=== block 1 ===
### Sequential cells grouped by signal name, block 1

Drawn at 3 px/um.
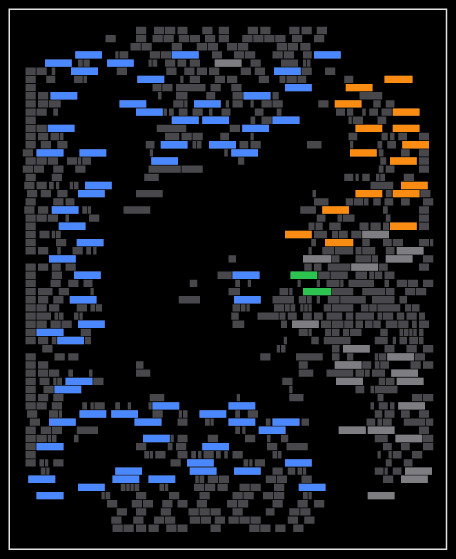
### Met4 routing, block 1

Drawn at 3 px/um. Supply wires on this layer in gray.
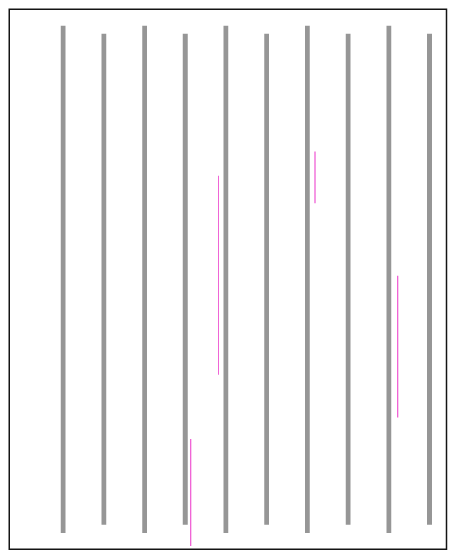
**src/rtl/lmac_tx_arb_pkg.sv**
```systemverilog
// Shared types and constants for the LMAC transmit arbiter.
// The optional stall watchdog is enabled with the LMAC_TX_ARB_WDOG_EN macro.
package lmac_tx_arb_pkg;

    typedef enum logic [1:0] {
        ST_IDLE = 2'd0,
        ST_GNT0 = 2'd1,
        ST_GNT1 = 2'd2
    } arb_state_t;

    localparam logic [1:0] GNT_NONE = 2'b00;
    localparam logic [1:0] GNT_S0   = 2'b01;
    localparam logic [1:0] GNT_S1   = 2'b10;

    localparam int PKT_CNT_W = 16;

    // With both sources eligible, fixed mode always favours s0; round-robin
    // hands the grant to whichever source did not finish the last packet.
    function automatic arb_state_t pick_owner(
        input logic elig0,
        input logic elig1,
        input logic prio_fixed,
        input logic last_s1
    );
        arb_state_t owner;
        owner = ST_IDLE;
        if (elig0 && elig1) begin
            owner = (prio_fixed || last_s1) ? ST_GNT0 : ST_GNT1;
        end else if (elig0) begin
            owner = ST_GNT0;
        end else if (elig1) begin
            owner = ST_GNT1;
        end
        return owner;
    endfunction

endpackage

```
**src/rtl/lmac_tx_arb_wdog.sv**
```systemverilog
// Stall watchdog: fires after WDOG_CYC consecutive stalled cycles of the owner.
// Only instantiated when LMAC_TX_ARB_WDOG_EN is defined.
module lmac_tx_arb_wdog #(
    parameter int WDOG_CYC = 1024
) (
    input  logic clk,
    input  logic reset_,
    input  logic stall,
    output logic fire,
    output logic pulse
);

    localparam int CNT_W = $clog2(WDOG_CYC + 1);
    localparam logic [CNT_W-1:0] LIMIT = CNT_W'(WDOG_CYC - 1);
    localparam logic [CNT_W-1:0] ONE   = CNT_W'(1);

    logic [CNT_W-1:0] stall_cnt;

    // The cycle that completes the WDOG_CYC-th stall is the one that fires.
    assign fire = stall && (stall_cnt == LIMIT);

    always_ff @(posedge clk or negedge reset_) begin
        if (!reset_) begin
            stall_cnt <= '0;
            pulse     <= 1'b0;
        end else begin
            pulse <= fire;
            if (!stall || fire) begin
                stall_cnt <= '0;
            end else begin
                stall_cnt <= stall_cnt + ONE;
            end
        end
    end

endmodule

```
**src/rtl/lmac_tx_arb.sv**
```systemverilog
// Two-source packet arbiter feeding the LMAC TX FIFO, with framing checks.
// Define LMAC_TX_ARB_WDOG_EN to build in the owner-stall watchdog.
module lmac_tx_arb
    import lmac_tx_arb_pkg::*;
#(
    parameter int DATA_W    = 64,
    parameter int USEDW_W   = 13,
    parameter int START_THR = 7936,
    parameter int WDOG_CYC  = 1024
) (
    input  logic                 clk,
    input  logic                 reset_,
    input  logic                 s0_valid,
    input  logic [DATA_W-1:0]    s0_data,
    input  logic                 s0_sop,
    input  logic                 s0_eop,
    output logic                 s0_ready,
    input  logic                 s1_valid,
    input  logic [DATA_W-1:0]    s1_data,
    input  logic                 s1_sop,
    input  logic                 s1_eop,
    output logic                 s1_ready,
    input  logic                 arb_en,
    input  logic                 prio_mode,
    output logic                 tx_mac_wr,
    output logic [DATA_W-1:0]    tx_mac_data,
    input  logic                 tx_mac_full,
    input  logic [USEDW_W-1:0]   tx_mac_usedw,
    output logic [1:0]           grant,
    output logic                 err_frm,
    output logic                 wdog_to,
    output logic [PKT_CNT_W-1:0] pkt_cnt0,
    output logic [PKT_CNT_W-1:0] pkt_cnt1
);

    localparam logic [USEDW_W-1:0]   START_LVL = USEDW_W'(START_THR);
    localparam logic [PKT_CNT_W-1:0] CNT_ONE   = PKT_CNT_W'(1);

    arb_state_t        state;
    arb_state_t        next_state;
    logic              last_s1;
    logic              first_word;
    logic              room;
    logic              elig0;
    logic              elig1;
    logic              owner_valid;
    logic              owner_sop;
    logic              owner_eop;
    logic [DATA_W-1:0] owner_data;
    logic              fwd_accept;
    logic              frm_err;
    logic              pkt_done;
    logic              wdog_fire;

    assign room  = (tx_mac_usedw < START_LVL);
    assign elig0 = s0_valid && s0_sop && arb_en && room;
    assign elig1 = s1_valid && s1_sop && arb_en && room;

    // Owner view is kept apart from the FSM so the watchdog can use it
    // without forming a combinational loop through next_state.
    always_comb begin
        owner_valid = 1'b0;
        owner_sop   = 1'b0;
        owner_eop   = 1'b0;
        owner_data  = s0_data;
        case (state)
            ST_GNT0: begin
                owner_valid = s0_valid;
                owner_sop   = s0_sop;
                owner_eop   = s0_eop;
                owner_data  = s0_data;
            end
            ST_GNT1: begin
                owner_valid = s1_valid;
                owner_sop   = s1_sop;
                owner_eop   = s1_eop;
                owner_data  = s1_data;
            end
            default: begin
                owner_valid = 1'b0;
            end
        endcase
    end

`ifdef LMAC_TX_ARB_WDOG_EN
    lmac_tx_arb_wdog #(
        .WDOG_CYC (WDOG_CYC)
    ) u_wdog (
        .clk    (clk),
        .reset_ (reset_),
        .stall  ((state != ST_IDLE) && !owner_valid),
        .fire   (wdog_fire),
        .pulse  (wdog_to)
    );
`else
    assign wdog_fire = 1'b0;
    assign wdog_to   = 1'b0;
`endif

    // In IDLE only non-sop words are taken, and only to be thrown away;
    // the sop word itself is accepted once the grant is in place.
    always_comb begin
        next_state = state;
        s0_ready   = 1'b0;
        s1_ready   = 1'b0;
        fwd_accept = 1'b0;
        frm_err    = 1'b0;
        pkt_done   = 1'b0;
        case (state)
            ST_IDLE: begin
                next_state = pick_owner(elig0, elig1, prio_mode, last_s1);
                if (s0_valid && !s0_sop) begin
                    s0_ready = 1'b1;
                    frm_err  = 1'b1;
                end
                if (s1_valid && !s1_sop) begin
                    s1_ready = 1'b1;
                    frm_err  = 1'b1;
                end
            end
            ST_GNT0: begin
                s0_ready = !tx_mac_full;
            end
            ST_GNT1: begin
                s1_ready = !tx_mac_full;
            end
            default: begin
                next_state = ST_IDLE;
            end
        endcase
        if (state == ST_GNT0 || state == ST_GNT1) begin
            fwd_accept = owner_valid && !tx_mac_full;
            if (fwd_accept && owner_sop && !first_word) begin
                frm_err = 1'b1;
            end
            if (fwd_accept && owner_eop) begin
                next_state = ST_IDLE;
                pkt_done   = 1'b1;
            end
            if (wdog_fire) begin
                next_state = ST_IDLE;
            end
        end
    end

    always_ff @(posedge clk or negedge reset_) begin
        if (!reset_) begin
            state      <= ST_IDLE;
            last_s1    <= 1'b1;
            first_word <= 1'b0;
        end else begin
            state <= next_state;
            if (state == ST_IDLE && next_state != ST_IDLE) begin
                first_word <= 1'b1;
            end else if (fwd_accept) begin
                first_word <= 1'b0;
            end
            if (pkt_done) begin
                last_s1 <= (state == ST_GNT1);
            end
        end
    end

    // Write side is a straight one-cycle register stage of accepted words.
    always_ff @(posedge clk or negedge reset_) begin
        if (!reset_) begin
            tx_mac_wr   <= 1'b0;
            tx_mac_data <= '0;
            err_frm     <= 1'b0;
            pkt_cnt0    <= '0;
            pkt_cnt1    <= '0;
        end else begin
            tx_mac_wr <= fwd_accept;
            if (fwd_accept) begin
                tx_mac_data <= owner_data;
            end
            err_frm <= frm_err;
            if (pkt_done && state == ST_GNT0) begin
                pkt_cnt0 <= pkt_cnt0 + CNT_ONE;
            end
            if (pkt_done && state == ST_GNT1) begin
                pkt_cnt1 <= pkt_cnt1 + CNT_ONE;
            end
        end
    end

    always_comb begin
        grant = GNT_NONE;
        case (state)
            ST_GNT0: grant = GNT_S0;
            ST_GNT1: grant = GNT_S1;
            default: grant = GNT_NONE;
        endcase
    end

endmodule
```
**config.mk**
```make
export PLATFORM = sky130hd
export DESIGN_NAME = lmac_tx_arb
export DESIGN_NICKNAME = d
export VERILOG_FILES = /design/src/rtl/lmac_tx_arb_pkg.sv /design/src/rtl/lmac_tx_arb_wdog.sv /design/src/rtl/lmac_tx_arb.sv
export SDC_FILE = /design/constraint.sdc
export NUM_CORES = 1
export LEC_CHECK = 0
export CELL_PAD_IN_SITES_DETAIL_PLACEMENT = 0
export CELL_PAD_IN_SITES_GLOBAL_PLACEMENT = 2
export CORE_ASPECT_RATIO = 1.25
export CORE_MARGIN = 4
export CORE_UTILIZATION = 21
export CTS_BUF_LIST = sky130_fd_sc_hd__clkbuf_8
export CTS_CLUSTER_SIZE = 14
export DETAILED_ROUTE_END_ITERATION = 10
export PLACE_DENSITY = 0.85
export REMOVE_ABC_BUFFERS = 1
export SYNTH_ARGS = -nofsm -noshare
export SYNTH_HDL_FRONTEND = slang
export SYNTH_SLANG_ARGS = --single-unit
```
**constraint.sdc**
```tcl
create_clock -name clk -period 1.89 [get_ports clk]
set_input_delay 0.378 -clock clk [delete_from_list [all_inputs] [get_ports clk]]
set_output_delay 0.378 -clock clk [all_outputs]
set_load 0.01 [all_outputs]
```
==> results.sh <==
# source this file to load flow results
export IMPL_num_nets_final=910
export IMPL_synth_yosys_num_cells=460
export IMPL_power_combinational_fraction_pct=52.8
export IMPL_largest_register_ff_count=64
export IMPL_grt_busiest_layer="met2"
export IMPL_max_cap_violations=0
export IMPL_total_congestion_overflow_after_global_routing=0
export IMPL_cts_root_buffer_cell="clkbuf_8"
export IMPL_critPathCaptureType="output port"
export IMPL_largest_register="tx_mac_data"
export IMPL_post_route_min_period_ns=1.88
export IMPL_final_period_utilization_pct=99.6
export IMPL_final_layout_top_logic_cells="clkdlybuf4s50_1 (240), dfrtp_1 (98), nor2_1 (62), mux2i_1 (62), a21oi_1 (46)"
export IMPL_num_nonclk_buffers=305
export IMPL_clk_path_buf_depth=2
export IMPL_routed_wire_per_std_cell_um=16.1
export IMPL_syn_instance_count=460
export IMPL_final_nonclk_buf_share_pct=35.7
export IMPL_pwr_density_cell_mw_per_mm2=1160
export IMPL_layout_setup_ws_ns=0.00760
export IMPL_placed_cells=1006
export IMPL_slowest_delay_ns=0.41
export IMPL_detail_route_drc_violations=0
export IMPL_tritoncts="yes"
export IMPL_post_cts_resized=24
export IMPL_area_of_the_multi_input_gates_mm2=0.00250
export IMPL_post_synth_main_logic_family="simple AND/OR/NAND/NOR gates"
export IMPL_detailedRoute_firstIterationViolations=146
export IMPL_post_drt_via_cell_ratio=4.31
export IMPL_worstSetupPathType="flip-flop to output port"
export IMPL_total_die_area_mm2=0.0261
export IMPL_run_status="finished clean"
export IMPL_worst_r2r_cell_count=9
export IMPL_cp_num_buf_inv=4
export IMPL_areaGrowthSynthToFinish_pct=76.8
export IMPL_clk_insertion_delay_late_ns=0.37
export IMPL_multi_input_comb_cells=328
export IMPL_sequential_cells=102
export IMPL_enable_flop_cells=0
export IMPL_area_share_clock_buf_inv_pct=2.08
export IMPL_fp_dieH_um=180
export IMPL_clock_slew_at_reported_path_ffs_ns=0.11
About 'Sequential cells grouped by signal name' of block 1:
legend:
  state:
    color: green
    placed_flops: 2
  tx_mac_data:
    color: blue
    placed_flops: 64
  pkt_cnt1:
    color: orange
    placed_flops: 16
    where: upper right
not colored: 20
share of cell area taken by flip-flops and latches: 29.3%
post-route core utilization: 37.8%

About 'Met4 routing' of block 1:
nets with wire on the layer: 3
longest straight run: 66.0 um
share of all routed wire: 0.98%
Vias: 4501
Routed Wire Length: 16800 um

## synth_stat cells (2+ instances only)
library cell / instances
buf_2: 19
mux2_1: 2
and4_1: 6
a21oi_1: 67
xnor2_1: 14
nor3_1: 6
o21ai_0: 2
a22oi_4: 2
dfrtp_1: 101
nand4_1: 5
nand2_1: 19
nor2_1: 70
buf_4: 2
nor2b_1: 3
and3_1: 3
inv_1: 5
nand3_1: 15
and2_1: 2
nor4_1: 3
nor4_2: 2
xor2_1: 16
ha_1: 6
o21ai_1: 2
mux2i_1: 64

=== block 2 ===
### Wiring by layer, block 2

Drawn at 8 px/um. Only two layers are drawn.
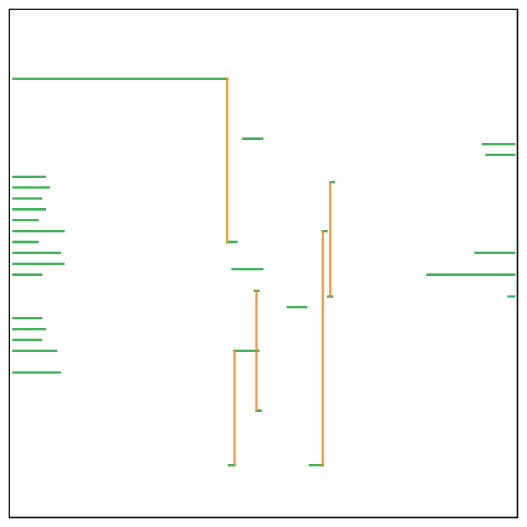
### Metal 1, block 2

Drawn at 10 px/um. Supply wires on this layer in gray.
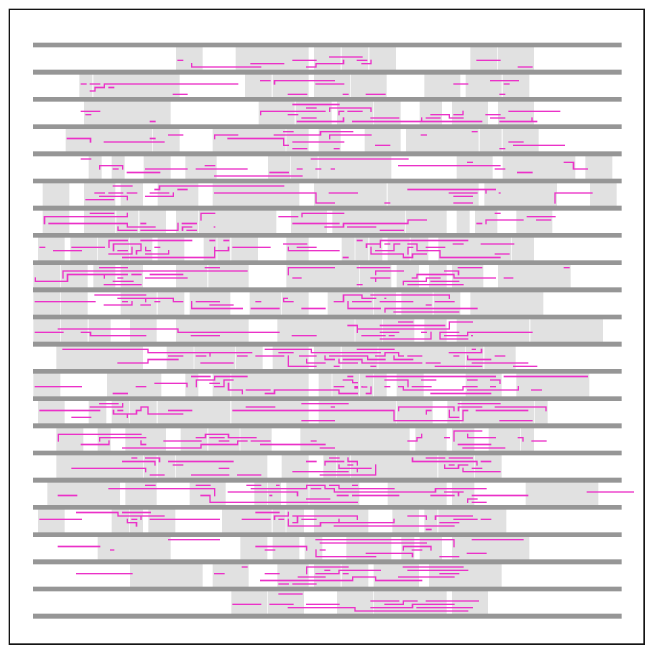
### Sequential cells grouped by signal name, block 2

Drawn at 8 px/um.
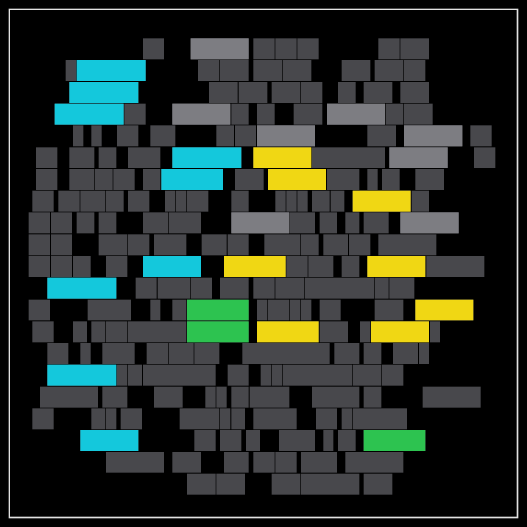
File: config.mk
export PLATFORM = sky130hd
export DESIGN_NAME = rom_read_sequencer
export DESIGN_NICKNAME = d
export VERILOG_FILES = /design/src/rtl/rom_read_sequencer.sv
export SDC_FILE = /design/constraint.sdc
export NUM_CORES = 1
export LEC_CHECK = 0
export CAP_MARGIN = 20
export CORE_MARGIN = 2
export CORE_UTILIZATION = 42
export DETAILED_ROUTE_END_ITERATION = 8
export HOLD_SLACK_MARGIN = 0.05
export PLACE_DENSITY = 0.75
export SLEW_MARGIN = 20
export SYNTH_ARGS = -nofsm -noshare
export SYNTH_HDL_FRONTEND = slang
export SYNTH_SLANG_ARGS = --single-unit
export TNS_END_PERCENT = 20
File: constraint.sdc
create_clock -name clk -period 1.55 [get_ports clk]
set_input_delay 0.2325 -clock clk [delete_from_list [all_inputs] [get_ports clk]]
set_output_delay 0.2325 -clock clk [all_outputs]
set_load 0.05 [all_outputs]
File: src/rtl/rom_read_sequencer.sv
`default_nettype none
// ============================================================================
// Module   : rom_read_sequencer
// Purpose  : Sweeps every address of a parallel ROM, drives its chip/output
//            enables, waits a programmable access time, captures each byte
//            and hands it downstream over a valid/ready handshake.
// Revision : 1.0 - initial release
// ============================================================================
module rom_read_sequencer #(
    parameter int ADDR_WIDTH    = 9,
    parameter int DATA_WIDTH    = 8,
    parameter int ACCESS_CYCLES = 4
) (
    input  logic                  clk,
    input  logic                  reset,
    input  logic                  start,
    input  logic                  abort,
    input  logic [DATA_WIDTH-1:0] rom_data,
    output logic [ADDR_WIDTH-1:0] rom_addr,
    output logic                  rom_ce_n,
    output logic                  rom_oe_n,
    output logic [ADDR_WIDTH-1:0] address_line,
    output logic [DATA_WIDTH-1:0] data_out,
    output logic                  data_valid,
    input  logic                  data_ready,
    output logic                  busy,
    output logic                  done
);

    // Access counter is 8 bits wide: ACCESS_CYCLES is limited to 1..255.
    localparam int             CNT_W  = 8;
    localparam logic [CNT_W-1:0] C_LAST = CNT_W'(ACCESS_CYCLES - 1);
    localparam logic [ADDR_WIDTH-1:0] C_ADDR_ONE = ADDR_WIDTH'(1);

    typedef enum logic [2:0] {
        S_IDLE   = 3'd0,
        S_SETUP  = 3'd1,
        S_ACCESS = 3'd2,
        S_OUTPUT = 3'd3,
        S_DONE   = 3'd4
    } state_t;

    state_t                  state_q, state_d;
    logic [ADDR_WIDTH-1:0]   addr_q,  addr_d;
    logic [DATA_WIDTH-1:0]   data_q,  data_d;
    logic [CNT_W-1:0]        cnt_q,   cnt_d;

    logic                    w_xfer;
    logic                    w_last_addr;

    assign w_xfer      = (state_q == S_OUTPUT) && data_ready;
    assign w_last_addr = &addr_q;

    // State, address, captured data and access counter registers.
    always_ff @(posedge clk) begin
        if (!reset) begin
            state_q <= S_IDLE;
            addr_q  <= '0;
            data_q  <= '0;
            cnt_q   <= '0;
        end else begin
            state_q <= state_d;
            addr_q  <= addr_d;
            data_q  <= data_d;
            cnt_q   <= cnt_d;
        end
    end

    // Next-state logic; abort wins over a same-cycle transfer in any busy state.
    always_comb begin
        state_d = state_q;
        addr_d  = addr_q;
        data_d  = data_q;
        cnt_d   = cnt_q;
        case (state_q)
            S_IDLE: begin
                if (start) begin
                    state_d = S_SETUP;
                    addr_d  = '0;
                end
            end
            S_SETUP: begin
                if (abort) begin
                    state_d = S_IDLE;
                end else begin
                    state_d = S_ACCESS;
                    cnt_d   = '0;
                end
            end
            S_ACCESS: begin
                if (abort) begin
                    state_d = S_IDLE;
                end else if (cnt_q == C_LAST) begin
                    data_d  = rom_data;
                    state_d = S_OUTPUT;
                end else begin
                    cnt_d   = cnt_q + 1'b1;
                end
            end
            S_OUTPUT: begin
                if (abort) begin
                    state_d = S_IDLE;
                end else if (w_xfer) begin
                    // No wrap: the last address ends the sweep instead of incrementing.
                    if (w_last_addr) begin
                        state_d = S_DONE;
                    end else begin
                        addr_d  = addr_q + C_ADDR_ONE;
                        state_d = S_SETUP;
                    end
                end
            end
            S_DONE: begin
                state_d = S_IDLE;
            end
            default: begin
                state_d = S_IDLE;
            end
        endcase
    end

    // Output decode: enables, handshake and status follow the current state.
    always_comb begin
        rom_ce_n   = 1'b1;
        rom_oe_n   = 1'b1;
        data_valid = 1'b0;
        busy       = 1'b0;
        done       = 1'b0;
        case (state_q)
            S_SETUP: begin
                rom_ce_n = 1'b0;
                busy     = 1'b1;
            end
            S_ACCESS: begin
                rom_ce_n = 1'b0;
                rom_oe_n = 1'b0;
                busy     = 1'b1;
            end
            S_OUTPUT: begin
                data_valid = 1'b1;
                busy       = 1'b1;
            end
            S_DONE: begin
                done = 1'b1;
            end
            default: begin
                busy = 1'b0;
            end
        endcase
    end

    assign rom_addr     = addr_q;
    assign address_line = addr_q;
    assign data_out     = data_q;

endmodule
`default_nettype wire

==> results.sh <==
# source this file to load flow results
export IMPL_run_status="complete, but fails checks"
export IMPL_failing_checks="negative setup slack"
export IMPL_ys_warn_count=0
export IMPL_finalSetupViolCount=11
export IMPL_clock_buffers=3
export IMPL_antenna_diode_count=0
export IMPL_post_cts_setup_buffers=0
export IMPL_synth_compound_area_share_pct=6.51
export IMPL_timing_max_slew_rel_slack_pct=72.2
export IMPL_achievable_frequency_mhz=595
export IMPL_cp_num_buf_inv=2
export IMPL_wl_met1_um=1510
export IMPL_layout_setup_ws_ns=-0.130
export IMPL_cts_hold_fix_buffers=0
export IMPL_postSynthNetCount=172
export IMPL_timing_hold_ws_ns=0.505
export IMPL_num_nets_final=227
export IMPL_power_combinational_fraction_pct=15.1
export IMPL_tapCellCount=46
export IMPL_post_synth_main_logic_family="simple AND/OR/NAND/NOR gates"
export IMPL_average_size_of_a_mapped_cell_um2=9.48
export IMPL_routed_wl_met2_um=1920
Notes on 'Wiring by layer' of block 2 above:
legend:
  M4:
    color: orange
    wire_length: 93.2 um
  M3:
    color: green
    wire_length: 131 um
Routed wire per std cell: 14.3 um
all-layer global routing usage: 18.2%
Vias: 1339

Notes on 'Metal 1' of block 2 above:
share of all routed wire: 41%
main direction: horizontal
nets with wire on the layer: 193
wire length on this layer: 1510 um
longest straight run: 18.4 um
met1 Usage GRT: 21.4%
Routed Wire Length: 3660 um

Notes on 'Sequential cells grouped by signal name' of block 2 above:
legend:
  state_q:
    color: green
    placed_flops: 3
  cnt_q:
    color: yellow
    placed_flops: 8
  address_line:
    color: cyan
    placed_flops: 9
not colored: 8
share of cell area taken by flip-flops and latches: 26.5%
area taken by flip-flops and latches: 591 um2
post-route core utilization: 66.3%
sequential group power: 0.729 mW

[stage by stage]
stage | total power [mW] | TNS, ns | area (um2) | std cells | setup slack [ns]
global placement | 0.944 | -3.81 | 2080 | 253 | -0.195
detailed placement | 0.948 | -4.80 | 2080 | 253 | -0.245
finish | 1.43 | -0.791 | 2230 | 256 | -0.130
floorplan | 0.841 | -0.760 | 1520 | 156 | -0.143
global route | 1.49 | -1.72 | 2230 | 256 | -0.217
CTS | 1.43 | -1.57 | 2160 | 257 | -0.180
[timing repair]
action	CTS	global route
setup endpoints to repair	21	17
pin swaps	7	11
resized	10	16

=== block 3 ===
### Met4 routing, block 3

Drawn at 3 px/um. Supply wires on this layer in gray.
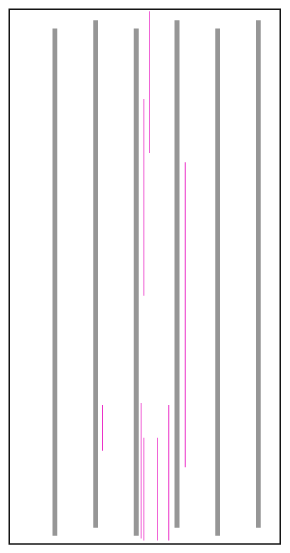
### Track usage over the die, block 3

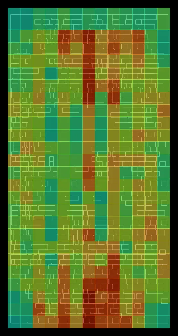
### Sequential cells grouped by signal name, block 3

Drawn at 3 px/um.
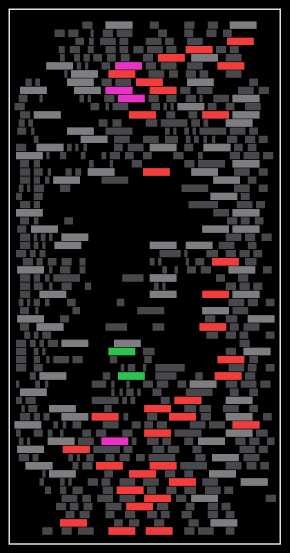
## config.mk

```make
export PLATFORM = sky130hd
export DESIGN_NAME = wishbone_master
export DESIGN_NICKNAME = d
export VERILOG_FILES = /design/src/rtl/wishbone_master.sv
export SDC_FILE = /design/constraint.sdc
export NUM_CORES = 1
export LEC_CHECK = 0
export CELL_PAD_IN_SITES_DETAIL_PLACEMENT = 1
export CELL_PAD_IN_SITES_GLOBAL_PLACEMENT = 1
export CORE_ASPECT_RATIO = 2
export CORE_MARGIN = 1
export CORE_UTILIZATION = 28
export DETAILED_ROUTE_END_ITERATION = 10
export PLACE_DENSITY = 0.83
export SLEW_MARGIN = 10
export SYNTH_ARGS = -nofsm -noshare
export SYNTH_HDL_FRONTEND = slang
export SYNTH_SLANG_ARGS = --single-unit
```

## constraint.sdc

```tcl
create_clock -name wb_clk_i -period 1.5 [get_ports wb_clk_i]
set_input_delay 0.3 -clock wb_clk_i [delete_from_list [all_inputs] [get_ports wb_clk_i]]
set_output_delay 0.3 -clock wb_clk_i [all_outputs]
set_load 0.02 [all_outputs]
```

## src/rtl/wishbone_master.sv

```systemverilog
// Wishbone classic single-transfer initiator: one bus cycle per valid/ready command, result on a valid/ready response.
// Optional ack watchdog is compiled in with `define WB_MASTER_TIMEOUT_EN.
module wishbone_master #(
    parameter logic [31:0] WISHBONE_BASE_ADDR = 32'h3000_0000,
    parameter int          TIMEOUT_CYCLES     = 16
) (
    input  logic        wb_clk_i,
    input  logic        wb_rst_n_i,
    input  logic        cmd_valid_i,
    output logic        cmd_ready_o,
    input  logic        cmd_we_i,
    input  logic [3:0]  cmd_sel_i,
    input  logic [31:0] cmd_adr_i,
    input  logic [31:0] cmd_dat_i,
    output logic        rsp_valid_o,
    input  logic        rsp_ready_i,
    output logic [31:0] rsp_dat_o,
    output logic        rsp_err_o,
    output logic        wbm_cyc_o,
    output logic        wbm_stb_o,
    output logic        wbm_we_o,
    output logic [3:0]  wbm_sel_o,
    output logic [31:0] wbm_adr_o,
    output logic [31:0] wbm_dat_o,
    input  logic        wbm_ack_i,
    input  logic [31:0] wbm_dat_i
);

    typedef enum logic [1:0] {IDLE, BUS, RESP} state_t;

    state_t state, state_nxt;
    logic   cmd_fire, bus_done, bus_abort, rsp_fire;
    logic   timeout_hit;

`ifdef WB_MASTER_TIMEOUT_EN
    localparam int CNT_W = $clog2(TIMEOUT_CYCLES + 1);
    logic [CNT_W-1:0] bus_cnt;

    // bus_cnt == n-1 during the n-th BUS cycle, so expiry lands on the TIMEOUT_CYCLES-th edge
    assign timeout_hit = (bus_cnt == CNT_W'(TIMEOUT_CYCLES - 1));

    always_ff @(posedge wb_clk_i or negedge wb_rst_n_i) begin
        if (!wb_rst_n_i) begin
            bus_cnt   <= '0;
            rsp_err_o <= 1'b0;
        end else begin
            if (cmd_fire)
                bus_cnt <= '0;
            else if (state == BUS)
                bus_cnt <= bus_cnt + 1'b1;
            if (bus_done)
                rsp_err_o <= 1'b0;
            else if (bus_abort)
                rsp_err_o <= 1'b1;
        end
    end
`else
    assign timeout_hit = 1'b0;
    assign rsp_err_o   = 1'b0;
`endif

    always_ff @(posedge wb_clk_i or negedge wb_rst_n_i) begin
        if (!wb_rst_n_i)
            state <= IDLE;
        else
            state <= state_nxt;
    end

    always_comb begin
        state_nxt   = state;
        cmd_ready_o = 1'b0;
        cmd_fire    = 1'b0;
        bus_done    = 1'b0;
        bus_abort   = 1'b0;
        rsp_fire    = 1'b0;
        case (state)
            IDLE: begin
                cmd_ready_o = 1'b1;
                if (cmd_valid_i) begin
                    cmd_fire  = 1'b1;
                    state_nxt = BUS;
                end
            end
            BUS: begin
                // ack takes priority over a simultaneous watchdog expiry
                if (wbm_ack_i) begin
                    bus_done  = 1'b1;
                    state_nxt = RESP;
                end else if (timeout_hit) begin
                    bus_abort = 1'b1;
                    state_nxt = RESP;
                end
            end
            RESP: begin
                if (rsp_ready_i) begin
                    rsp_fire  = 1'b1;
                    state_nxt = IDLE;
                end
            end
            default: state_nxt = IDLE;
        endcase
    end

    always_ff @(posedge wb_clk_i or negedge wb_rst_n_i) begin
        if (!wb_rst_n_i) begin
            wbm_cyc_o   <= 1'b0;
            wbm_stb_o   <= 1'b0;
            wbm_we_o    <= 1'b0;
            wbm_sel_o   <= '0;
            wbm_adr_o   <= '0;
            wbm_dat_o   <= '0;
            rsp_valid_o <= 1'b0;
            rsp_dat_o   <= '0;
        end else begin
            if (cmd_fire) begin
                wbm_cyc_o <= 1'b1;
                wbm_stb_o <= 1'b1;
                wbm_we_o  <= cmd_we_i;
                wbm_sel_o <= cmd_sel_i;
                wbm_adr_o <= WISHBONE_BASE_ADDR + cmd_adr_i;
                wbm_dat_o <= cmd_dat_i;
            end
            if (bus_done || bus_abort) begin
                wbm_cyc_o   <= 1'b0;
                wbm_stb_o   <= 1'b0;
                rsp_valid_o <= 1'b1;
                rsp_dat_o   <= (bus_done && !wbm_we_o) ? wbm_dat_i : 32'h0;
            end
            if (rsp_fire)
                rsp_valid_o <= 1'b0;
        end
    end

endmodule

```

==> results.sh <==
# source this file to load flow results
export IMPL_run_status="complete, but fails checks"
export IMPL_failing_checks="negative setup slack"
export IMPL_worstSetupPathType="flip-flop to flip-flop"
export IMPL_gp_routability_congestion=0.761
export IMPL_detail_route_drc_violations=0
export IMPL_ff_type="dfrtp_1"
export IMPL_timing_hold_worst_start="cmd_valid_i"
export IMPL_post_cts_setup_buffers=1
export IMPL_crit_family="simple AND/OR/NAND/NOR gates"
export IMPL_total_die_area_mm2=0.0160
export IMPL_cp_max_fo=22
export IMPL_clkSinkCount=105
export IMPL_ant_nets=0
export IMPL_post_drt_via_cell_ratio=4.39
export IMPL_worst_reg2reg_endpoint="wbm_adr_o[16]$_DFFE_PN0P_"
export IMPL_rows=63
export IMPL_cell_count_of_the_worst_hold_path=3
export IMPL_postSynthNetCount=423
export IMPL_areaGrowthSynthToFinish_pct=62.3
export IMPL_p_leak_nw=3.39
export IMPL_post_route_min_period_ns=1.56
export IMPL_initial_antenna_violation_count=1
export IMPL_fp_dieH_um=178
export IMPL_final_nonclk_buf_share_pct=32.8
export IMPL_finalSetupViolCount=65
export IMPL_pwr_density_cell_mw_per_mm2=1980
export IMPL_achievable_frequency_mhz=642
export IMPL_clockNetworkPower_mw=2.20
export IMPL_yosys_cell_types_count=19
export IMPL_layout_setup_ws_ns=-0.0572
export IMPL_fraction_of_layout_instances_using_a_drive_strength_above_1_pct=18.8
export IMPL_max_cap_violations=0
export IMPL_top_signal_layer_used="met4"
export IMPL_worst_endpoint_arrival_ns=1.79
export IMPL_floorplan_die_width_um=89.9
export IMPL_clk_insertion_delay_late_ns=0.35
Notes on 'Met4 routing' of block 3 above:
wire length on this layer: 386 um
share of all routed wire: 2.8%
main direction: vertical
nets with wire on the layer: 7
longest straight run: 101 um
Vias: 3242
Routed Wire Length: 13900 um

Notes on 'Track usage over the die' of block 3 above:
gr busiest metal: met2
met1 Usage GRT: 17.1%
Routed wire per std cell: 18.8 um

Notes on 'Sequential cells grouped by signal name' of block 3 above:
legend:
  wbm_dat_o:
    color: red
    placed_flops: 32
  wbm_sel_o:
    color: magenta
    placed_flops: 4
  state:
    color: green
    placed_flops: 2
not colored: 67
area taken by flip-flops and latches: 0.00263 mm2
post-route core utilization: 46.9%
share of cell area taken by flip-flops and latches: 37.4%
sequential group power: 4.91 mW

[cells by family after synthesis]
family / count (synthesis) / synth area share (%)
xor gates and xnor gates: 2 / 0.405
DFF: 105 / 60.8
adders and majority gates: 1 / 0.289
buffers and inverters: 24 / 3.50
AOI/OAI and AO/OA: 40 / 4.63
and+or+nand+nor: 77 / 8.74
other: 1 / 0.0867
muxes: 66 / 21.6
[state kept, by name, indices dropped and copies added, names as in the netlist]
register,flops
wbm_stb_o,1
wbm_adr_o,32
rsp_dat_o,32
rsp_valid_o,1
wbm_dat_o,32
state,2
wbm_sel_o,4
wbm_we_o,1

=== block 4 ===
<file path="src/rtl/cacheline_adaptor_if.sv">
`default_nettype none
// ============================================================================
// Module   : cacheline_adaptor_if
// Brief    : Arbiter line port plus physical memory burst port.
// Revision : 1.0
// ============================================================================
interface cacheline_adaptor_if #(
    parameter int LINE_WIDTH  = 256,
    parameter int BURST_WIDTH = 64
);
    logic                   pmem_read_cla;
    logic                   pmem_write_cla;
    logic [31:0]            pmem_address_cla;
    logic [LINE_WIDTH-1:0]  pmem_wdata_256_cla;
    logic                   pmem_resp_cla;
    logic [LINE_WIDTH-1:0]  pmem_rdata_256_cla;
    logic [31:0]            address_o;
    logic                   read_o;
    logic                   write_o;
    logic [BURST_WIDTH-1:0] burst_o;
    logic [BURST_WIDTH-1:0] burst_i;
    logic                   resp_i;

    modport slave (
        input  pmem_read_cla, pmem_write_cla, pmem_address_cla, pmem_wdata_256_cla,
        input  burst_i, resp_i,
        output pmem_resp_cla, pmem_rdata_256_cla, address_o, read_o, write_o, burst_o
    );

    modport master (
        output pmem_read_cla, pmem_write_cla, pmem_address_cla, pmem_wdata_256_cla,
        output burst_i, resp_i,
        input  pmem_resp_cla, pmem_rdata_256_cla, address_o, read_o, write_o, burst_o
    );
endinterface
`default_nettype wire

</file>
<file path="src/rtl/cacheline_adaptor.sv">
`default_nettype none
// ============================================================================
// Module   : cacheline_adaptor
// Brief    : Converts one 256-bit line read/write into a 4-beat memory burst.
// Revision : 1.0
// ============================================================================
module cacheline_adaptor #(
    parameter int LINE_WIDTH  = 256,
    parameter int BURST_WIDTH = 64,
    parameter int OFFSET_BITS = 5
) (
    input  logic                 clk,
    input  logic                 rst,
    cacheline_adaptor_if.slave   bus
);
    localparam int BEATS = LINE_WIDTH / BURST_WIDTH;
    localparam int CNT_W = (BEATS > 1) ? $clog2(BEATS) : 1;
    localparam logic [CNT_W-1:0] LAST_BEAT = CNT_W'(BEATS - 1);

    typedef enum logic [1:0] {
        IDLE  = 2'd0,
        READ  = 2'd1,
        WRITE = 2'd2,
        DONE  = 2'd3
    } state_t;

    state_t                state_q, state_d;
    logic [CNT_W-1:0]      cnt_q, cnt_d;
    logic [31:0]           addr_q, addr_d;
    logic [LINE_WIDTH-1:0] wdata_q, wdata_d;
    logic [LINE_WIDTH-1:0] rdata_q, rdata_d;

    always_ff @(posedge clk or posedge rst) begin
        if (rst) begin
            state_q <= IDLE;
            cnt_q   <= '0;
            addr_q  <= '0;
            wdata_q <= '0;
            rdata_q <= '0;
        end else begin
            state_q <= state_d;
            cnt_q   <= cnt_d;
            addr_q  <= addr_d;
            wdata_q <= wdata_d;
            rdata_q <= rdata_d;
        end
    end

    always_comb begin
        state_d = state_q;
        cnt_d   = cnt_q;
        addr_d  = addr_q;
        wdata_d = wdata_q;
        rdata_d = rdata_q;
        case (state_q)
            IDLE: begin
                // Read takes priority when both requests are (illegally) high
                if (bus.pmem_read_cla) begin
                    addr_d  = {bus.pmem_address_cla[31:OFFSET_BITS], {OFFSET_BITS{1'b0}}};
                    cnt_d   = '0;
                    state_d = READ;
                end else if (bus.pmem_write_cla) begin
                    addr_d  = {bus.pmem_address_cla[31:OFFSET_BITS], {OFFSET_BITS{1'b0}}};
                    wdata_d = bus.pmem_wdata_256_cla;
                    cnt_d   = '0;
                    state_d = WRITE;
                end
            end
            READ: begin
                if (bus.resp_i) begin
                    rdata_d[int'(cnt_q)*BURST_WIDTH +: BURST_WIDTH] = bus.burst_i;
                    if (cnt_q == LAST_BEAT) begin
                        cnt_d   = '0;
                        state_d = DONE;
                    end else begin
                        cnt_d = cnt_q + 1'b1;
                    end
                end
            end
            WRITE: begin
                if (bus.resp_i) begin
                    if (cnt_q == LAST_BEAT) begin
                        cnt_d   = '0;
                        state_d = DONE;
                    end else begin
                        cnt_d = cnt_q + 1'b1;
                    end
                end
            end
            DONE: begin
                state_d = IDLE;
            end
            default: begin
                state_d = IDLE;
            end
        endcase
    end

    // Outputs decode from registered state only, so rst clears them at once
    assign bus.pmem_resp_cla      = (state_q == DONE);
    assign bus.read_o             = (state_q == READ);
    assign bus.write_o            = (state_q == WRITE);
    assign bus.address_o          = ((state_q == READ) || (state_q == WRITE)) ? addr_q : '0;
    assign bus.burst_o            = (state_q == WRITE) ?
                                    wdata_q[int'(cnt_q)*BURST_WIDTH +: BURST_WIDTH] : '0;
    assign bus.pmem_rdata_256_cla = rdata_q;
endmodule
`default_nettype wire
</file>
<file path="src/flat_wrapper.sv">
// flat-port wrapper written by rule: the top's interface ports become plain ports
module cacheline_adaptor_flat 
#(
    parameter int LINE_WIDTH  = 256,
    parameter int BURST_WIDTH = 64,
    parameter int OFFSET_BITS = 5
)
  (clk, rst, bus_pmem_read_cla, bus_pmem_write_cla, bus_pmem_address_cla, bus_pmem_wdata_256_cla, bus_burst_i, bus_resp_i, bus_pmem_resp_cla, bus_pmem_rdata_256_cla, bus_address_o, bus_read_o, bus_write_o, bus_burst_o);
  cacheline_adaptor_if #(.LINE_WIDTH(LINE_WIDTH), .BURST_WIDTH(BURST_WIDTH)) bus_i ();
  input  logic clk;
  input  logic rst;
  input wire logic [$bits(bus_i.pmem_read_cla)-1:0] bus_pmem_read_cla;
  input wire logic [$bits(bus_i.pmem_write_cla)-1:0] bus_pmem_write_cla;
  input wire logic [$bits(bus_i.pmem_address_cla)-1:0] bus_pmem_address_cla;
  input wire logic [$bits(bus_i.pmem_wdata_256_cla)-1:0] bus_pmem_wdata_256_cla;
  input wire logic [$bits(bus_i.burst_i)-1:0] bus_burst_i;
  input wire logic [$bits(bus_i.resp_i)-1:0] bus_resp_i;
  output wire logic [$bits(bus_i.pmem_resp_cla)-1:0] bus_pmem_resp_cla;
  output wire logic [$bits(bus_i.pmem_rdata_256_cla)-1:0] bus_pmem_rdata_256_cla;
  output wire logic [$bits(bus_i.address_o)-1:0] bus_address_o;
  output wire logic [$bits(bus_i.read_o)-1:0] bus_read_o;
  output wire logic [$bits(bus_i.write_o)-1:0] bus_write_o;
  output wire logic [$bits(bus_i.burst_o)-1:0] bus_burst_o;
  assign bus_i.pmem_read_cla = bus_pmem_read_cla;
  assign bus_i.pmem_write_cla = bus_pmem_write_cla;
  assign bus_i.pmem_address_cla = bus_pmem_address_cla;
  assign bus_i.pmem_wdata_256_cla = bus_pmem_wdata_256_cla;
  assign bus_i.burst_i = bus_burst_i;
  assign bus_i.resp_i = bus_resp_i;
  assign bus_pmem_resp_cla = bus_i.pmem_resp_cla;
  assign bus_pmem_rdata_256_cla = bus_i.pmem_rdata_256_cla;
  assign bus_address_o = bus_i.address_o;
  assign bus_read_o = bus_i.read_o;
  assign bus_write_o = bus_i.write_o;
  assign bus_burst_o = bus_i.burst_o;
  cacheline_adaptor #(.LINE_WIDTH(LINE_WIDTH), .BURST_WIDTH(BURST_WIDTH), .OFFSET_BITS(OFFSET_BITS)) u_core (.clk(clk), .rst(rst), .bus(bus_i));
endmodule
</file>
<file path="config.mk">
export PLATFORM = sky130hd
export DESIGN_NAME = cacheline_adaptor_flat
export DESIGN_NICKNAME = d
export VERILOG_FILES = /design/src/rtl/cacheline_adaptor_if.sv /design/src/rtl/cacheline_adaptor.sv /design/src/flat_wrapper.sv
export SDC_FILE = /design/constraint.sdc
export NUM_CORES = 1
export LEC_CHECK = 0
export CORE_AREA = 3 3 279 281
export DETAILED_ROUTE_END_ITERATION = 10
export DIE_AREA = 0 0 282 284
export PLACE_DENSITY = 0.59
export SYNTH_ARGS = -nofsm -noshare
export SYNTH_HDL_FRONTEND = slang
export SYNTH_SLANG_ARGS = --single-unit
</file>
<file path="constraint.sdc">
create_clock -name clk -period 27 [get_ports clk]
set_clock_uncertainty 0.05 [all_clocks]
set_input_delay 4.05 -clock clk [delete_from_list [all_inputs] [get_ports clk]]
set_output_delay 4.05 -clock clk [all_outputs]
set_load 0.01 [all_outputs]
</file>
### Track usage over the die, block 4

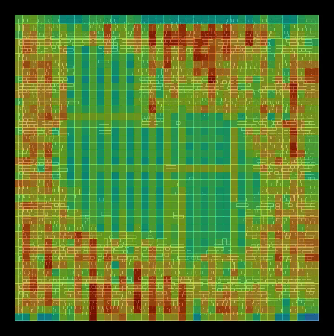
all-layer global routing usage: 17.9%
grt met2 use: 29.6%
met1 Usage GRT: 20.7%
gr busiest metal: met2
post-route core utilization: 42.4%

==> results.sh <==
# source this file to load flow results
export IMPL_worst_slew_pin_slew_ns=1.13
export IMPL_tritoncts="yes"
export IMPL_worst_endpoint_arrival_ns=3.68
export IMPL_antenna_diode_count=11
export IMPL_power_switching_mw=1.02
export IMPL_dp_slack_ns=19.46
export IMPL_p_leak_nw=13.6
export IMPL_ys_seq_elements=543
export IMPL_maxSlewViolCount=0
export IMPL_total_power_mw=3.42
export IMPL_clk_pwr_share_pct=25.2
export IMPL_initial_core_util_pct=29.2
export IMPL_floorplan_die_width_um=282
export IMPL_numPortBuffers=701
export IMPL_hold_path_end="u_core.addr_q[27]$_DFFE_PP0P_"
export IMPL_grt_start_max_net_pins=185
export IMPL_async_set_reset_flop_share_out_of_synthesis_pct=100
export IMPL_common_cells="dfrtp_1 (543), mux2_2 (283), a22o_1 (256)"
export IMPL_powerComb_mw=1.26
export IMPL_sequential_cells=543
export IMPL_achievable_frequency_mhz=129
export IMPL_clock_slew_at_reported_path_ffs_ns=0.06
export IMPL_clkSinkCount=543
export IMPL_detailedRoute_firstIterationViolations=546
export IMPL_total_die_area_mm2=0.0801
export IMPL_detailroute_via_count=15100
export IMPL_timing_max_slew_rel_slack_pct=24.5
export IMPL_areaGrowthSynthToFinish_pct=45.3
export IMPL_layout_filler_cells=6885
export IMPL_ff_type="dfrtp_1"
export IMPL_worst_setup_path_startpoint="u_core.cnt_q[0]$_DFFE_PP0P_"
export IMPL_routed_wire_per_std_cell_um=23.7
export IMPL_largestPowerGroup="registers"
export IMPL_top_cell_class_by_occupied_area="sequential cells"
export IMPL_pwr_density_cell_mw_per_mm2=106
export IMPL_cp_slowest_cell="buf_4"
export IMPL_run_status="finished clean"
export IMPL_post_route_min_period_ns=7.78
export IMPL_power_combinational_fraction_pct=36.8
export IMPL_warnings=49
export IMPL_first_pass_grt_wire_length_um=109000
export IMPL_crit_chain="buf_4 > mux4_2 > and2_1 > clkdlybuf4s50_1"
### Sequential cells grouped by signal name, block 4

Drawn at 1.5 px/um.
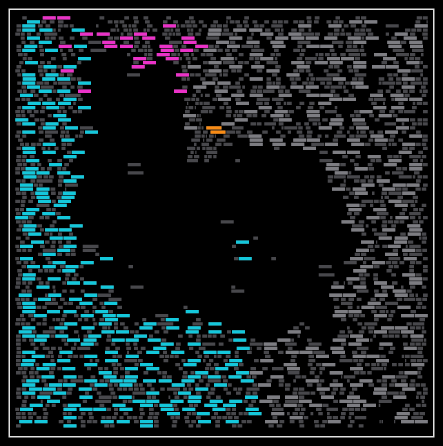
legend:
  u_core.cnt_q:
    color: orange
    placed_flops: 2
  u_core.bus.pmem_rdata_256_cla:
    color: cyan
    placed_flops: 256
  u_core.addr_q:
    color: magenta
    placed_flops: 27
not colored: 258
share of cell area taken by flip-flops and latches: 42.3%
area taken by flip-flops and latches: 0.0136 mm2
sequential group power: 1.30 mW

## cells by family (layout without fill, tap and decap cells)
group                    count (synthesis)  count (layout)  share of synthesized area, %
other                                    1              16                        0.0170
buffers and inverters                  119             832                          2.82
adder cells (fa/ha/maj)                 11              11                         0.623
AND-OR/OR-AND                          259             259                          10.2
multiplexers                           352             352                          21.2
flip-flops                             543             543                          61.5
AND/OR/NAND/NOR                        126             126                          3.65

=== block 5 ===
===== config.mk =====
export PLATFORM = sky130hd
export DESIGN_NAME = bsg_reset_release_sequencer
export DESIGN_NICKNAME = d
export VERILOG_FILES = /design/src/rtl/bsg_reset_release_sequencer.sv
export SDC_FILE = /design/constraint.sdc
export NUM_CORES = 1
export LEC_CHECK = 0
export CAP_MARGIN = 0
export CORE_UTILIZATION = 30
export CTS_CLUSTER_SIZE = 8
export DETAILED_ROUTE_END_ITERATION = 10
export GPL_ROUTABILITY_DRIVEN = 0
export PLACE_DENSITY = 0.51
export RECOVER_POWER = 25
export SYNTH_ARGS = -nofsm -noshare
export SYNTH_HDL_FRONTEND = slang
export SYNTH_SLANG_ARGS = --single-unit

===== constraint.sdc =====
create_clock -name clk_i -period 4.7 [get_ports clk_i]
set_input_delay 0.94 -clock clk_i [delete_from_list [all_inputs] [get_ports clk_i]]
set_output_delay 0.94 -clock clk_i [all_outputs]
set_load 0.02 [all_outputs]

===== src/rtl/bsg_reset_release_sequencer.sv =====
// Staged reset release for several clock-synchronous domains: after start_i the
// per-domain resets fall in index order, each a programmable gap after the previous.
module bsg_reset_release_sequencer #(
   parameter int num_domains_p = 3,
   parameter int delay_width_p = 8,
   parameter int hold_cycles_p = 4,
   localparam int dom_w_lp = (num_domains_p > 1) ? $clog2(num_domains_p) : 1
) (
   input  logic                                   clk_i,
   input  logic                                   reset_n_i,
   input  logic                                   start_i,
   input  logic                                   abort_i,
   input  logic [num_domains_p*delay_width_p-1:0] delay_i,
   output logic [num_domains_p-1:0]               reset_o,
   output logic                                   busy_o,
   output logic                                   done_o,
   output logic [dom_w_lp-1:0]                    domain_o
);

   localparam int hold_w_lp = (hold_cycles_p > 1) ? $clog2(hold_cycles_p) : 1;
   localparam int cnt_w_lp  = (delay_width_p > hold_w_lp) ? delay_width_p : hold_w_lp;
   localparam logic [cnt_w_lp-1:0] hold_load_lp = cnt_w_lp'(hold_cycles_p - 1);
   localparam logic [dom_w_lp-1:0] last_dom_lp  = dom_w_lp'(num_domains_p - 1);

   typedef enum logic [1:0] {
      st_hold,
      st_idle,
      st_count,
      st_done
   } state_e;

   state_e                    state_r, state_n;
   logic [cnt_w_lp-1:0]       cnt_r, cnt_n;
   logic [dom_w_lp-1:0]       domain_r, domain_n, dom_inc;
   logic [num_domains_p-1:0]  resets_r, resets_n;
   logic                      busy_r, busy_n;
   logic                      done_r, done_n;
   logic [delay_width_p-1:0]  delay_a [num_domains_p];

   always_comb begin
      for (int k = 0; k < num_domains_p; k++) begin
         delay_a[k] = delay_i[k*delay_width_p +: delay_width_p];
      end
   end

   always_comb begin
      state_n  = state_r;
      cnt_n    = cnt_r;
      domain_n = domain_r;
      resets_n = resets_r;
      // Saturate so the delay lookup never indexes past the last domain.
      dom_inc  = (domain_r == last_dom_lp) ? domain_r : domain_r + 1'b1;

      if (abort_i) begin
         state_n  = st_hold;
         cnt_n    = hold_load_lp;
         domain_n = '0;
         resets_n = '1;
      end else begin
         case (state_r)
            st_hold: begin
               if (cnt_r == '0) state_n = st_idle;
               else             cnt_n   = cnt_r - 1'b1;
            end
            st_idle: begin
               resets_n = '1;
               if (start_i) begin
                  state_n  = st_count;
                  domain_n = '0;
                  cnt_n    = cnt_w_lp'(delay_a[0]);
               end
            end
            st_count: begin
               if (cnt_r != '0) begin
                  cnt_n = cnt_r - 1'b1;
               end else begin
                  for (int k = 0; k < num_domains_p; k++) begin
                     if (dom_w_lp'(k) == domain_r) resets_n[k] = 1'b0;
                  end
                  if (domain_r == last_dom_lp) begin
                     state_n = st_done;
                  end else begin
                     domain_n = dom_inc;
                     cnt_n    = cnt_w_lp'(delay_a[dom_inc]);
                  end
               end
            end
            st_done: begin
               resets_n = '0;
            end
            default: begin
               state_n  = st_hold;
               cnt_n    = hold_load_lp;
               domain_n = '0;
               resets_n = '1;
            end
         endcase
      end

      busy_n = (state_n == st_hold) || (state_n == st_count);
      done_n = (state_n == st_done);
   end

   always_ff @(posedge clk_i or negedge reset_n_i) begin
      if (!reset_n_i) begin
         state_r  <= st_hold;
         cnt_r    <= hold_load_lp;
         domain_r <= '0;
         resets_r <= '1;
         busy_r   <= 1'b1;
         done_r   <= 1'b0;
      end else begin
         state_r  <= state_n;
         cnt_r    <= cnt_n;
         domain_r <= domain_n;
         resets_r <= resets_n;
         busy_r   <= busy_n;
         done_r   <= done_n;
      end
   end

   assign reset_o  = resets_r;
   assign busy_o   = busy_r;
   assign done_o   = done_r;
   assign domain_o = domain_r;

endmodule


### Track usage over the die, block 5

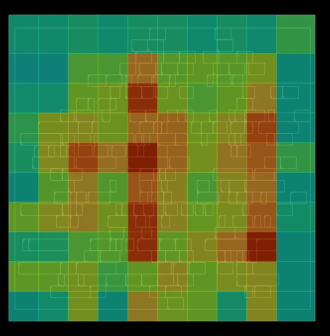
met1 Usage GRT: 22.5%
grt met2 use: 27.5%
all-layer global routing usage: 17.1%
met3 track demand over resource: 3.56%

-- stage by stage --
| stage | instances | instance area (um2) | hold slack, ns | utilization, % | setup slack [ns] |
|---|---|---|---|---|---|
| global route | 249 | 1850 | 0.519 | 41.3 | 1.71 |
| detailed placement | 245 | 1800 | 0.476 | 40.2 | 1.88 |
| CTS | 249 | 1850 | 0.487 | 41.3 | 1.97 |
| global placement | 245 | 1800 | 0.479 | 40.2 | 1.93 |
| floorplan | 168 | 1430 | 0.473 | - | 2.58 |
| finish | 249 | 1850 | 0.486 | 41.3 | 1.95 |
==> results.sh <==
# source this file to load flow results
export IMPL_pwr_density_cell_mw_per_mm2=503
export IMPL_async_set_reset_flop_share_out_of_synthesis_pct=100
export IMPL_area_share_clock_buf_inv_pct=2.64
export IMPL_post_cts_setup_buffers=0
export IMPL_cts_root_buffer_cell="clkbuf_8"
export IMPL_peakVddDrop_mv=0.232
export IMPL_layout_filler_cells=449
export IMPL_cell_count_of_the_worst_hold_path=2
export IMPL_grt_busiest_layer="met2"
export IMPL_run_status="finished clean"
export IMPL_clock_tree_skew_after_final_layout_ns=0.00581
export IMPL_total_congestion_overflow_after_global_routing=0
export IMPL_origin_of_the_critical_flop_to_flop_path="cnt_r[0]$_DFFE_PN1P_"
export IMPL_largestPowerGroup="combinational cells"
export IMPL_cp_slowest_cell="a21oi_1"
export IMPL_post_synth_main_logic_family="AND-OR/OR-AND gates"
export IMPL_dpl_hpwl_um=3270
export IMPL_pwr_share_seq_pct=26.7
export IMPL_area_of_the_multi_input_gates_um2=918
export IMPL_post_drt_via_cell_ratio=5.63
export IMPL_post_cts_resized=0
export IMPL_hold_path_end="reset_o[2]$_DFFE_PN1P_"
export IMPL_worst_r2r_cell_count=7
export IMPL_clk_pwr_share_pct=12.2
export IMPL_largest_register="cnt_r"
export IMPL_clk_insertion_delay_late_ns=0.26
export IMPL_wl_met1_um=1890
export IMPL_synth_yosys_num_cells=168
export IMPL_slowest_delay_ns=0.67
export IMPL_timing_critical_path_depth=7
export IMPL_yosys_top_cells_area="dfrtp_1 (19%), dfstp_2 (11%), mux2i_1 (8.4%)"
export IMPL_warnings=32
export IMPL_synthDominantAreaCellType="dfrtp_1"
export IMPL_worst_reg2reg_endpoint="cnt_r[0]$_DFFE_PN1P_"
export IMPL_synth_chip_area_mm2=0.00143
export IMPL_numCtsBuffers=3
export IMPL_yosys_cell_types_count=46
export IMPL_initial_core_util_pct=31.9

=== block 6 ===
### Wiring by layer, block 6

Drawn at 3 px/um. Only two layers are drawn.
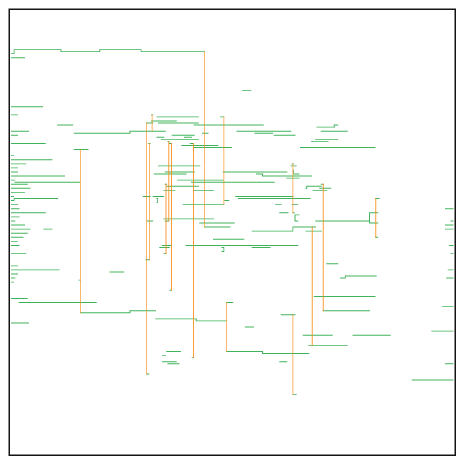
### Track usage over the die, block 6

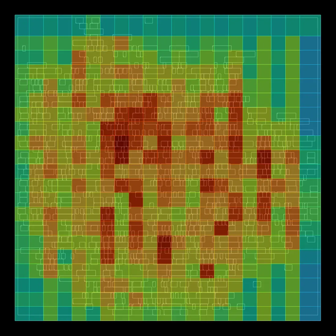
## src/rtl/radix4_booth_mult_seq.sv

```systemverilog
// Sequential radix-4 Booth multiplier: one Booth digit per clock, WIDTH/2+1 digits per product.
// Handles signed and unsigned operands by extending both to WIDTH+2 bits before recoding.
module radix4_booth_mult_seq #(
    parameter int WIDTH = 16
) (
    input  logic                 clk,
    input  logic                 rst_n,
    input  logic                 in_valid,
    output logic                 in_ready,
    input  logic [WIDTH-1:0]     a,
    input  logic [WIDTH-1:0]     b,
    input  logic                 signed_mode,
    output logic                 out_valid,
    input  logic                 out_ready,
    output logic [2*WIDTH-1:0]   product,
    output logic                 busy
);

    localparam int M  = WIDTH / 2 + 1;
    localparam int EW = WIDTH + 2;
    localparam int PW = 2 * WIDTH + 4;
    localparam int CW = $clog2(M + 1);

    typedef enum logic [1:0] {IDLE, CALC, DONE} state_t;

    state_t          state;
    logic [PW-1:0]   acc;
    logic [PW-1:0]   mcand;
    logic [EW-1:0]   mplier;
    logic            prev;
    logic [CW-1:0]   cnt;

    logic [EW-1:0]   a_ext;
    logic [EW-1:0]   b_ext;
    logic [PW-1:0]   pp;
    logic [PW-1:0]   sum;

    // Two extra bits keep unsigned operands positive under Booth recoding.
    assign a_ext = signed_mode ? {{2{a[WIDTH-1]}}, a} : {2'b00, a};
    assign b_ext = signed_mode ? {{2{b[WIDTH-1]}}, b} : {2'b00, b};

    always_comb begin
        pp = '0;
        case ({mplier[1:0], prev})
            3'b001, 3'b010: pp = mcand;
            3'b011:         pp = mcand << 1;
            3'b100:         pp = -(mcand << 1);
            3'b101, 3'b110: pp = -mcand;
            default:        pp = '0;
        endcase
    end

    assign sum = acc + pp;

    // The multiplicand shifts left while the multiplier shifts right, so
    // each digit lands at its correct weight without a variable shifter.
    always_ff @(posedge clk or negedge rst_n) begin
        if (!rst_n) begin
            state   <= IDLE;
            acc     <= '0;
            mcand   <= '0;
            mplier  <= '0;
            prev    <= 1'b0;
            cnt     <= '0;
            product <= '0;
        end else begin
            case (state)
                IDLE: begin
                    if (in_valid) begin
                        mcand  <= {{(PW-EW){a_ext[EW-1]}}, a_ext};
                        mplier <= b_ext;
                        prev   <= 1'b0;
                        acc    <= '0;
                        cnt    <= '0;
                        state  <= CALC;
                    end
                end
                CALC: begin
                    acc    <= sum;
                    mcand  <= mcand << 2;
                    mplier <= mplier >> 2;
                    prev   <= mplier[1];
                    cnt    <= cnt + CW'(1);
                    if (cnt == CW'(M - 1)) begin
                        product <= sum[2*WIDTH-1:0];
                        state   <= DONE;
                    end
                end
                DONE: begin
                    if (out_ready) begin
                        state <= IDLE;
                    end
                end
                default: state <= IDLE;
            endcase
        end
    end

    assign in_ready  = (state == IDLE);
    assign out_valid = (state == DONE);
    assign busy      = (state != IDLE);

endmodule

```

## config.mk

```make
export PLATFORM = sky130hd
export DESIGN_NAME = radix4_booth_mult_seq
export DESIGN_NICKNAME = d
export VERILOG_FILES = /design/src/rtl/radix4_booth_mult_seq.sv
export SDC_FILE = /design/constraint.sdc
export NUM_CORES = 1
export LEC_CHECK = 0
export ABC_CLOCK_PERIOD_IN_PS = 5270
export CAP_MARGIN = 30
export CORE_UTILIZATION = 39
export DETAILED_ROUTE_END_ITERATION = 8
export PLACE_DENSITY = 0.65
export RECOVER_POWER = 100
export SYNTH_ARGS = -nofsm -noshare
export SYNTH_HDL_FRONTEND = slang
export SYNTH_SLANG_ARGS = --single-unit
```

## constraint.sdc

```tcl
create_clock -name clk -period 5.27 [get_ports clk]
set_input_delay 1.054 -clock clk [delete_from_list [all_inputs] [get_ports clk]]
set_output_delay 1.054 -clock clk [all_outputs]
set_load 0.05 [all_outputs]
```

==> results.sh <==
# source this file to load flow results
export IMPL_run_status="complete, but fails checks"
export IMPL_failing_checks="max-capacitance violations, max-slew violations"
export IMPL_ant_nets=0
export IMPL_tritoncts="yes"
export IMPL_post_route_min_period_ns=4.82
export IMPL_timing_critical_path_depth=15
export IMPL_synthSimpleGateAreaFrac_pct=20.2
export IMPL_clkSinkCount=120
export IMPL_detail_route_drc_violations=0
export IMPL_met3_track_demand_over_resource_pct=3.50
export IMPL_synth_compound_area_share_pct=25.5
export IMPL_cts_root_buffer_cell="clkbuf_16"
export IMPL_synth_adder_area_share_pct=5.35
export IMPL_async_set_reset_flop_share_out_of_synthesis_pct=100
export IMPL_ys_warn_count=0
export IMPL_max_cap_violations=3
export IMPL_finalSetupViolCount=0
export IMPL_slowest_delay_ns=0.67
export IMPL_gp_routability_congestion=0.890
export IMPL_worst_reg2reg_endpoint="product[24]$_DFFE_PN0P_"
export IMPL_layout_setup_ws_ns=0.451
export IMPL_enable_flop_cells=0
export IMPL_timing_hold_worst_start="product[20]$_DFFE_PN0P_"
export IMPL_maxSlewViolCount=126
export IMPL_postSynthNetCount=1060
export IMPL_syn_instance_count=988
export IMPL_first_pass_grt_wire_length_um=38100
export IMPL_cp_num_buf_inv=1
export IMPL_routed_wire_per_std_cell_um=18.0
export IMPL_numCtsBuffers=17
export IMPL_detailedRoute_firstIterationViolations=628
export IMPL_initial_antenna_violation_count=0
export IMPL_warnings=27
Notes on 'Wiring by layer' of block 6 above:
legend:
  M3:
    color: green
    wire_length: 1190 um
  M4:
    color: orange
    wire_length: 594 um
Vias: 7545
Routed Wire Length: 23300 um

Notes on 'Track usage over the die' of block 6 above:
all-layer global routing usage: 22.1%
grt met2 use: 36.6%
gr busiest metal: met2

## layout make-up
class,instances,share of cell area [%]
well taps,275,3.56
multi-input cells,772,50.7
repair buffers,89,8.44
inverters,12,0.466
flip-flops and latches,120,31.1
clock inverters,14,1.31
clock buffers,18,4.44
## synth_stat cells, drive strengths merged (19+ instances only)
master	instances
a22oi	59
a21oi	68
a22o	27
xor2	30
clkbuf	72
nor2	60
o21ai	89
xnor2	31
ha	34
nor3	19
dfrtp	120
nand2	175
## registers in the layout, summed over array words and instances (netlist names)
register  flops
mcand        32
mplier       17
acc          32
cnt           4
state         2
prev          1
product      32

=== block 7 ===
### Track usage over the die, block 7

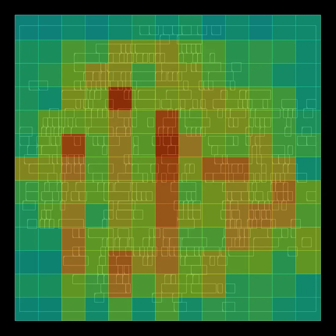
### The metal 3 layer, block 7

Drawn at 4 px/um.
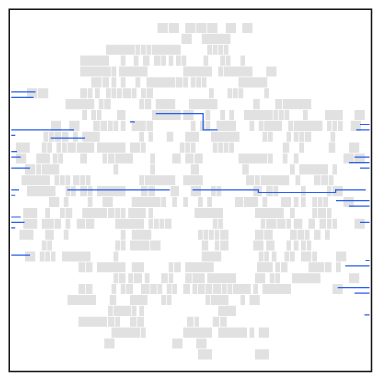
==> src/rtl/adder4b_bist.sv <==
// adder4b_bist: built-in self-test engine for a 4-bit ripple adder.
//
// On start, sweeps all 512 {Cin,A,B} vectors into the adder, waits SETTLE
// cycles per vector, compares {Cout,S} against A+B+Cin, counts mismatches
// (saturating) and latches the first failing vector.
//
// Ports:
//   clk        in   system clock, rising edge
//   rst        in   synchronous active-high reset
//   start      in   start a sweep (honoured in IDLE or DONE only)
//   dut_A/B    out  registered operands to the adder
//   dut_Cin    out  registered carry-in to the adder
//   dut_S      in   sum from the adder
//   dut_Cout   in   carry-out from the adder
//   busy       out  high in WAIT and CHECK
//   done       out  high in DONE
//   pass       out  high in DONE with no mismatches
//   err_cnt    out  mismatch count, saturating
//   first_fail out  {Cin,A,B} of the first mismatch
//   fail_valid out  first_fail holds a value
module adder4b_bist #(
    parameter int SETTLE = 1,
    parameter int ERR_W  = 10
) (
    input  logic             clk,
    input  logic             rst,
    input  logic             start,
    output logic [3:0]       dut_A,
    output logic [3:0]       dut_B,
    output logic             dut_Cin,
    input  logic [3:0]       dut_S,
    input  logic             dut_Cout,
    output logic             busy,
    output logic             done,
    output logic             pass,
    output logic [ERR_W-1:0] err_cnt,
    output logic [8:0]       first_fail,
    output logic             fail_valid
);

    typedef enum logic [1:0] {
        S_IDLE,
        S_WAIT,
        S_CHECK,
        S_DONE
    } state_t;

    localparam logic [3:0]       L_WLOAD = 4'(SETTLE - 1);
    localparam logic [ERR_W-1:0] L_ONE   = {{(ERR_W-1){1'b0}}, 1'b1};

    state_t           r_state;
    logic [8:0]       r_v;
    logic [3:0]       r_wcnt;
    logic [ERR_W-1:0] r_err;
    logic [8:0]       r_first;
    logic             r_fvalid;
    logic             r_busy;
    logic             r_done;
    logic             r_pass;

    logic [4:0]       w_exp;
    logic             w_mismatch;
    logic [ERR_W-1:0] w_err_inc;

    always_comb begin
        w_exp      = {1'b0, r_v[7:4]} + {1'b0, r_v[3:0]} + {4'b0, r_v[8]};
        w_mismatch = (w_exp != {dut_Cout, dut_S});
        w_err_inc  = (r_err == '1) ? r_err : r_err + L_ONE;
    end

    always_ff @(posedge clk) begin
        if (rst) begin
            r_state  <= S_IDLE;
            r_v      <= '0;
            r_wcnt   <= '0;
            r_err    <= '0;
            r_first  <= '0;
            r_fvalid <= 1'b0;
            r_busy   <= 1'b0;
            r_done   <= 1'b0;
            r_pass   <= 1'b0;
        end else begin
            case (r_state)
                S_IDLE, S_DONE: begin
                    if (start) begin
                        r_v      <= '0;
                        r_err    <= '0;
                        r_first  <= '0;
                        r_fvalid <= 1'b0;
                        r_wcnt   <= L_WLOAD;
                        r_state  <= S_WAIT;
                        r_busy   <= 1'b1;
                        r_done   <= 1'b0;
                        r_pass   <= 1'b0;
                    end
                end
                S_WAIT: begin
                    if (r_wcnt == 4'd0) begin
                        r_state <= S_CHECK;
                    end else begin
                        r_wcnt <= r_wcnt - 4'd1;
                    end
                end
                S_CHECK: begin
                    if (w_mismatch) begin
                        r_err <= w_err_inc;
                        if (!r_fvalid) begin
                            r_first  <= r_v;
                            r_fvalid <= 1'b1;
                        end
                    end
                    if (r_v == 9'd511) begin
                        // Operands stay on the last vector while in DONE.
                        r_state <= S_DONE;
                        r_busy  <= 1'b0;
                        r_done  <= 1'b1;
                        // Counter saturates, never wraps, so zero means clean.
                        r_pass  <= !w_mismatch && (r_err == '0);
                    end else begin
                        r_v     <= r_v + 9'd1;
                        r_wcnt  <= L_WLOAD;
                        r_state <= S_WAIT;
                    end
                end
                default: r_state <= S_IDLE;
            endcase
        end
    end

    assign dut_Cin    = r_v[8];
    assign dut_A      = r_v[7:4];
    assign dut_B      = r_v[3:0];
    assign busy       = r_busy;
    assign done       = r_done;
    assign pass       = r_pass;
    assign err_cnt    = r_err;
    assign first_fail = r_first;
    assign fail_valid = r_fvalid;

endmodule

==> config.mk <==
export PLATFORM = sky130hd
export DESIGN_NAME = adder4b_bist
export DESIGN_NICKNAME = d
export VERILOG_FILES = /design/src/rtl/adder4b_bist.sv
export SDC_FILE = /design/constraint.sdc
export NUM_CORES = 1
export LEC_CHECK = 0
export ABC_AREA = 1
export CORE_UTILIZATION = 30
export DETAILED_ROUTE_END_ITERATION = 8
export PLACE_DENSITY = 0.53
export SLEW_MARGIN = 20
export SYNTH_ARGS = -nofsm -noshare
export SYNTH_HDL_FRONTEND = slang
export SYNTH_SLANG_ARGS = --single-unit
==> constraint.sdc <==
create_clock -name clk -period 2.97 [get_ports clk]
set_clock_uncertainty 0.2 [all_clocks]
set_input_delay 0.891 -clock clk [delete_from_list [all_inputs] [get_ports clk]]
set_output_delay 0.891 -clock clk [all_outputs]
set_load 0.1 [all_outputs]
==> results.sh <==
# source this file to load flow results
export IMPL_slowest_delay_ns=0.52
export IMPL_final_period_utilization_pct=90.4
export IMPL_area_share_clock_buf_inv_pct=3.18
export IMPL_final_layout_top_logic_cells="nand2_1 (95), inv_1 (63), nor2_1 (41), buf_4 (41), dfxtp_1 (36)"
export IMPL_dp_slack_ns=0.139
export IMPL_seq_area_share_pct=26.5
export IMPL_post_route_min_period_ns=2.68
export IMPL_clk_insertion_delay_late_ns=0.28
export IMPL_routed_wire_per_std_cell_um=11.1
export IMPL_run_status="finished clean"
export IMPL_cp_num_buf_inv=0
export IMPL_tapCellCount=99
export IMPL_detailroute_wirelength_met3_um=194
export IMPL_power_switching_mw=1.86
export IMPL_inverters=65
export IMPL_dpl_hpwl_um=4260
export IMPL_worstHoldPathType="flip-flop to flip-flop"
export IMPL_total_die_area_mm2=0.00813
export IMPL_average_size_of_a_mapped_cell_um2=6.50
export IMPL_synthSimpleGateAreaFrac_pct=36.6
export IMPL_area_of_the_multi_input_gates_mm2=0.00128
export IMPL_sw_frac_of_total_pct=57.8
export IMPL_timing_critical_path_required_ns=2.95
export IMPL_hold_path_end="busy$_SDFFE_PP0P_"
export IMPL_initial_antenna_violation_count=0
export IMPL_peakVddDrop_mv=0.384
export IMPL_comb_area_share_pct=44.4
export IMPL_worstSetupStartpointType="flip-flop"
Notes on 'Track usage over the die' of block 7 above:
post-route core utilization: 39.0%
met1 Usage GRT: 18.5%
gr busiest metal: met2
grt met2 use: 25.2%

Notes on 'The metal 3 layer' of block 7 above:
share of all routed wire: 3.5%
wire length on this layer: 194 um
nets with wire on the layer: 30
longest straight run: 25.3 um
main direction: horizontal
Routed Wire Length: 5600 um
met3 track demand over resource: 2.88%
Vias: 2242

==> Yosys cell counts, drive strengths merged, types with 3 or more instances <==
| cell type | n | area [um2] |
|---|---|---|
| inv | 65 | 244 |
| a21oi | 26 | 138 |
| nand3 | 20 | 123 |
| dfxtp | 38 | 761 |
| buf | 4 | 32.5 |
| o21ai | 13 | 65.1 |
| nand2 | 95 | 357 |
| clkbuf | 5 | 18.8 |
| ha | 12 | 150 |
| nand4 | 17 | 106 |
| nor3 | 7 | 40.0 |
| nor2 | 44 | 178 |
| or2 | 3 | 18.8 |

=== block 8 ===
### config.mk
export PLATFORM = sky130hd
export DESIGN_NAME = fetch_stage
export DESIGN_NICKNAME = d
export VERILOG_FILES = /design/src/rtl/fetch_stage.sv
export SDC_FILE = /design/constraint.sdc
export NUM_CORES = 1
export LEC_CHECK = 0
export CAP_MARGIN = 20
export CELL_PAD_IN_SITES_DETAIL_PLACEMENT = 1
export CELL_PAD_IN_SITES_GLOBAL_PLACEMENT = 1
export CORE_MARGIN = 5
export CORE_UTILIZATION = 35
export CTS_CLUSTER_SIZE = 14
export DETAILED_ROUTE_END_ITERATION = 8
export PLACE_DENSITY_LB_ADDON = 0.1
export SYNTH_ARGS = -nofsm -noshare
export SYNTH_HDL_FRONTEND = slang
export SYNTH_SLANG_ARGS = --single-unit
### constraint.sdc
create_clock -name clk -period 1.85 [get_ports clk]
set_input_delay 0.2775 -clock clk [delete_from_list [all_inputs] [get_ports clk]]
set_output_delay 0.2775 -clock clk [all_outputs]
set_load 0.005 [all_outputs]
### src/rtl/fetch_stage.sv
// IF stage plus IF/ID pipeline register for a pipeline fed by a variable-latency instruction memory.
// One request outstanding at a time; the returned word is buffered before entering IF/ID.
module fetch_stage #(
  parameter int              XLEN      = 32,
  parameter logic [XLEN-1:0] RESET_PC  = '0,
  parameter logic [31:0]     NOP_INSTR = 32'h0000_0013
) (
  input  logic            clk,
  input  logic            rst_n,
  input  logic            StallF,
  input  logic            StallD,
  input  logic            FlushD,
  input  logic [1:0]      PCSrcE,
  input  logic [XLEN-1:0] PCTargetE,
  input  logic [XLEN-1:0] ALUResultE,
  output logic            imem_req,
  output logic [XLEN-1:0] imem_addr,
  input  logic            imem_ready,
  input  logic            imem_rvalid,
  input  logic [31:0]     imem_rdata,
  output logic [31:0]     InstrD,
  output logic [XLEN-1:0] PCD,
  output logic [XLEN-1:0] PCPlus4D,
  output logic            ValidD
);

  typedef enum logic [1:0] {FETCH, WAIT, DROP} state_t;

  state_t            r_state;
  state_t            w_stateNext;
  logic [XLEN-1:0]   r_pcF;
  logic [XLEN-1:0]   r_reqPc;
  logic [31:0]       r_fbufInstr;
  logic [XLEN-1:0]   r_fbufPc;
  logic              r_fbufValid;

  logic              w_redir;
  logic [XLEN-1:0]   w_target;
  logic              w_accept;
  logic              w_capture;
  logic              w_consume;

  // jalr targets have bit 0 cleared; 2'b11 behaves like a branch/jal redirect
  assign w_redir   = (PCSrcE != 2'b00);
  assign w_target  = (PCSrcE == 2'b10) ? {ALUResultE[XLEN-1:1], 1'b0} : PCTargetE;
  assign imem_req  = rst_n & (r_state == FETCH) & ~r_fbufValid & ~StallF & ~w_redir;
  assign imem_addr = r_pcF;
  assign w_accept  = imem_req & imem_ready;
  assign w_consume = ~FlushD & ~StallD & r_fbufValid;

  always_ff @(posedge clk or negedge rst_n) begin
    if (!rst_n) begin
      r_state <= FETCH;
    end else begin
      r_state <= w_stateNext;
    end
  end

  always_comb begin
    w_stateNext = r_state;
    w_capture   = 1'b0;
    case (r_state)
      FETCH: begin
        if (w_accept) begin
          w_stateNext = WAIT;
        end
      end
      WAIT: begin
        if (imem_rvalid) begin
          w_stateNext = FETCH;
          w_capture   = ~w_redir;
        end else if (w_redir) begin
          w_stateNext = DROP;
        end
      end
      DROP: begin
        if (imem_rvalid) begin
          w_stateNext = FETCH;
        end
      end
      default: begin
        w_stateNext = FETCH;
      end
    endcase
  end

  always_ff @(posedge clk or negedge rst_n) begin
    if (!rst_n) begin
      r_pcF   <= RESET_PC;
      r_reqPc <= '0;
    end else if (w_redir) begin
      r_pcF <= w_target;
    end else if (w_accept) begin
      r_reqPc <= r_pcF;
      r_pcF   <= r_pcF + XLEN'(4);
    end
  end

  // A redirect invalidates the buffered word even if it arrived this same edge
  always_ff @(posedge clk or negedge rst_n) begin
    if (!rst_n) begin
      r_fbufInstr <= '0;
      r_fbufPc    <= '0;
      r_fbufValid <= 1'b0;
    end else begin
      if (w_capture) begin
        r_fbufInstr <= imem_rdata;
        r_fbufPc    <= r_reqPc;
      end
      if (w_redir) begin
        r_fbufValid <= 1'b0;
      end else if (w_capture) begin
        r_fbufValid <= 1'b1;
      end else if (w_consume) begin
        r_fbufValid <= 1'b0;
      end
    end
  end

  always_ff @(posedge clk or negedge rst_n) begin
    if (!rst_n) begin
      InstrD   <= NOP_INSTR;
      PCD      <= '0;
      PCPlus4D <= '0;
      ValidD   <= 1'b0;
    end else if (FlushD) begin
      InstrD   <= NOP_INSTR;
      PCD      <= '0;
      PCPlus4D <= '0;
      ValidD   <= 1'b0;
    end else if (StallD) begin
      InstrD   <= InstrD;
      PCD      <= PCD;
      PCPlus4D <= PCPlus4D;
      ValidD   <= ValidD;
    end else if (r_fbufValid) begin
      InstrD   <= r_fbufInstr;
      PCD      <= r_fbufPc;
      PCPlus4D <= r_fbufPc + XLEN'(4);
      ValidD   <= 1'b1;
    end else begin
      InstrD   <= NOP_INSTR;
      PCD      <= '0;
      PCPlus4D <= '0;
      ValidD   <= 1'b0;
    end
  end

endmodule
==> results.sh <==
# source this file to load flow results
export IMPL_core_area_mm2=0.0279
export IMPL_finalSetupViolCount=1
export IMPL_run_status="complete, but fails checks"
export IMPL_cp_max_fo=4
export IMPL_cp_slowest_cell="or3_4"
export IMPL_numPortBuffers=233
export IMPL_warnings=32
export IMPL_failing_checks="negative setup slack"
export IMPL_ant_nets=0
export IMPL_peakVddDrop_mv=0.622
export IMPL_layout_setup_ws_ns=-0.0871
export IMPL_timing_critical_path_depth=5
export IMPL_slowest_delay_ns=0.40
export IMPL_clockNetworkPower_mw=5.48
export IMPL_crit_chain="nand2_1 > or3_4 > or3_4 > or3_4 > a32oi_2"
export IMPL_comb_area_share_pct=28.0
export IMPL_grt_start_max_net_pins=144
-- cells in the mapped netlist, drive strengths merged (7+ instances only) --
cell type  count  share of area (%)
a22o          63                5.6
nor2          21               0.79
nor3          11               0.55
and3           8               0.50
a21oi         28                1.4
a22oi         17                1.3
o31ai          9               0.68
nand3         28                1.5
nor2b         14               0.88
mux2          89                 10
nand4         26                1.6
buf            9               0.45
o21ai         61                3.1
nand2         83                3.1
clkbuf        46                1.7
dfrtp        223                 56
xor2          16                1.4
inv           15               0.57
nor4           9               0.63
xnor2         17                1.5
and4           7               0.62
### Wiring by layer, block 8

Drawn at 3 px/um. Only two layers are drawn.
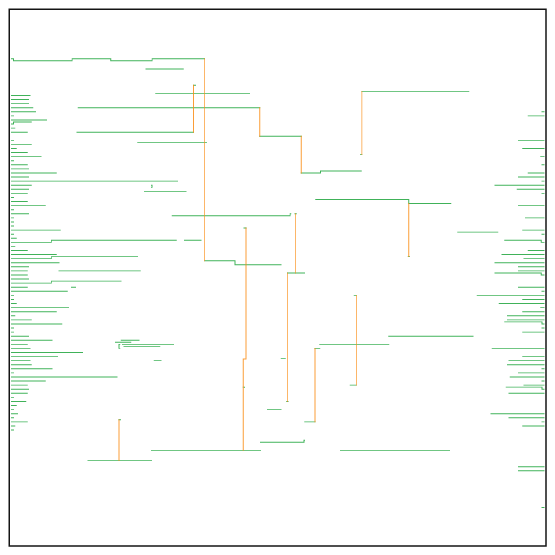
legend:
  M3:
    color: green
    wire_length: 1840 um
  M4:
    color: orange
    wire_length: 349 um
Routed wire per std cell: 19.7 um
Vias: 8317
Routed Wire Length: 32000 um

### Sequential cells grouped by signal name, block 8

Drawn at 3 px/um.
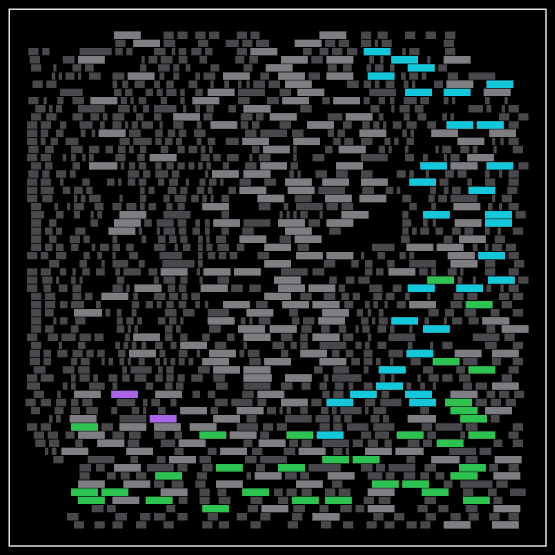
legend:
  r_fbufInstr:
    color: green
    placed_flops: 32
    where: a band across the bottom
  r_state:
    color: purple
    placed_flops: 2
  PCPlus4D:
    color: cyan
    placed_flops: 30
not colored: 162
sequential group power: 5.53 mW
share of cell area taken by flip-flops and latches: 37.4%
area taken by flip-flops and latches: 0.00566 mm2
post-route core utilization: 54.2%

### Track usage over the die, block 8

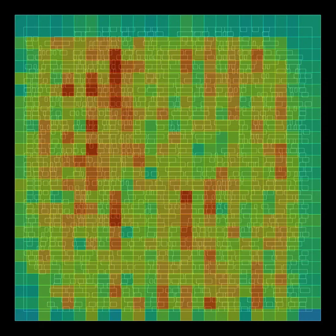
grt met2 use: 31.4%
met1 Usage GRT: 28.7%
all-layer global routing usage: 19.8%
met3 track demand over resource: 3.82%
gr busiest metal: met2


=== block 9 ===
### Track usage over the die, block 9

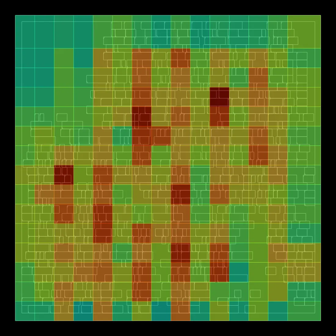
### Metal 1, block 9

Drawn at 6 px/um. Supply wires on this layer in gray.
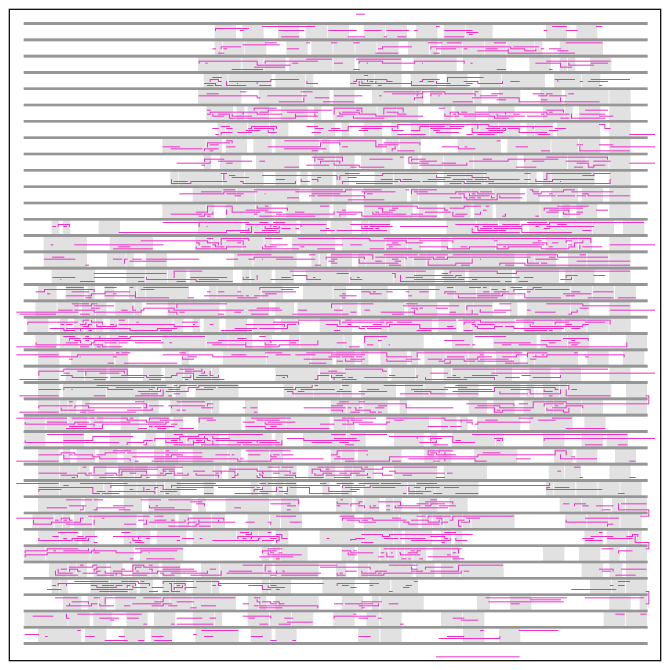
[config.mk]
export PLATFORM = sky130hd
export DESIGN_NAME = cpu_run_ctrl
export DESIGN_NICKNAME = d
export VERILOG_FILES = /design/src/rtl/cpu_run_ctrl_pkg.sv /design/src/rtl/cpu_run_ctrl_sat_counter.sv /design/src/rtl/cpu_run_ctrl.sv
export SDC_FILE = /design/constraint.sdc
export NUM_CORES = 1
export LEC_CHECK = 0
export CORE_MARGIN = 2
export CORE_UTILIZATION = 49
export DETAILED_ROUTE_END_ITERATION = 8
export PLACE_DENSITY = 0.8
export SLEW_MARGIN = 10
export SYNTH_ARGS = -nofsm -noshare
export SYNTH_HDL_FRONTEND = slang
export SYNTH_SLANG_ARGS = --single-unit
[constraint.sdc]
create_clock -name clk -period 3.7 [get_ports clk]
set_input_delay 0.37 -clock clk [delete_from_list [all_inputs] [get_ports clk]]
set_output_delay 0.37 -clock clk [all_outputs]
set_load 0.005 [all_outputs]
[src/rtl/cpu_run_ctrl_pkg.sv]
// Shared constants for the CPU run controller: the run-state encoding and the
// default self-loop instruction word that marks program completion.
package cpu_run_ctrl_pkg;

  typedef enum logic [1:0] {
    ST_RST_HOLD = 2'd0,
    ST_RUN      = 2'd1,
    ST_HALT     = 2'd2,
    ST_TIMEOUT  = 2'd3
  } run_state_e;

  // beq $0,$0,-1 : branch-to-self, the conventional end-of-program marker
  localparam logic [31:0] HALT_WORD_DEFAULT = 32'h1000_FFFF;

  function automatic logic is_done_state(input run_state_e s);
    return (s == ST_HALT) || (s == ST_TIMEOUT);
  endfunction

endpackage

[src/rtl/cpu_run_ctrl_sat_counter.sv]
// Up-counter with synchronous clear and enable that sticks at all-ones
// instead of wrapping.
module sat_counter #(
  parameter int unsigned W = 8
) (
  input  logic         clk,
  input  logic         i_clr,
  input  logic         i_en,
  output logic [W-1:0] o_cnt
);

  logic [W-1:0] r_cnt;

  // Count register: clear has priority, then saturating increment
  always_ff @(posedge clk) begin
    if (i_clr) begin
      r_cnt <= '0;
    end else if (i_en && (r_cnt != {W{1'b1}})) begin
      r_cnt <= r_cnt + W'(1'b1);
    end else begin
      r_cnt <= r_cnt;
    end
  end

  assign o_cnt = r_cnt;

endmodule

[src/rtl/cpu_run_ctrl.sv]
// Run controller for a test CPU: holds the core in reset, lets it run, and
// stops it on a halt instruction, a stalled PC, or an exhausted cycle budget.
module cpu_run_ctrl
  import cpu_run_ctrl_pkg::*;
#(
  parameter int unsigned RESET_CYCLES = 5,
  parameter int unsigned MAX_CYCLES   = 100000,
  parameter int unsigned STALL_LIMIT  = 8,
  parameter int unsigned PC_W         = 32,
  parameter int unsigned CNT_W        = 32,
  parameter logic [31:0] HALT_WORD    = HALT_WORD_DEFAULT
) (
  input  logic             clk,
  input  logic             reset,
  input  logic             restart,
  input  logic             pc_valid,
  input  logic [PC_W-1:0]  pc,
  input  logic [31:0]      instr,
  output logic             cpu_reset,
  output logic             run,
  output logic             done,
  output logic             timeout,
  output logic [CNT_W-1:0] cycle_count,
  output logic [PC_W-1:0]  halt_pc
);

  localparam int unsigned        STALL_W    = $clog2(STALL_LIMIT + 1);
  localparam logic [7:0]         HOLD_LAST  = 8'(RESET_CYCLES - 1);
  localparam logic [CNT_W-1:0]   CYCLE_LAST = CNT_W'(MAX_CYCLES - 1);
  localparam logic [STALL_W-1:0] STALL_LAST = STALL_W'(STALL_LIMIT - 1);

  run_state_e       r_state;
  run_state_e       w_state_nxt;
  logic [7:0]       r_hold_cnt;
  logic [PC_W-1:0]  r_last_pc;
  logic [PC_W-1:0]  r_halt_pc;
  logic [CNT_W-1:0] w_cycle_cnt;
  logic [STALL_W-1:0] w_stall_cnt;

  logic w_in_run;
  logic w_repeat;
  logic w_new_pc;
  logic w_halt_word;
  logic w_stall_halt;
  logic w_halt_hit;
  logic w_restart_go;
  logic w_cycle_clr;
  logic w_cycle_en;
  logic w_stall_clr;
  logic w_stall_en;

  assign w_in_run     = (r_state == ST_RUN);
  assign w_repeat     = pc_valid && (pc == r_last_pc);
  assign w_new_pc     = pc_valid && (pc != r_last_pc);
  assign w_halt_word  = pc_valid && (instr == HALT_WORD);
  // The repeat seen this cycle is the one that brings stall_cnt to the limit
  assign w_stall_halt = w_repeat && (w_stall_cnt >= STALL_LAST);
  assign w_halt_hit   = w_in_run && (w_halt_word || w_stall_halt);
  assign w_restart_go = is_done_state(r_state) && restart;

  // Next-state decision; halt beats timeout when both fire together
  always_comb begin
    w_state_nxt = r_state;
    case (r_state)
      ST_RST_HOLD: begin
        if (r_hold_cnt == HOLD_LAST) begin
          w_state_nxt = ST_RUN;
        end else begin
          w_state_nxt = ST_RST_HOLD;
        end
      end
      ST_RUN: begin
        if (w_halt_hit) begin
          w_state_nxt = ST_HALT;
        end else if (w_cycle_cnt == CYCLE_LAST) begin
          w_state_nxt = ST_TIMEOUT;
        end else begin
          w_state_nxt = ST_RUN;
        end
      end
      ST_HALT, ST_TIMEOUT: begin
        if (restart) begin
          w_state_nxt = ST_RST_HOLD;
        end else begin
          w_state_nxt = r_state;
        end
      end
      default: w_state_nxt = ST_RST_HOLD;
    endcase
  end

  // State, reset-hold counter and PC capture registers
  always_ff @(posedge clk) begin
    if (reset) begin
      r_state    <= ST_RST_HOLD;
      r_hold_cnt <= 8'd0;
      r_last_pc  <= '0;
      r_halt_pc  <= '0;
    end else begin
      r_state <= w_state_nxt;
      if ((r_state == ST_RST_HOLD) && (w_state_nxt == ST_RST_HOLD)) begin
        r_hold_cnt <= r_hold_cnt + 8'd1;
      end else begin
        r_hold_cnt <= 8'd0;
      end
      if (w_restart_go) begin
        r_last_pc <= '0;
        r_halt_pc <= '0;
      end else begin
        if (w_in_run && w_new_pc) begin
          r_last_pc <= pc;
        end
        if (w_halt_hit) begin
          r_halt_pc <= w_halt_word ? pc : r_last_pc;
        end
      end
    end
  end

  // The budget counter stops one short of MAX_CYCLES on the timeout edge
  assign w_cycle_clr = reset || w_restart_go;
  assign w_cycle_en  = w_in_run && (w_state_nxt != ST_TIMEOUT);
  assign w_stall_clr = reset || w_restart_go || (w_in_run && w_new_pc);
  assign w_stall_en  = w_in_run && w_repeat;

  sat_counter #(.W(CNT_W)) u_cycle_cnt (
    .clk   (clk),
    .i_clr (w_cycle_clr),
    .i_en  (w_cycle_en),
    .o_cnt (w_cycle_cnt)
  );

  sat_counter #(.W(STALL_W)) u_stall_cnt (
    .clk   (clk),
    .i_clr (w_stall_clr),
    .i_en  (w_stall_en),
    .o_cnt (w_stall_cnt)
  );

  // Status outputs decoded from the registered state only
  always_comb begin
    cpu_reset = 1'b0;
    run       = 1'b0;
    done      = 1'b0;
    timeout   = 1'b0;
    case (r_state)
      ST_RST_HOLD: cpu_reset = 1'b1;
      ST_RUN:      run       = 1'b1;
      ST_HALT:     done      = 1'b1;
      ST_TIMEOUT: begin
        done    = 1'b1;
        timeout = 1'b1;
      end
      default:     cpu_reset = 1'b1;
    endcase
  end

  assign cycle_count = w_cycle_cnt;
  assign halt_pc     = r_halt_pc;

endmodule

==> results.sh <==
# source this file to load flow results
export IMPL_clkSinkCount=110
export IMPL_crit_chain="clkdlybuf4s50_1 > or4b_1 > or4_1 > or4_2 > inv_2 > o21a_2 > buf_4 > nor2_1 > a211oi_1"
export IMPL_pwr_density_cell_mw_per_mm2=308
export IMPL_ant_nets=0
export IMPL_largestPowerGroup="registers"
export IMPL_total_power_mw=2.16
export IMPL_post_route_cell_area_mm2=0.00700
export IMPL_worstSetupStartpointType="input port"
export IMPL_final_hold_violation_count=0
export IMPL_seqCellArea_mm2=0.00220
export IMPL_synth_chip_area_mm2=0.00533
export IMPL_post_cts_setup_buffers=0
export IMPL_post_route_min_period_ns=3.13
export IMPL_worst_setup_path_startpoint="instr[29]"
export IMPL_yosys_top_cells_area="dfxtp_1 (41%), mux2i_1 (13%), xnor2_1 (7.7%)"
export IMPL_peakVddDrop_mv=0.170
export IMPL_fp_dieH_um=108
export IMPL_num_nets_final=766
export IMPL_detailedRoute_firstIterationViolations=184
export IMPL_layout_setup_ws_ns=0.565
export IMPL_gp_routability_congestion=0.854
export IMPL_netlist_top_cell_by_instances="dfxtp_1"
export IMPL_areaGrowthSynthToFinish_pct=31.3
export IMPL_hold_path_end="r_hold_cnt[0]$_SDFF_PP0_"
export IMPL_p_leak_nw=2.47
export IMPL_detail_route_drc_violations=0
export IMPL_rows=38
export IMPL_dp_slack_ns=0.151
export IMPL_io_pins=136
export IMPL_firstDrtPassIters=4
export IMPL_run_status="finished clean"
About 'Track usage over the die' of block 9:
post-route core utilization: 65.2%
grt met2 use: 37.4%
all-layer global routing usage: 22.7%
met3 track demand over resource: 6.75%
gr busiest metal: met2

About 'Metal 1' of block 9:
nets with wire on the layer: 675
longest straight run: 34.5 um
wire length on this layer: 5990 um
main direction: horizontal
share of all routed wire: 45%
Routed Wire Length: 13300 um
Vias: 4570

-- sequential cells by signal, indices dropped and copies added (netlist names) --
register and flops:
r_hold_cnt 8, r_state 2, r_last_pc 32, u_stall_cnt.o_cnt 4, halt_pc 32, u_cycle_cnt.o_cnt 32
-- final cells by class --
cell class / count / area share (%)
clock buffer: 9 / 1.77
clock inverter: 7 / 1.11
inverter: 8 / 0.429
multi-input combinational: 422 / 42.2
sequential: 110 / 31.4
tap: 140 / 2.50
timing repair buffer: 143 / 20.5

=== block 10 ===
### Wiring by layer, block 10

Drawn at 4 px/um. Only two layers are drawn.
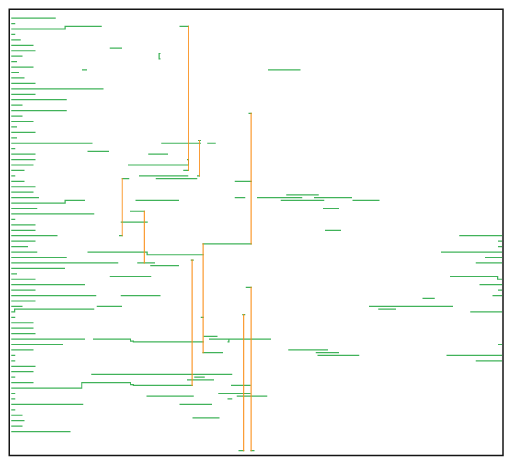
### Metal 1, block 10

Drawn at 4 px/um. Supply wires on this layer in gray.
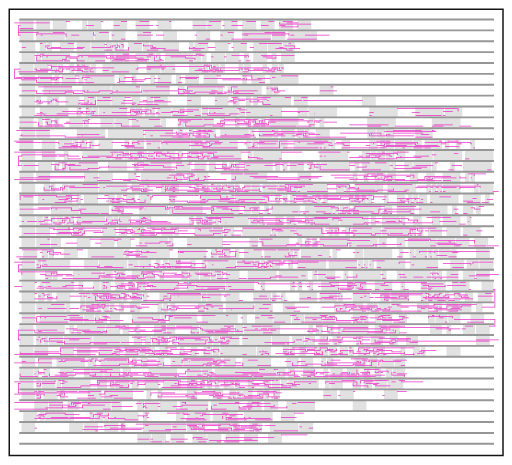
--- src/rtl/locked_mult_key_sweep_ctrl.sv ---
`default_nettype none
// ============================================================================
// Module      : locked_mult_key_sweep_ctrl
// Description : Key-sweep sequencer for a key-locked OP_W x OP_W multiplier.
//               Holds one candidate key on the multiplier key bus, applies
//               NUM_VEC LFSR-generated operand pairs, checks every product
//               against an internal golden multiply and reports the
//               mismatch count and the index of the first failing vector.
// Revision    : 1.0 - initial release
// ============================================================================
module locked_mult_key_sweep_ctrl #(
    parameter int OP_W    = 8,
    parameter int KEY_W   = 32,
    parameter int NUM_VEC = 256,
    parameter int SETTLE  = 1,
    parameter int CNT_W   = 9
) (
    input  logic                clk,
    input  logic                rst,
    input  logic                key_valid,
    output logic                key_ready,
    input  logic [KEY_W-1:0]    key_data,
    input  logic [15:0]         seed,
    input  logic                abort,
    output logic [OP_W-1:0]     dut_op1,
    output logic [OP_W-1:0]     dut_op2,
    output logic [KEY_W-1:0]    dut_key,
    input  logic [2*OP_W-1:0]   dut_product,
    output logic                res_valid,
    input  logic                res_ready,
    output logic [KEY_W-1:0]    res_key,
    output logic [CNT_W-1:0]    res_err_count,
    output logic [CNT_W-1:0]    res_first_err,
    output logic                busy
);

    // The vector index gets its own width so that a narrow error counter
    // never limits how many vectors can be walked per key.
    localparam int IDX_W  = (NUM_VEC > 1) ? $clog2(NUM_VEC) : 1;
    localparam int WCNT_W = (SETTLE > 1) ? $clog2(SETTLE) : 1;

    localparam logic [2:0] c_st_idle   = 3'd0;
    localparam logic [2:0] c_st_load   = 3'd1;
    localparam logic [2:0] c_st_wait   = 3'd2;
    localparam logic [2:0] c_st_check  = 3'd3;
    localparam logic [2:0] c_st_report = 3'd4;

    localparam logic [IDX_W-1:0]  c_last_idx   = IDX_W'(NUM_VEC - 1);
    localparam logic [WCNT_W-1:0] c_wcnt_init  = WCNT_W'(SETTLE - 1);
    localparam logic [15:0]       c_zero_seed  = 16'hACE1;

    logic [2:0]          r_state;
    logic [2:0]          w_state_next;
    logic [15:0]         r_lfsr;
    logic [15:0]         w_lfsr_step;
    logic [IDX_W-1:0]    r_idx;
    logic [WCNT_W-1:0]   r_wcnt;
    logic [CNT_W-1:0]    r_err;
    logic [CNT_W-1:0]    r_first_err;
    logic [2*OP_W-1:0]   w_golden;
    logic                w_mismatch;
    logic                w_accept;
    logic                w_in_sweep;
    logic                w_abort_hit;
    logic                w_last_vec;

    // Golden product is taken at full width so no carry bits are lost.
    assign w_golden    = {{OP_W{1'b0}}, dut_op1} * {{OP_W{1'b0}}, dut_op2};
    assign w_mismatch  = (dut_product != w_golden);

    // Fibonacci LFSR, taps for x^16 + x^14 + x^13 + x^11 + 1.
    assign w_lfsr_step = {r_lfsr[14:0], r_lfsr[15] ^ r_lfsr[13] ^ r_lfsr[12] ^ r_lfsr[10]};

    assign w_accept    = key_valid && key_ready;
    assign w_in_sweep  = (r_state == c_st_load) || (r_state == c_st_wait) ||
                         (r_state == c_st_check);
    assign w_abort_hit = abort && w_in_sweep;
    assign w_last_vec  = (r_idx == c_last_idx);

    // The result key is simply the key still held on the multiplier bus.
    assign res_key       = dut_key;
    assign res_err_count = r_err;
    assign res_first_err = r_first_err;

    // State register.
    always_ff @(posedge clk) begin
        if (rst) begin
            r_state <= c_st_idle;
        end else begin
            r_state <= w_state_next;
        end
    end

    // Next-state logic; abort overrides every sweep transition, including
    // the final CHECK that would otherwise enter REPORT.
    always_comb begin
        w_state_next = r_state;
        case (r_state)
            c_st_idle: begin
                if (w_accept) begin
                    w_state_next = c_st_load;
                end
            end
            c_st_load: begin
                w_state_next = abort ? c_st_idle : c_st_wait;
            end
            c_st_wait: begin
                if (abort) begin
                    w_state_next = c_st_idle;
                end else if (r_wcnt == '0) begin
                    w_state_next = c_st_check;
                end
            end
            c_st_check: begin
                if (abort) begin
                    w_state_next = c_st_idle;
                end else if (w_last_vec) begin
                    w_state_next = c_st_report;
                end else begin
                    w_state_next = c_st_load;
                end
            end
            c_st_report: begin
                if (res_ready) begin
                    w_state_next = c_st_idle;
                end
            end
            default: begin
                w_state_next = c_st_idle;
            end
        endcase
    end

    // Handshake and status outputs decoded from the current state.
    always_comb begin
        key_ready = 1'b0;
        res_valid = 1'b0;
        busy      = 1'b1;
        case (r_state)
            c_st_idle: begin
                key_ready = 1'b1;
                busy      = 1'b0;
            end
            c_st_report: begin
                res_valid = 1'b1;
            end
            default: begin
                key_ready = 1'b0;
            end
        endcase
    end

    // Sweep datapath: key/seed capture, operand launch, settle count and
    // product check. Operands and key are only written in LOAD and IDLE, so
    // they hold through REPORT.
    always_ff @(posedge clk) begin
        if (rst) begin
            r_lfsr      <= '0;
            r_idx       <= '0;
            r_wcnt      <= '0;
            r_err       <= '0;
            r_first_err <= '1;
            dut_op1     <= '0;
            dut_op2     <= '0;
            dut_key     <= '0;
        end else if (w_abort_hit) begin
            // A cancelled sweep leaves no partial result behind.
            r_err       <= '0;
            r_first_err <= '1;
        end else begin
            case (r_state)
                c_st_idle: begin
                    if (w_accept) begin
                        dut_key     <= key_data;
                        r_lfsr      <= (seed == 16'h0000) ? c_zero_seed : seed;
                        r_idx       <= '0;
                        r_err       <= '0;
                        r_first_err <= '1;
                    end
                end
                c_st_load: begin
                    dut_op1 <= OP_W'(r_lfsr[15:8]);
                    dut_op2 <= OP_W'(r_lfsr[7:0]);
                    r_wcnt  <= c_wcnt_init;
                end
                c_st_wait: begin
                    if (r_wcnt != '0) begin
                        r_wcnt <= r_wcnt - 1'b1;
                    end
                end
                c_st_check: begin
                    if (w_mismatch) begin
                        if (!(&r_err)) begin
                            r_err <= r_err + 1'b1;
                        end
                        if (&r_first_err) begin
                            r_first_err <= CNT_W'(r_idx);
                        end
                    end
                    r_lfsr <= w_lfsr_step;
                    if (!w_last_vec) begin
                        r_idx <= r_idx + 1'b1;
                    end
                end
                default: begin
                    r_wcnt <= r_wcnt;
                end
            endcase
        end
    end

endmodule
`default_nettype wire

--- config.mk ---
export PLATFORM = sky130hd
export DESIGN_NAME = locked_mult_key_sweep_ctrl
export DESIGN_NICKNAME = d
export VERILOG_FILES = /design/src/rtl/locked_mult_key_sweep_ctrl.sv
export SDC_FILE = /design/constraint.sdc
export NUM_CORES = 1
export LEC_CHECK = 0
export ABC_CLOCK_PERIOD_IN_PS = 5500
export CORE_ASPECT_RATIO = 0.9
export CORE_MARGIN = 2
export CORE_UTILIZATION = 50
export DETAILED_ROUTE_END_ITERATION = 8
export PLACE_DENSITY = 0.82
export SLEW_MARGIN = 20
export SYNTH_ARGS = -nofsm -noshare
export SYNTH_HDL_FRONTEND = slang
export SYNTH_SLANG_ARGS = --single-unit
--- constraint.sdc ---
create_clock -name clk -period 5.5 [get_ports clk]
set_input_delay 0.55 -clock clk [delete_from_list [all_inputs] [get_ports clk]]
set_output_delay 0.55 -clock clk [all_outputs]
set_load 0.005 [all_outputs]
==> results.sh <==
# source this file to load flow results
export IMPL_cp_slowest_cell="fa_1"
export IMPL_grt_start_max_net_pins=72
export IMPL_comb_area_share_pct=47.5
export IMPL_initial_antenna_violation_count=0
export IMPL_netlist_top_cell_by_instances="nand2_1"
export IMPL_tapCellCount=164
export IMPL_reg2reg_slack_ns=0.45
export IMPL_clock_tree_skew_after_final_layout_ns=0.00539
export IMPL_clock_buffers=12
export IMPL_origin_of_the_critical_flop_to_flop_path="dut_op1[2]$_SDFFE_PP0P_"
export IMPL_timing_hold_worst_start="dut_key[16]$_SDFFE_PP0P_"
export IMPL_seq_cell_power_mw=0.731
export IMPL_tritoncts="yes"
export IMPL_fp_dieH_um=111
export IMPL_post_synth_main_logic_family="simple AND/OR/NAND/NOR gates"
export IMPL_worst_endpoint_arrival_ns=5.31
export IMPL_floorplan_die_width_um=123
export IMPL_crit_chain="nand2_1 > fa_1 > fa_1 > fa_1 > inv_1 > fa_1 > ha_1 > a21oi_1 > nand2b_1 > a31oi_1 > a311o_1 > xnor2_1 > nand4_4 > nand2_4 > mux2i_1"
export IMPL_run_status="finished clean"
export IMPL_crit_family="adder cells"
export IMPL_cts_root_buffer_cell="clkbuf_16"
export IMPL_hold_path_end="dut_key[16]$_SDFFE_PP0P_"
export IMPL_seqCellArea_mm2=0.00186
export IMPL_achievable_frequency_mhz=198
export IMPL_synthSimpleGateAreaFrac_pct=22.4
export IMPL_p_leak_nw=3.38
export IMPL_worst_setup_path_startpoint="dut_op1[2]$_SDFFE_PP0P_"
export IMPL_peakVddDrop_mv=0.169
export IMPL_post_layout_nonfiller_instances=1068
export IMPL_cell_count_of_the_worst_hold_path=2
export IMPL_area_of_the_multi_input_gates_mm2=0.00390
export IMPL_sw_frac_of_total_pct=24.3
export IMPL_final_nonclk_buf_share_pct=21.2
export IMPL_inverters=57
export IMPL_unrepaired_setup_endpoints_after_global_routing="false"
export IMPL_enable_flop_cells=0
About 'Wiring by layer' of block 10:
legend:
  M4:
    color: orange
    wire_length: 238 um
  M3:
    color: green
    wire_length: 1110 um
Routed wire per std cell: 15.2 um
Routed Wire Length: 16200 um

About 'Metal 1' of block 10:
nets with wire on the layer: 927
share of all routed wire: 44%
Vias: 5775
met1 Usage GRT: 32.9%

==> per-layer routing <==
layer  GRT usage (%)  part of all wire, %
met1            32.9                   44
met2            39.2                   47
met3            4.84                  6.8
met4            6.29                  1.5
met5               0                    0
==> state kept, by name, indices dropped and copies added, names as in the netlist <==
| register | flops |
|---|---|
| dut_key | 32 |
| r_lfsr | 16 |
| r_idx | 8 |
| dut_op2 | 8 |
| r_state | 3 |
| dut_op1 | 8 |
| res_err_count | 9 |
| res_first_err | 9 |

=== block 11 ===
$ cat config.mk
export PLATFORM = sky130hd
export DESIGN_NAME = router_output_allocator
export DESIGN_NICKNAME = d
export VERILOG_FILES = /design/src/rtl/router_pkg.sv /design/src/rtl/rr_priority_arbiter.sv /design/src/rtl/router_output_allocator.sv
export SDC_FILE = /design/constraint.sdc
export NUM_CORES = 1
export LEC_CHECK = 0
export CAP_MARGIN = 40
export CELL_PAD_IN_SITES_DETAIL_PLACEMENT = 0
export CELL_PAD_IN_SITES_GLOBAL_PLACEMENT = 1
export CORE_ASPECT_RATIO = 1.25
export CORE_MARGIN = 4
export CORE_UTILIZATION = 50
export CTS_BUF_LIST = sky130_fd_sc_hd__clkbuf_4 sky130_fd_sc_hd__clkbuf_8
export CTS_CLUSTER_DIAMETER = 40
export DETAILED_ROUTE_END_ITERATION = 8
export DONT_BUFFER_PORTS = 1
export PLACE_DENSITY = 0.8
export RECOVER_POWER = 50
export SYNTH_ARGS = -nofsm -noshare
export SYNTH_HDL_FRONTEND = slang
export SYNTH_SLANG_ARGS = --single-unit
$ cat constraint.sdc
create_clock -name clk_noc -period 9 [get_ports clk_noc]
set_clock_uncertainty 0.05 [all_clocks]
set_input_delay 0.9 -clock clk_noc [delete_from_list [all_inputs] [get_ports clk_noc]]
set_output_delay 0.9 -clock clk_noc [all_outputs]
set_load 0.01 [all_outputs]
$ cat src/rtl/router_pkg.sv
// Shared router types and helpers.
// Used by the per-output allocators and arbiters.
package router_pkg;

   typedef enum logic {
      ALLOC_IDLE,
      ALLOC_LOCKED
   } alloc_state_e;

   function automatic logic [31:0] onehot_to_idx(input logic [31:0] oh);
      logic [31:0] idx;
      idx = '0;
      for (int i = 0; i < 32; i++) begin
         if (oh[i]) idx = idx | 32'(i);
      end
      return idx;
   endfunction

endpackage

$ cat src/rtl/rr_priority_arbiter.sv
// Combinational rotating-priority arbiter.
// Grants the first request at or after ptr, wrapping.
module rr_priority_arbiter #(
   parameter int N  = 5,
   parameter int PW = $clog2(N)
) (
   input  logic [N-1:0]  req,
   input  logic [PW-1:0] ptr,
   output logic [N-1:0]  gnt
);

   logic          found;
   logic [PW-1:0] j;

   always_comb begin
      gnt   = '0;
      found = 1'b0;
      j     = '0;
      for (int k = 0; k < N; k++) begin
         j = PW'((int'(ptr) + k) % N);
         if (!found && req[j]) begin
            gnt[j] = 1'b1;
            found  = 1'b1;
         end
      end
   end

endmodule

$ cat src/rtl/router_output_allocator.sv
// Per-output wormhole allocator with downstream credit tracking.
// Holds the port for one packet until its tail flit departs.
module router_output_allocator
   import router_pkg::*;
#(
   parameter int NUM_INPUTS        = 5,
   parameter int FLIT_BUFFER_DEPTH = 8,
   localparam int IDX_W = $clog2(NUM_INPUTS),
   localparam int CNT_W = $clog2(FLIT_BUFFER_DEPTH + 1)
) (
   input  logic                  clk_noc,
   input  logic                  rst,
   input  logic [NUM_INPUTS-1:0] req_valid,
   input  logic [NUM_INPUTS-1:0] req_tail,
   input  logic [NUM_INPUTS-1:0] turn_disable,
   input  logic                  credit_in,
   output logic [NUM_INPUTS-1:0] grant,
   output logic [IDX_W-1:0]      grant_idx,
   output logic                  locked,
   output logic [NUM_INPUTS-1:0] flit_pop,
   output logic                  send_out,
   output logic [CNT_W-1:0]      credit_cnt,
   output logic                  credit_err
);

   localparam logic [CNT_W-1:0] DEPTH_C = CNT_W'(FLIT_BUFFER_DEPTH);
   localparam logic [IDX_W-1:0] LAST_C  = IDX_W'(NUM_INPUTS - 1);

   alloc_state_e          state_q, state_d;
   logic [NUM_INPUTS-1:0] grant_q, grant_d;
   logic [IDX_W-1:0]      idx_q, idx_d;
   logic [IDX_W-1:0]      rr_ptr_q, rr_ptr_d;
   logic [CNT_W-1:0]      credit_q, credit_d;
   logic                  cerr_q, cerr_d;

   logic [NUM_INPUTS-1:0] arb_gnt;
   logic [IDX_W-1:0]      arb_idx;
   logic                  fire;

   rr_priority_arbiter #(
      .N  (NUM_INPUTS),
      .PW (IDX_W)
   ) u_arb (
      .req (req_valid & ~turn_disable),
      .ptr (rr_ptr_q),
      .gnt (arb_gnt)
   );

   assign arb_idx = IDX_W'(onehot_to_idx(32'(arb_gnt)));

   // Fire uses the registered count, so a returning credit helps next cycle.
   assign fire = (state_q == ALLOC_LOCKED) && req_valid[idx_q]
              && (credit_q != '0);

   assign grant      = grant_q;
   assign grant_idx  = idx_q;
   assign locked     = (state_q == ALLOC_LOCKED);
   assign flit_pop   = grant_q & {NUM_INPUTS{fire}};
   assign send_out   = fire;
   assign credit_cnt = credit_q;
   assign credit_err = cerr_q;

   always_comb begin
      state_d  = state_q;
      grant_d  = grant_q;
      idx_d    = idx_q;
      rr_ptr_d = rr_ptr_q;
      unique case (state_q)
         ALLOC_IDLE: begin
            if (arb_gnt != '0) begin
               state_d = ALLOC_LOCKED;
               grant_d = arb_gnt;
               idx_d   = arb_idx;
            end
         end
         ALLOC_LOCKED: begin
            if (fire && req_tail[idx_q]) begin
               state_d  = ALLOC_IDLE;
               grant_d  = '0;
               idx_d    = '0;
               rr_ptr_d = (idx_q == LAST_C) ? '0 : idx_q + IDX_W'(1);
            end
         end
         default: state_d = ALLOC_IDLE;
      endcase
   end

   always_comb begin
      credit_d = credit_q;
      cerr_d   = cerr_q;
      unique case ({fire, credit_in})
         2'b10: credit_d = credit_q - CNT_W'(1);
         2'b01: begin
            if (credit_q == DEPTH_C) cerr_d = 1'b1;
            else credit_d = credit_q + CNT_W'(1);
         end
         default: ;
      endcase
   end

   always_ff @(posedge clk_noc or posedge rst) begin
      if (rst) begin
         state_q  <= ALLOC_IDLE;
         grant_q  <= '0;
         idx_q    <= '0;
         rr_ptr_q <= '0;
         credit_q <= DEPTH_C;
         cerr_q   <= 1'b0;
      end else begin
         state_q  <= state_d;
         grant_q  <= grant_d;
         idx_q    <= idx_d;
         rr_ptr_q <= rr_ptr_d;
         credit_q <= credit_d;
         cerr_q   <= cerr_d;
      end
   end

endmodule

### Metal 1, block 11

Drawn at 6 px/um. Supply wires on this layer in gray.
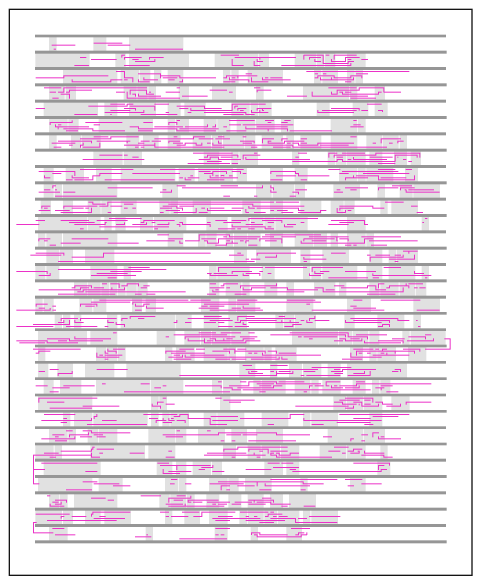
wire length on this layer: 3310 um
longest straight run: 32.7 um
main direction: horizontal
Vias: 2816
Routed Wire Length: 8010 um

==> results.sh <==
# source this file to load flow results
export IMPL_post_cts_setup_buffers=0
export IMPL_run_status="finished clean"
export IMPL_powerComb_mw=1.16
export IMPL_ys_sh_xor_pct=4.09
export IMPL_seqCellArea_um2=402
export IMPL_detail_route_drc_violations=0
export IMPL_placed_cells=424
export IMPL_post_synth_main_logic_family="AND-OR/OR-AND gates"
export IMPL_firstDrtPassIters=4
export IMPL_ff_type="dfrtp_1"
export IMPL_power_switching_mw=0.760
export IMPL_enable_flop_cells=0
export IMPL_timing_max_slew_rel_slack_pct=41.4
export IMPL_clock_slew_at_reported_path_ffs_ns=0.06
export IMPL_top_signal_layer_used="met4"
export IMPL_cell_count_of_the_worst_hold_path=1
export IMPL_post_route_cell_area_mm2=0.00304
export IMPL_cts_root_buffer_cell="clkbuf_8"
export IMPL_crit_path_end="grant[4]$_DFFE_PP0P_"
export IMPL_post_cts_resized=0
export IMPL_finalSetupTns_ns=0
==> state kept, by name (all words and copies together), names as in the netlist <==
| signal | cells |
|---|---|
| locked | 1 |
| credit_err | 1 |
| rr_ptr_q | 3 |
| grant_idx | 2 |
| credit_cnt | 4 |
| grant | 5 |
==> final cells by class <==
cell class                      instances  area share [%]
Multi-Input combinational cell        316            79.1
Sequential cell                        16            13.2
Inverter                               24            2.97
Tap cell                               66            2.72
Clock buffer                            4            1.61
Timing Repair Buffer                    2           0.412

=== block 12 ===
### Wiring by layer, block 12

Drawn at 1.5 px/um. Only two layers are drawn.
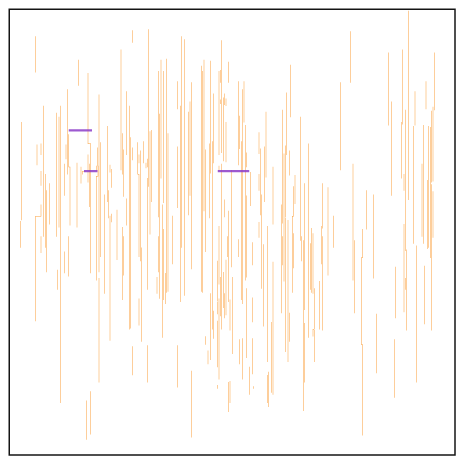
### Metal 1, block 12

Drawn at 2 px/um. Supply wires on this layer in gray.
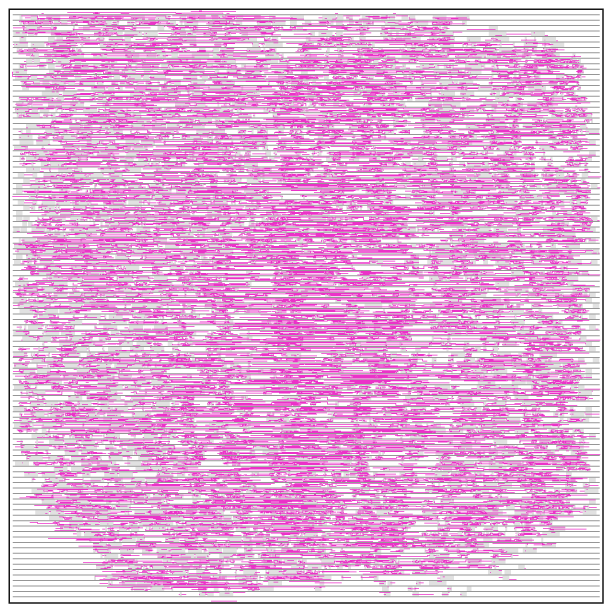
$ cat config.mk
export PLATFORM = sky130hd
export DESIGN_NAME = execute_stage
export DESIGN_NICKNAME = d
export VERILOG_FILES = /design/src/rtl/execute_stage.sv
export SDC_FILE = /design/constraint.sdc
export NUM_CORES = 2
export LEC_CHECK = 0
export CAP_MARGIN = 20
export CORE_UTILIZATION = 43
export CTS_CLUSTER_SIZE = 30
export DETAILED_ROUTE_END_ITERATION = 10
export PLACE_DENSITY_LB_ADDON = 0.12
export SLEW_MARGIN = 5
export SYNTH_ARGS = -nofsm -noshare
export SYNTH_HDL_FRONTEND = slang
export SYNTH_SLANG_ARGS = --single-unit
$ cat constraint.sdc
create_clock -name clk -period 13.8 [get_ports clk]
set_input_delay 2.76 -clock clk [delete_from_list [all_inputs] [get_ports clk]]
set_output_delay 2.76 -clock clk [all_outputs]
set_load 0.1 [all_outputs]
$ cat src/rtl/execute_stage.sv
// Execute stage: latches decoded operands, computes the integer ALU / predicate result,
// and runs div/mod on a 1-bit-per-cycle restoring divider behind valid/ready handshakes.
module execute_stage #(
  parameter int                WIDTH     = 32,
  parameter logic [WIDTH-1:0]  DIV0_QUOT = 32'hFFFF_FFFF
) (
  input  logic             clk,
  input  logic             rst,
  input  logic             flush,
  input  logic             in_valid,
  output logic             in_ready,
  input  logic [6:0]       ex,
  input  logic [1:0]       mem,
  input  logic [3:0]       wb,
  input  logic [WIDTH-1:0] rx,
  input  logic [WIDTH-1:0] ry,
  input  logic             px,
  input  logic             py,
  input  logic [WIDTH-1:0] imm_s,
  input  logic [3:0]       z_in,
  output logic             out_valid,
  input  logic             out_ready,
  output logic [WIDTH-1:0] result,
  output logic [WIDTH-1:0] store_data,
  output logic             pz,
  output logic [3:0]       z_out,
  output logic [1:0]       mem_out,
  output logic [3:0]       wb_out
);
  typedef enum logic {IDLE, DIV_BUSY} state_t;

  state_t           r_state;
  logic [5:0]       r_cnt;
  logic [WIDTH-1:0] r_rem, r_quot, r_dvsr, r_a;
  logic             r_qneg, r_div0, r_mod;
  logic             r_valid, r_pz;
  logic [WIDTH-1:0] r_result, r_sd;
  logic [3:0]       r_z, r_wb;
  logic [1:0]       r_mem;

  logic [3:0]       w_op;
  logic [WIDTH-1:0] w_op2, w_res, w_amag, w_bmag;
  logic             w_pz, w_is_div, w_accept, w_unused;
  logic [WIDTH-1:0] w_sh, w_q_nxt, w_r_nxt, w_q_fin, w_r_fin;
  logic [WIDTH:0]   w_sub;

  assign w_unused = ex[6];
  assign w_op     = ex[4:1];
  assign w_op2    = ex[5] ? imm_s : ry;
  assign w_is_div = ex[0] & ((w_op == 4'b0100) | (w_op == 4'b0101));
  assign in_ready = (r_state == IDLE) & (~r_valid | out_ready) & ~flush & ~rst;
  assign w_accept = in_valid & in_ready;

  always_comb begin
    w_res = '0;
    w_pz  = 1'b0;
    if (ex[0]) begin
      case (w_op)
        4'b0001: w_res = rx + w_op2;
        4'b0010: w_res = rx - w_op2;
        4'b0011: w_res = rx * w_op2;
        4'b0110: w_res = rx << w_op2[4:0];
        4'b0111: w_res = rx >> w_op2[4:0];
        4'b1000: w_res = rx & w_op2;
        4'b1001: w_res = rx | w_op2;
        4'b1010: w_res = rx ^ w_op2;
        4'b1011: w_res = -rx;
        4'b1100: w_res = ~rx;
        4'b1101: w_res = w_op2;
        default: w_res = '0;
      endcase
    end else begin
      case (w_op)
        4'b0001: w_pz = px & py;
        4'b0010: w_pz = px | py;
        4'b0011: w_pz = px ^ py;
        4'b0100: w_pz = ~px;
        4'b0101: w_pz = (rx != '0);
        4'b0110: w_pz = rx[WIDTH-1];
        4'b0111: w_pz = (rx == '0);
        default: w_pz = 1'b0;
      endcase
    end
  end

  // Restoring step on magnitudes; r_quot shifts the dividend out as quotient bits shift in.
  assign w_amag  = rx[WIDTH-1] ? -rx : rx;
  assign w_bmag  = w_op2[WIDTH-1] ? -w_op2 : w_op2;
  assign w_sh    = {r_rem[WIDTH-2:0], r_quot[WIDTH-1]};
  assign w_sub   = {1'b0, w_sh} - {1'b0, r_dvsr};
  assign w_q_nxt = {r_quot[WIDTH-2:0], ~w_sub[WIDTH]};
  assign w_r_nxt = w_sub[WIDTH] ? w_sh : w_sub[WIDTH-1:0];
  assign w_q_fin = r_div0 ? DIV0_QUOT : (r_qneg ? -w_q_nxt : w_q_nxt);
  assign w_r_fin = r_div0 ? r_a : (r_a[WIDTH-1] ? -w_r_nxt : w_r_nxt);

  always_ff @(posedge clk) begin
    if (rst) begin
      r_state <= IDLE;   r_cnt  <= '0;
      r_rem   <= '0;     r_quot <= '0;  r_dvsr <= '0;  r_a <= '0;
      r_qneg  <= 1'b0;   r_div0 <= 1'b0; r_mod <= 1'b0;
      r_valid <= 1'b0;   r_result <= '0; r_sd <= '0;   r_pz <= 1'b0;
      r_z     <= '0;     r_mem <= '0;    r_wb <= '0;
    end else if (flush) begin
      r_state <= IDLE;
      r_cnt   <= '0;
      r_valid <= 1'b0;
    end else begin
      case (r_state)
        IDLE: begin
          if (w_accept) begin
            r_sd  <= ry;
            r_z   <= z_in;
            r_mem <= mem;
            r_wb  <= wb;
            if (w_is_div) begin
              r_state <= DIV_BUSY;
              r_cnt   <= 6'd32;
              r_valid <= 1'b0;
              r_pz    <= 1'b0;
              r_rem   <= '0;
              r_quot  <= w_amag;
              r_dvsr  <= w_bmag;
              r_a     <= rx;
              r_qneg  <= rx[WIDTH-1] ^ w_op2[WIDTH-1];
              r_div0  <= (w_op2 == '0);
              r_mod   <= w_op[0];
            end else begin
              r_valid  <= 1'b1;
              r_result <= w_res;
              r_pz     <= w_pz;
            end
          end else if (out_ready) begin
            r_valid <= 1'b0;
          end
        end
        DIV_BUSY: begin
          r_rem  <= w_r_nxt;
          r_quot <= w_q_nxt;
          r_cnt  <= r_cnt - 6'd1;
          if (r_cnt == 6'd1) begin
            r_state  <= IDLE;
            r_valid  <= 1'b1;
            r_result <= r_mod ? w_r_fin : w_q_fin;
          end
        end
        default: r_state <= IDLE;
      endcase
    end
  end

  assign out_valid  = r_valid;
  assign result     = r_result;
  assign store_data = r_sd;
  assign pz         = r_pz;
  assign z_out      = r_z;
  assign mem_out    = r_mem;
  assign wb_out     = r_wb;
endmodule

==> results.sh <==
# source this file to load flow results
export IMPL_synth_yosys_num_cells=4887
export IMPL_cell_count_of_the_worst_hold_path=2
export IMPL_areaGrowthSynthToFinish_pct=11.8
export IMPL_common_cells="nand2_1 (673), nor2_1 (635), inv_1 (478)"
export IMPL_first_global_vias=36200
export IMPL_run_status="finished clean"
export IMPL_cp_slowest_cell="mux2i_4"
export IMPL_cp_num_buf_inv=7
export IMPL_slowest_delay_ns=0.64
export IMPL_ff_type="dfxtp_1"
export IMPL_post_layout_nonfiller_instances=6097
export IMPL_initial_antenna_violation_count=7
export IMPL_synth_chip_area_mm2=0.0372
export IMPL_grt_start_max_net_pins=80
export IMPL_numCtsBuffers=28
export IMPL_detail_route_drc_violations=0
export IMPL_ant_nets=0
export IMPL_layout_setup_ws_ns=2.08
export IMPL_crit_path_end="result[31]$_SDFFE_PP0P_"
export IMPL_final_period_utilization_pct=84.9
export IMPL_finalSetupViolCount=0
export IMPL_timing_hold_worst_start="r_a[17]$_SDFFE_PP0P_"
export IMPL_initial_core_util_pct=43.6
About 'Wiring by layer' of block 12:
legend:
  M5:
    color: purple
    wire_length: 40.5 um
  M4:
    color: orange
    wire_length: 11300 um
Vias: 37.5k
Routed wire per std cell: 28.6 um
Routed Wire Length: 174000 um
all-layer global routing usage: 39.3%

About 'Metal 1' of block 12:
wire length on this layer: 68.9 mm
longest straight run: 128 um
main direction: horizontal
met1 Usage GRT: 50.8%

## final cells by class
cell class,instances,area [um2]
well taps,1144,1430
multi-input cells,3836,30000
diodes,6,15.0
inverters,508,1910
repair buffers,339,3030
clock buffers,43,878
fillers,8794,43800
flip-flops and latches,213,4270
clock inverters,8,78.8
## cells by family after synthesis
logic type,Yosys count,share of synthesized area (%)
and+or+nand+nor,1716,20.0
buffers and inverters,838,8.59
muxes,167,5.20
DFF,213,11.5
adders and majority gates,672,30.9
xor gates and xnor gates,264,6.25
AOI/OAI and AO/OA,1017,17.7


==> notes/layouts.md <==
Pictures saved along the way, in no particular order.

Metal 1.
shot_01.png
Drawn at 4 px/um. Supply wires on this layer in gray.
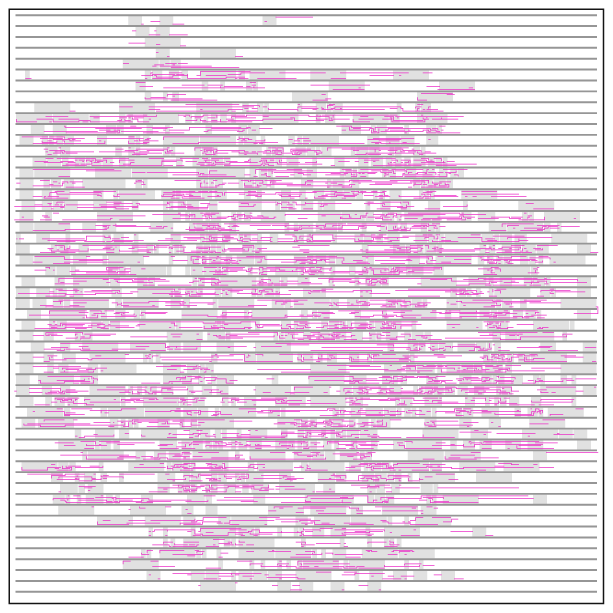
shot_02.png
Drawn at 6 px/um. Supply wires on this layer in gray.
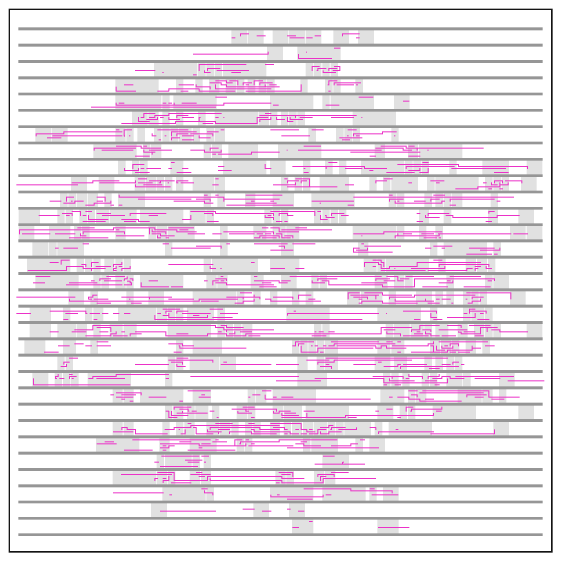
shot_03.png
Drawn at 2 px/um. Supply wires on this layer in gray.
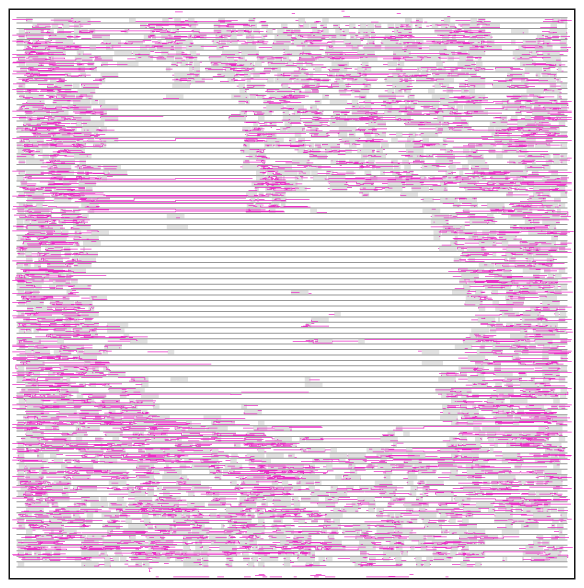
shot_04.png
Drawn at 3 px/um. Supply wires on this layer in gray.
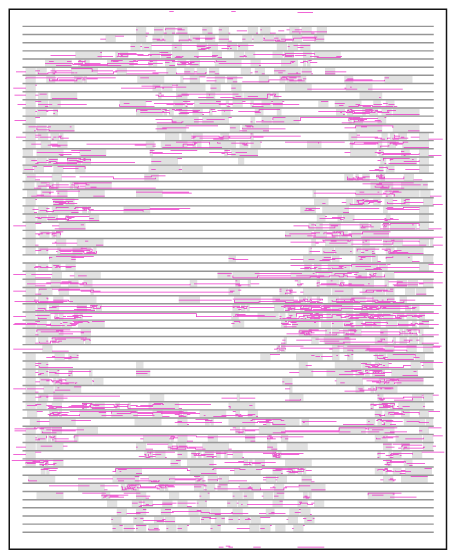
shot_05.png
Drawn at 8 px/um. Supply wires on this layer in gray.
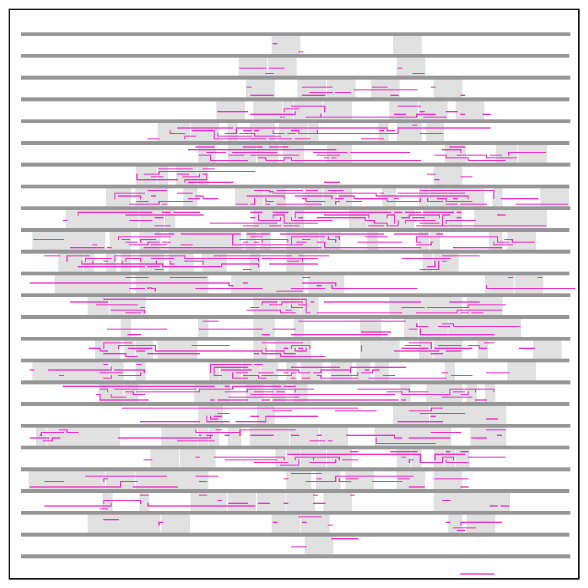
shot_06.png
Drawn at 4 px/um. Supply wires on this layer in gray.
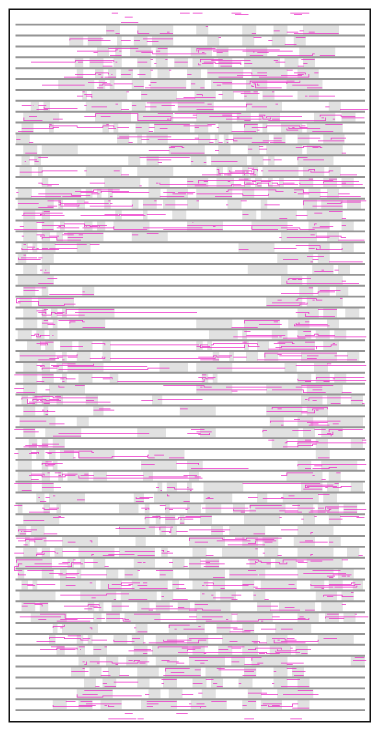
block 3: shot_06.png
block 1: shot_04.png
block 7: shot_02.png
block 4: shot_03.png
block 5: shot_05.png
block 6: shot_01.png
The one with the largest die is shot_03.png.

Key to shot_05.png:
main direction: horizontal
wire length on this layer: 1890 um
nets with wire on the layer: 212
longest straight run: 29.4 um


==> layout pictures side by side <==
Wiring by layer.
Plate I
Drawn at 4 px/um. Only two layers are drawn.
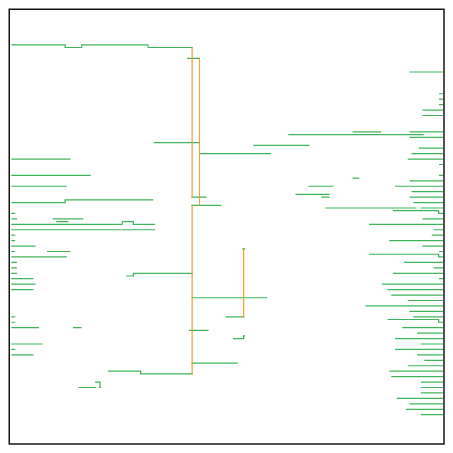
Plate II
Drawn at 4 px/um. Only two layers are drawn.
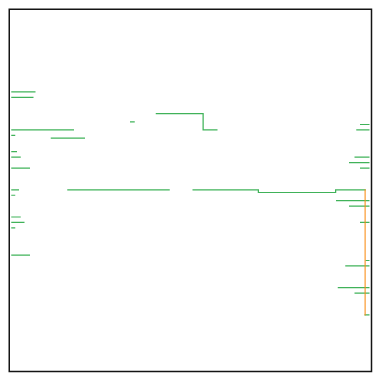
Plate III
Drawn at 4 px/um. Only two layers are drawn.
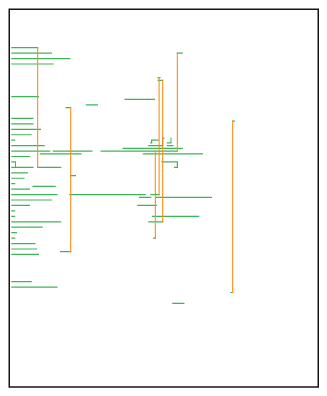
Plate IV
Drawn at 6 px/um. Only two layers are drawn.
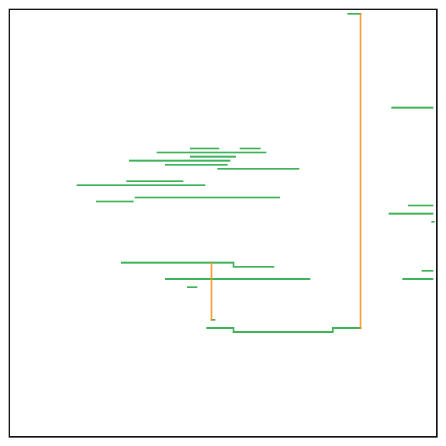
Plate V
Drawn at 3 px/um. Only two layers are drawn.
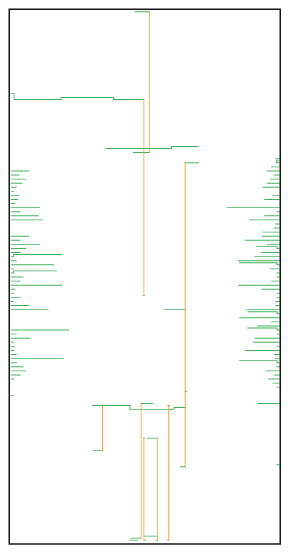
Plate VI
Drawn at 1.5 px/um. Only two layers are drawn.
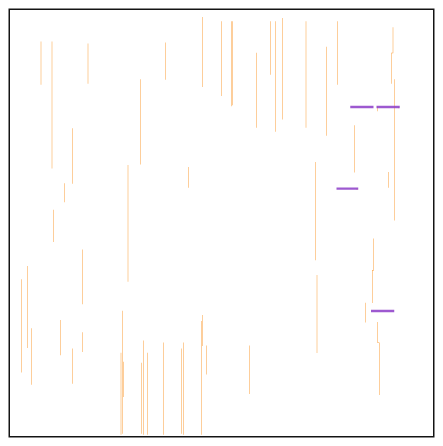
block 9: Plate I
block 11: Plate III
block 3: Plate V
block 4: Plate VI
block 5: Plate IV
block 7: Plate II
The one with the smallest die is Plate IV.
The one with the most wire is Plate VI.

Key to Plate II:
legend:
  M4:
    color: orange
    wire_length: 31.3 um
  M3:
    color: green
    wire_length: 194 um

No activity file was given, so power comes from the tool's default toggle rates.
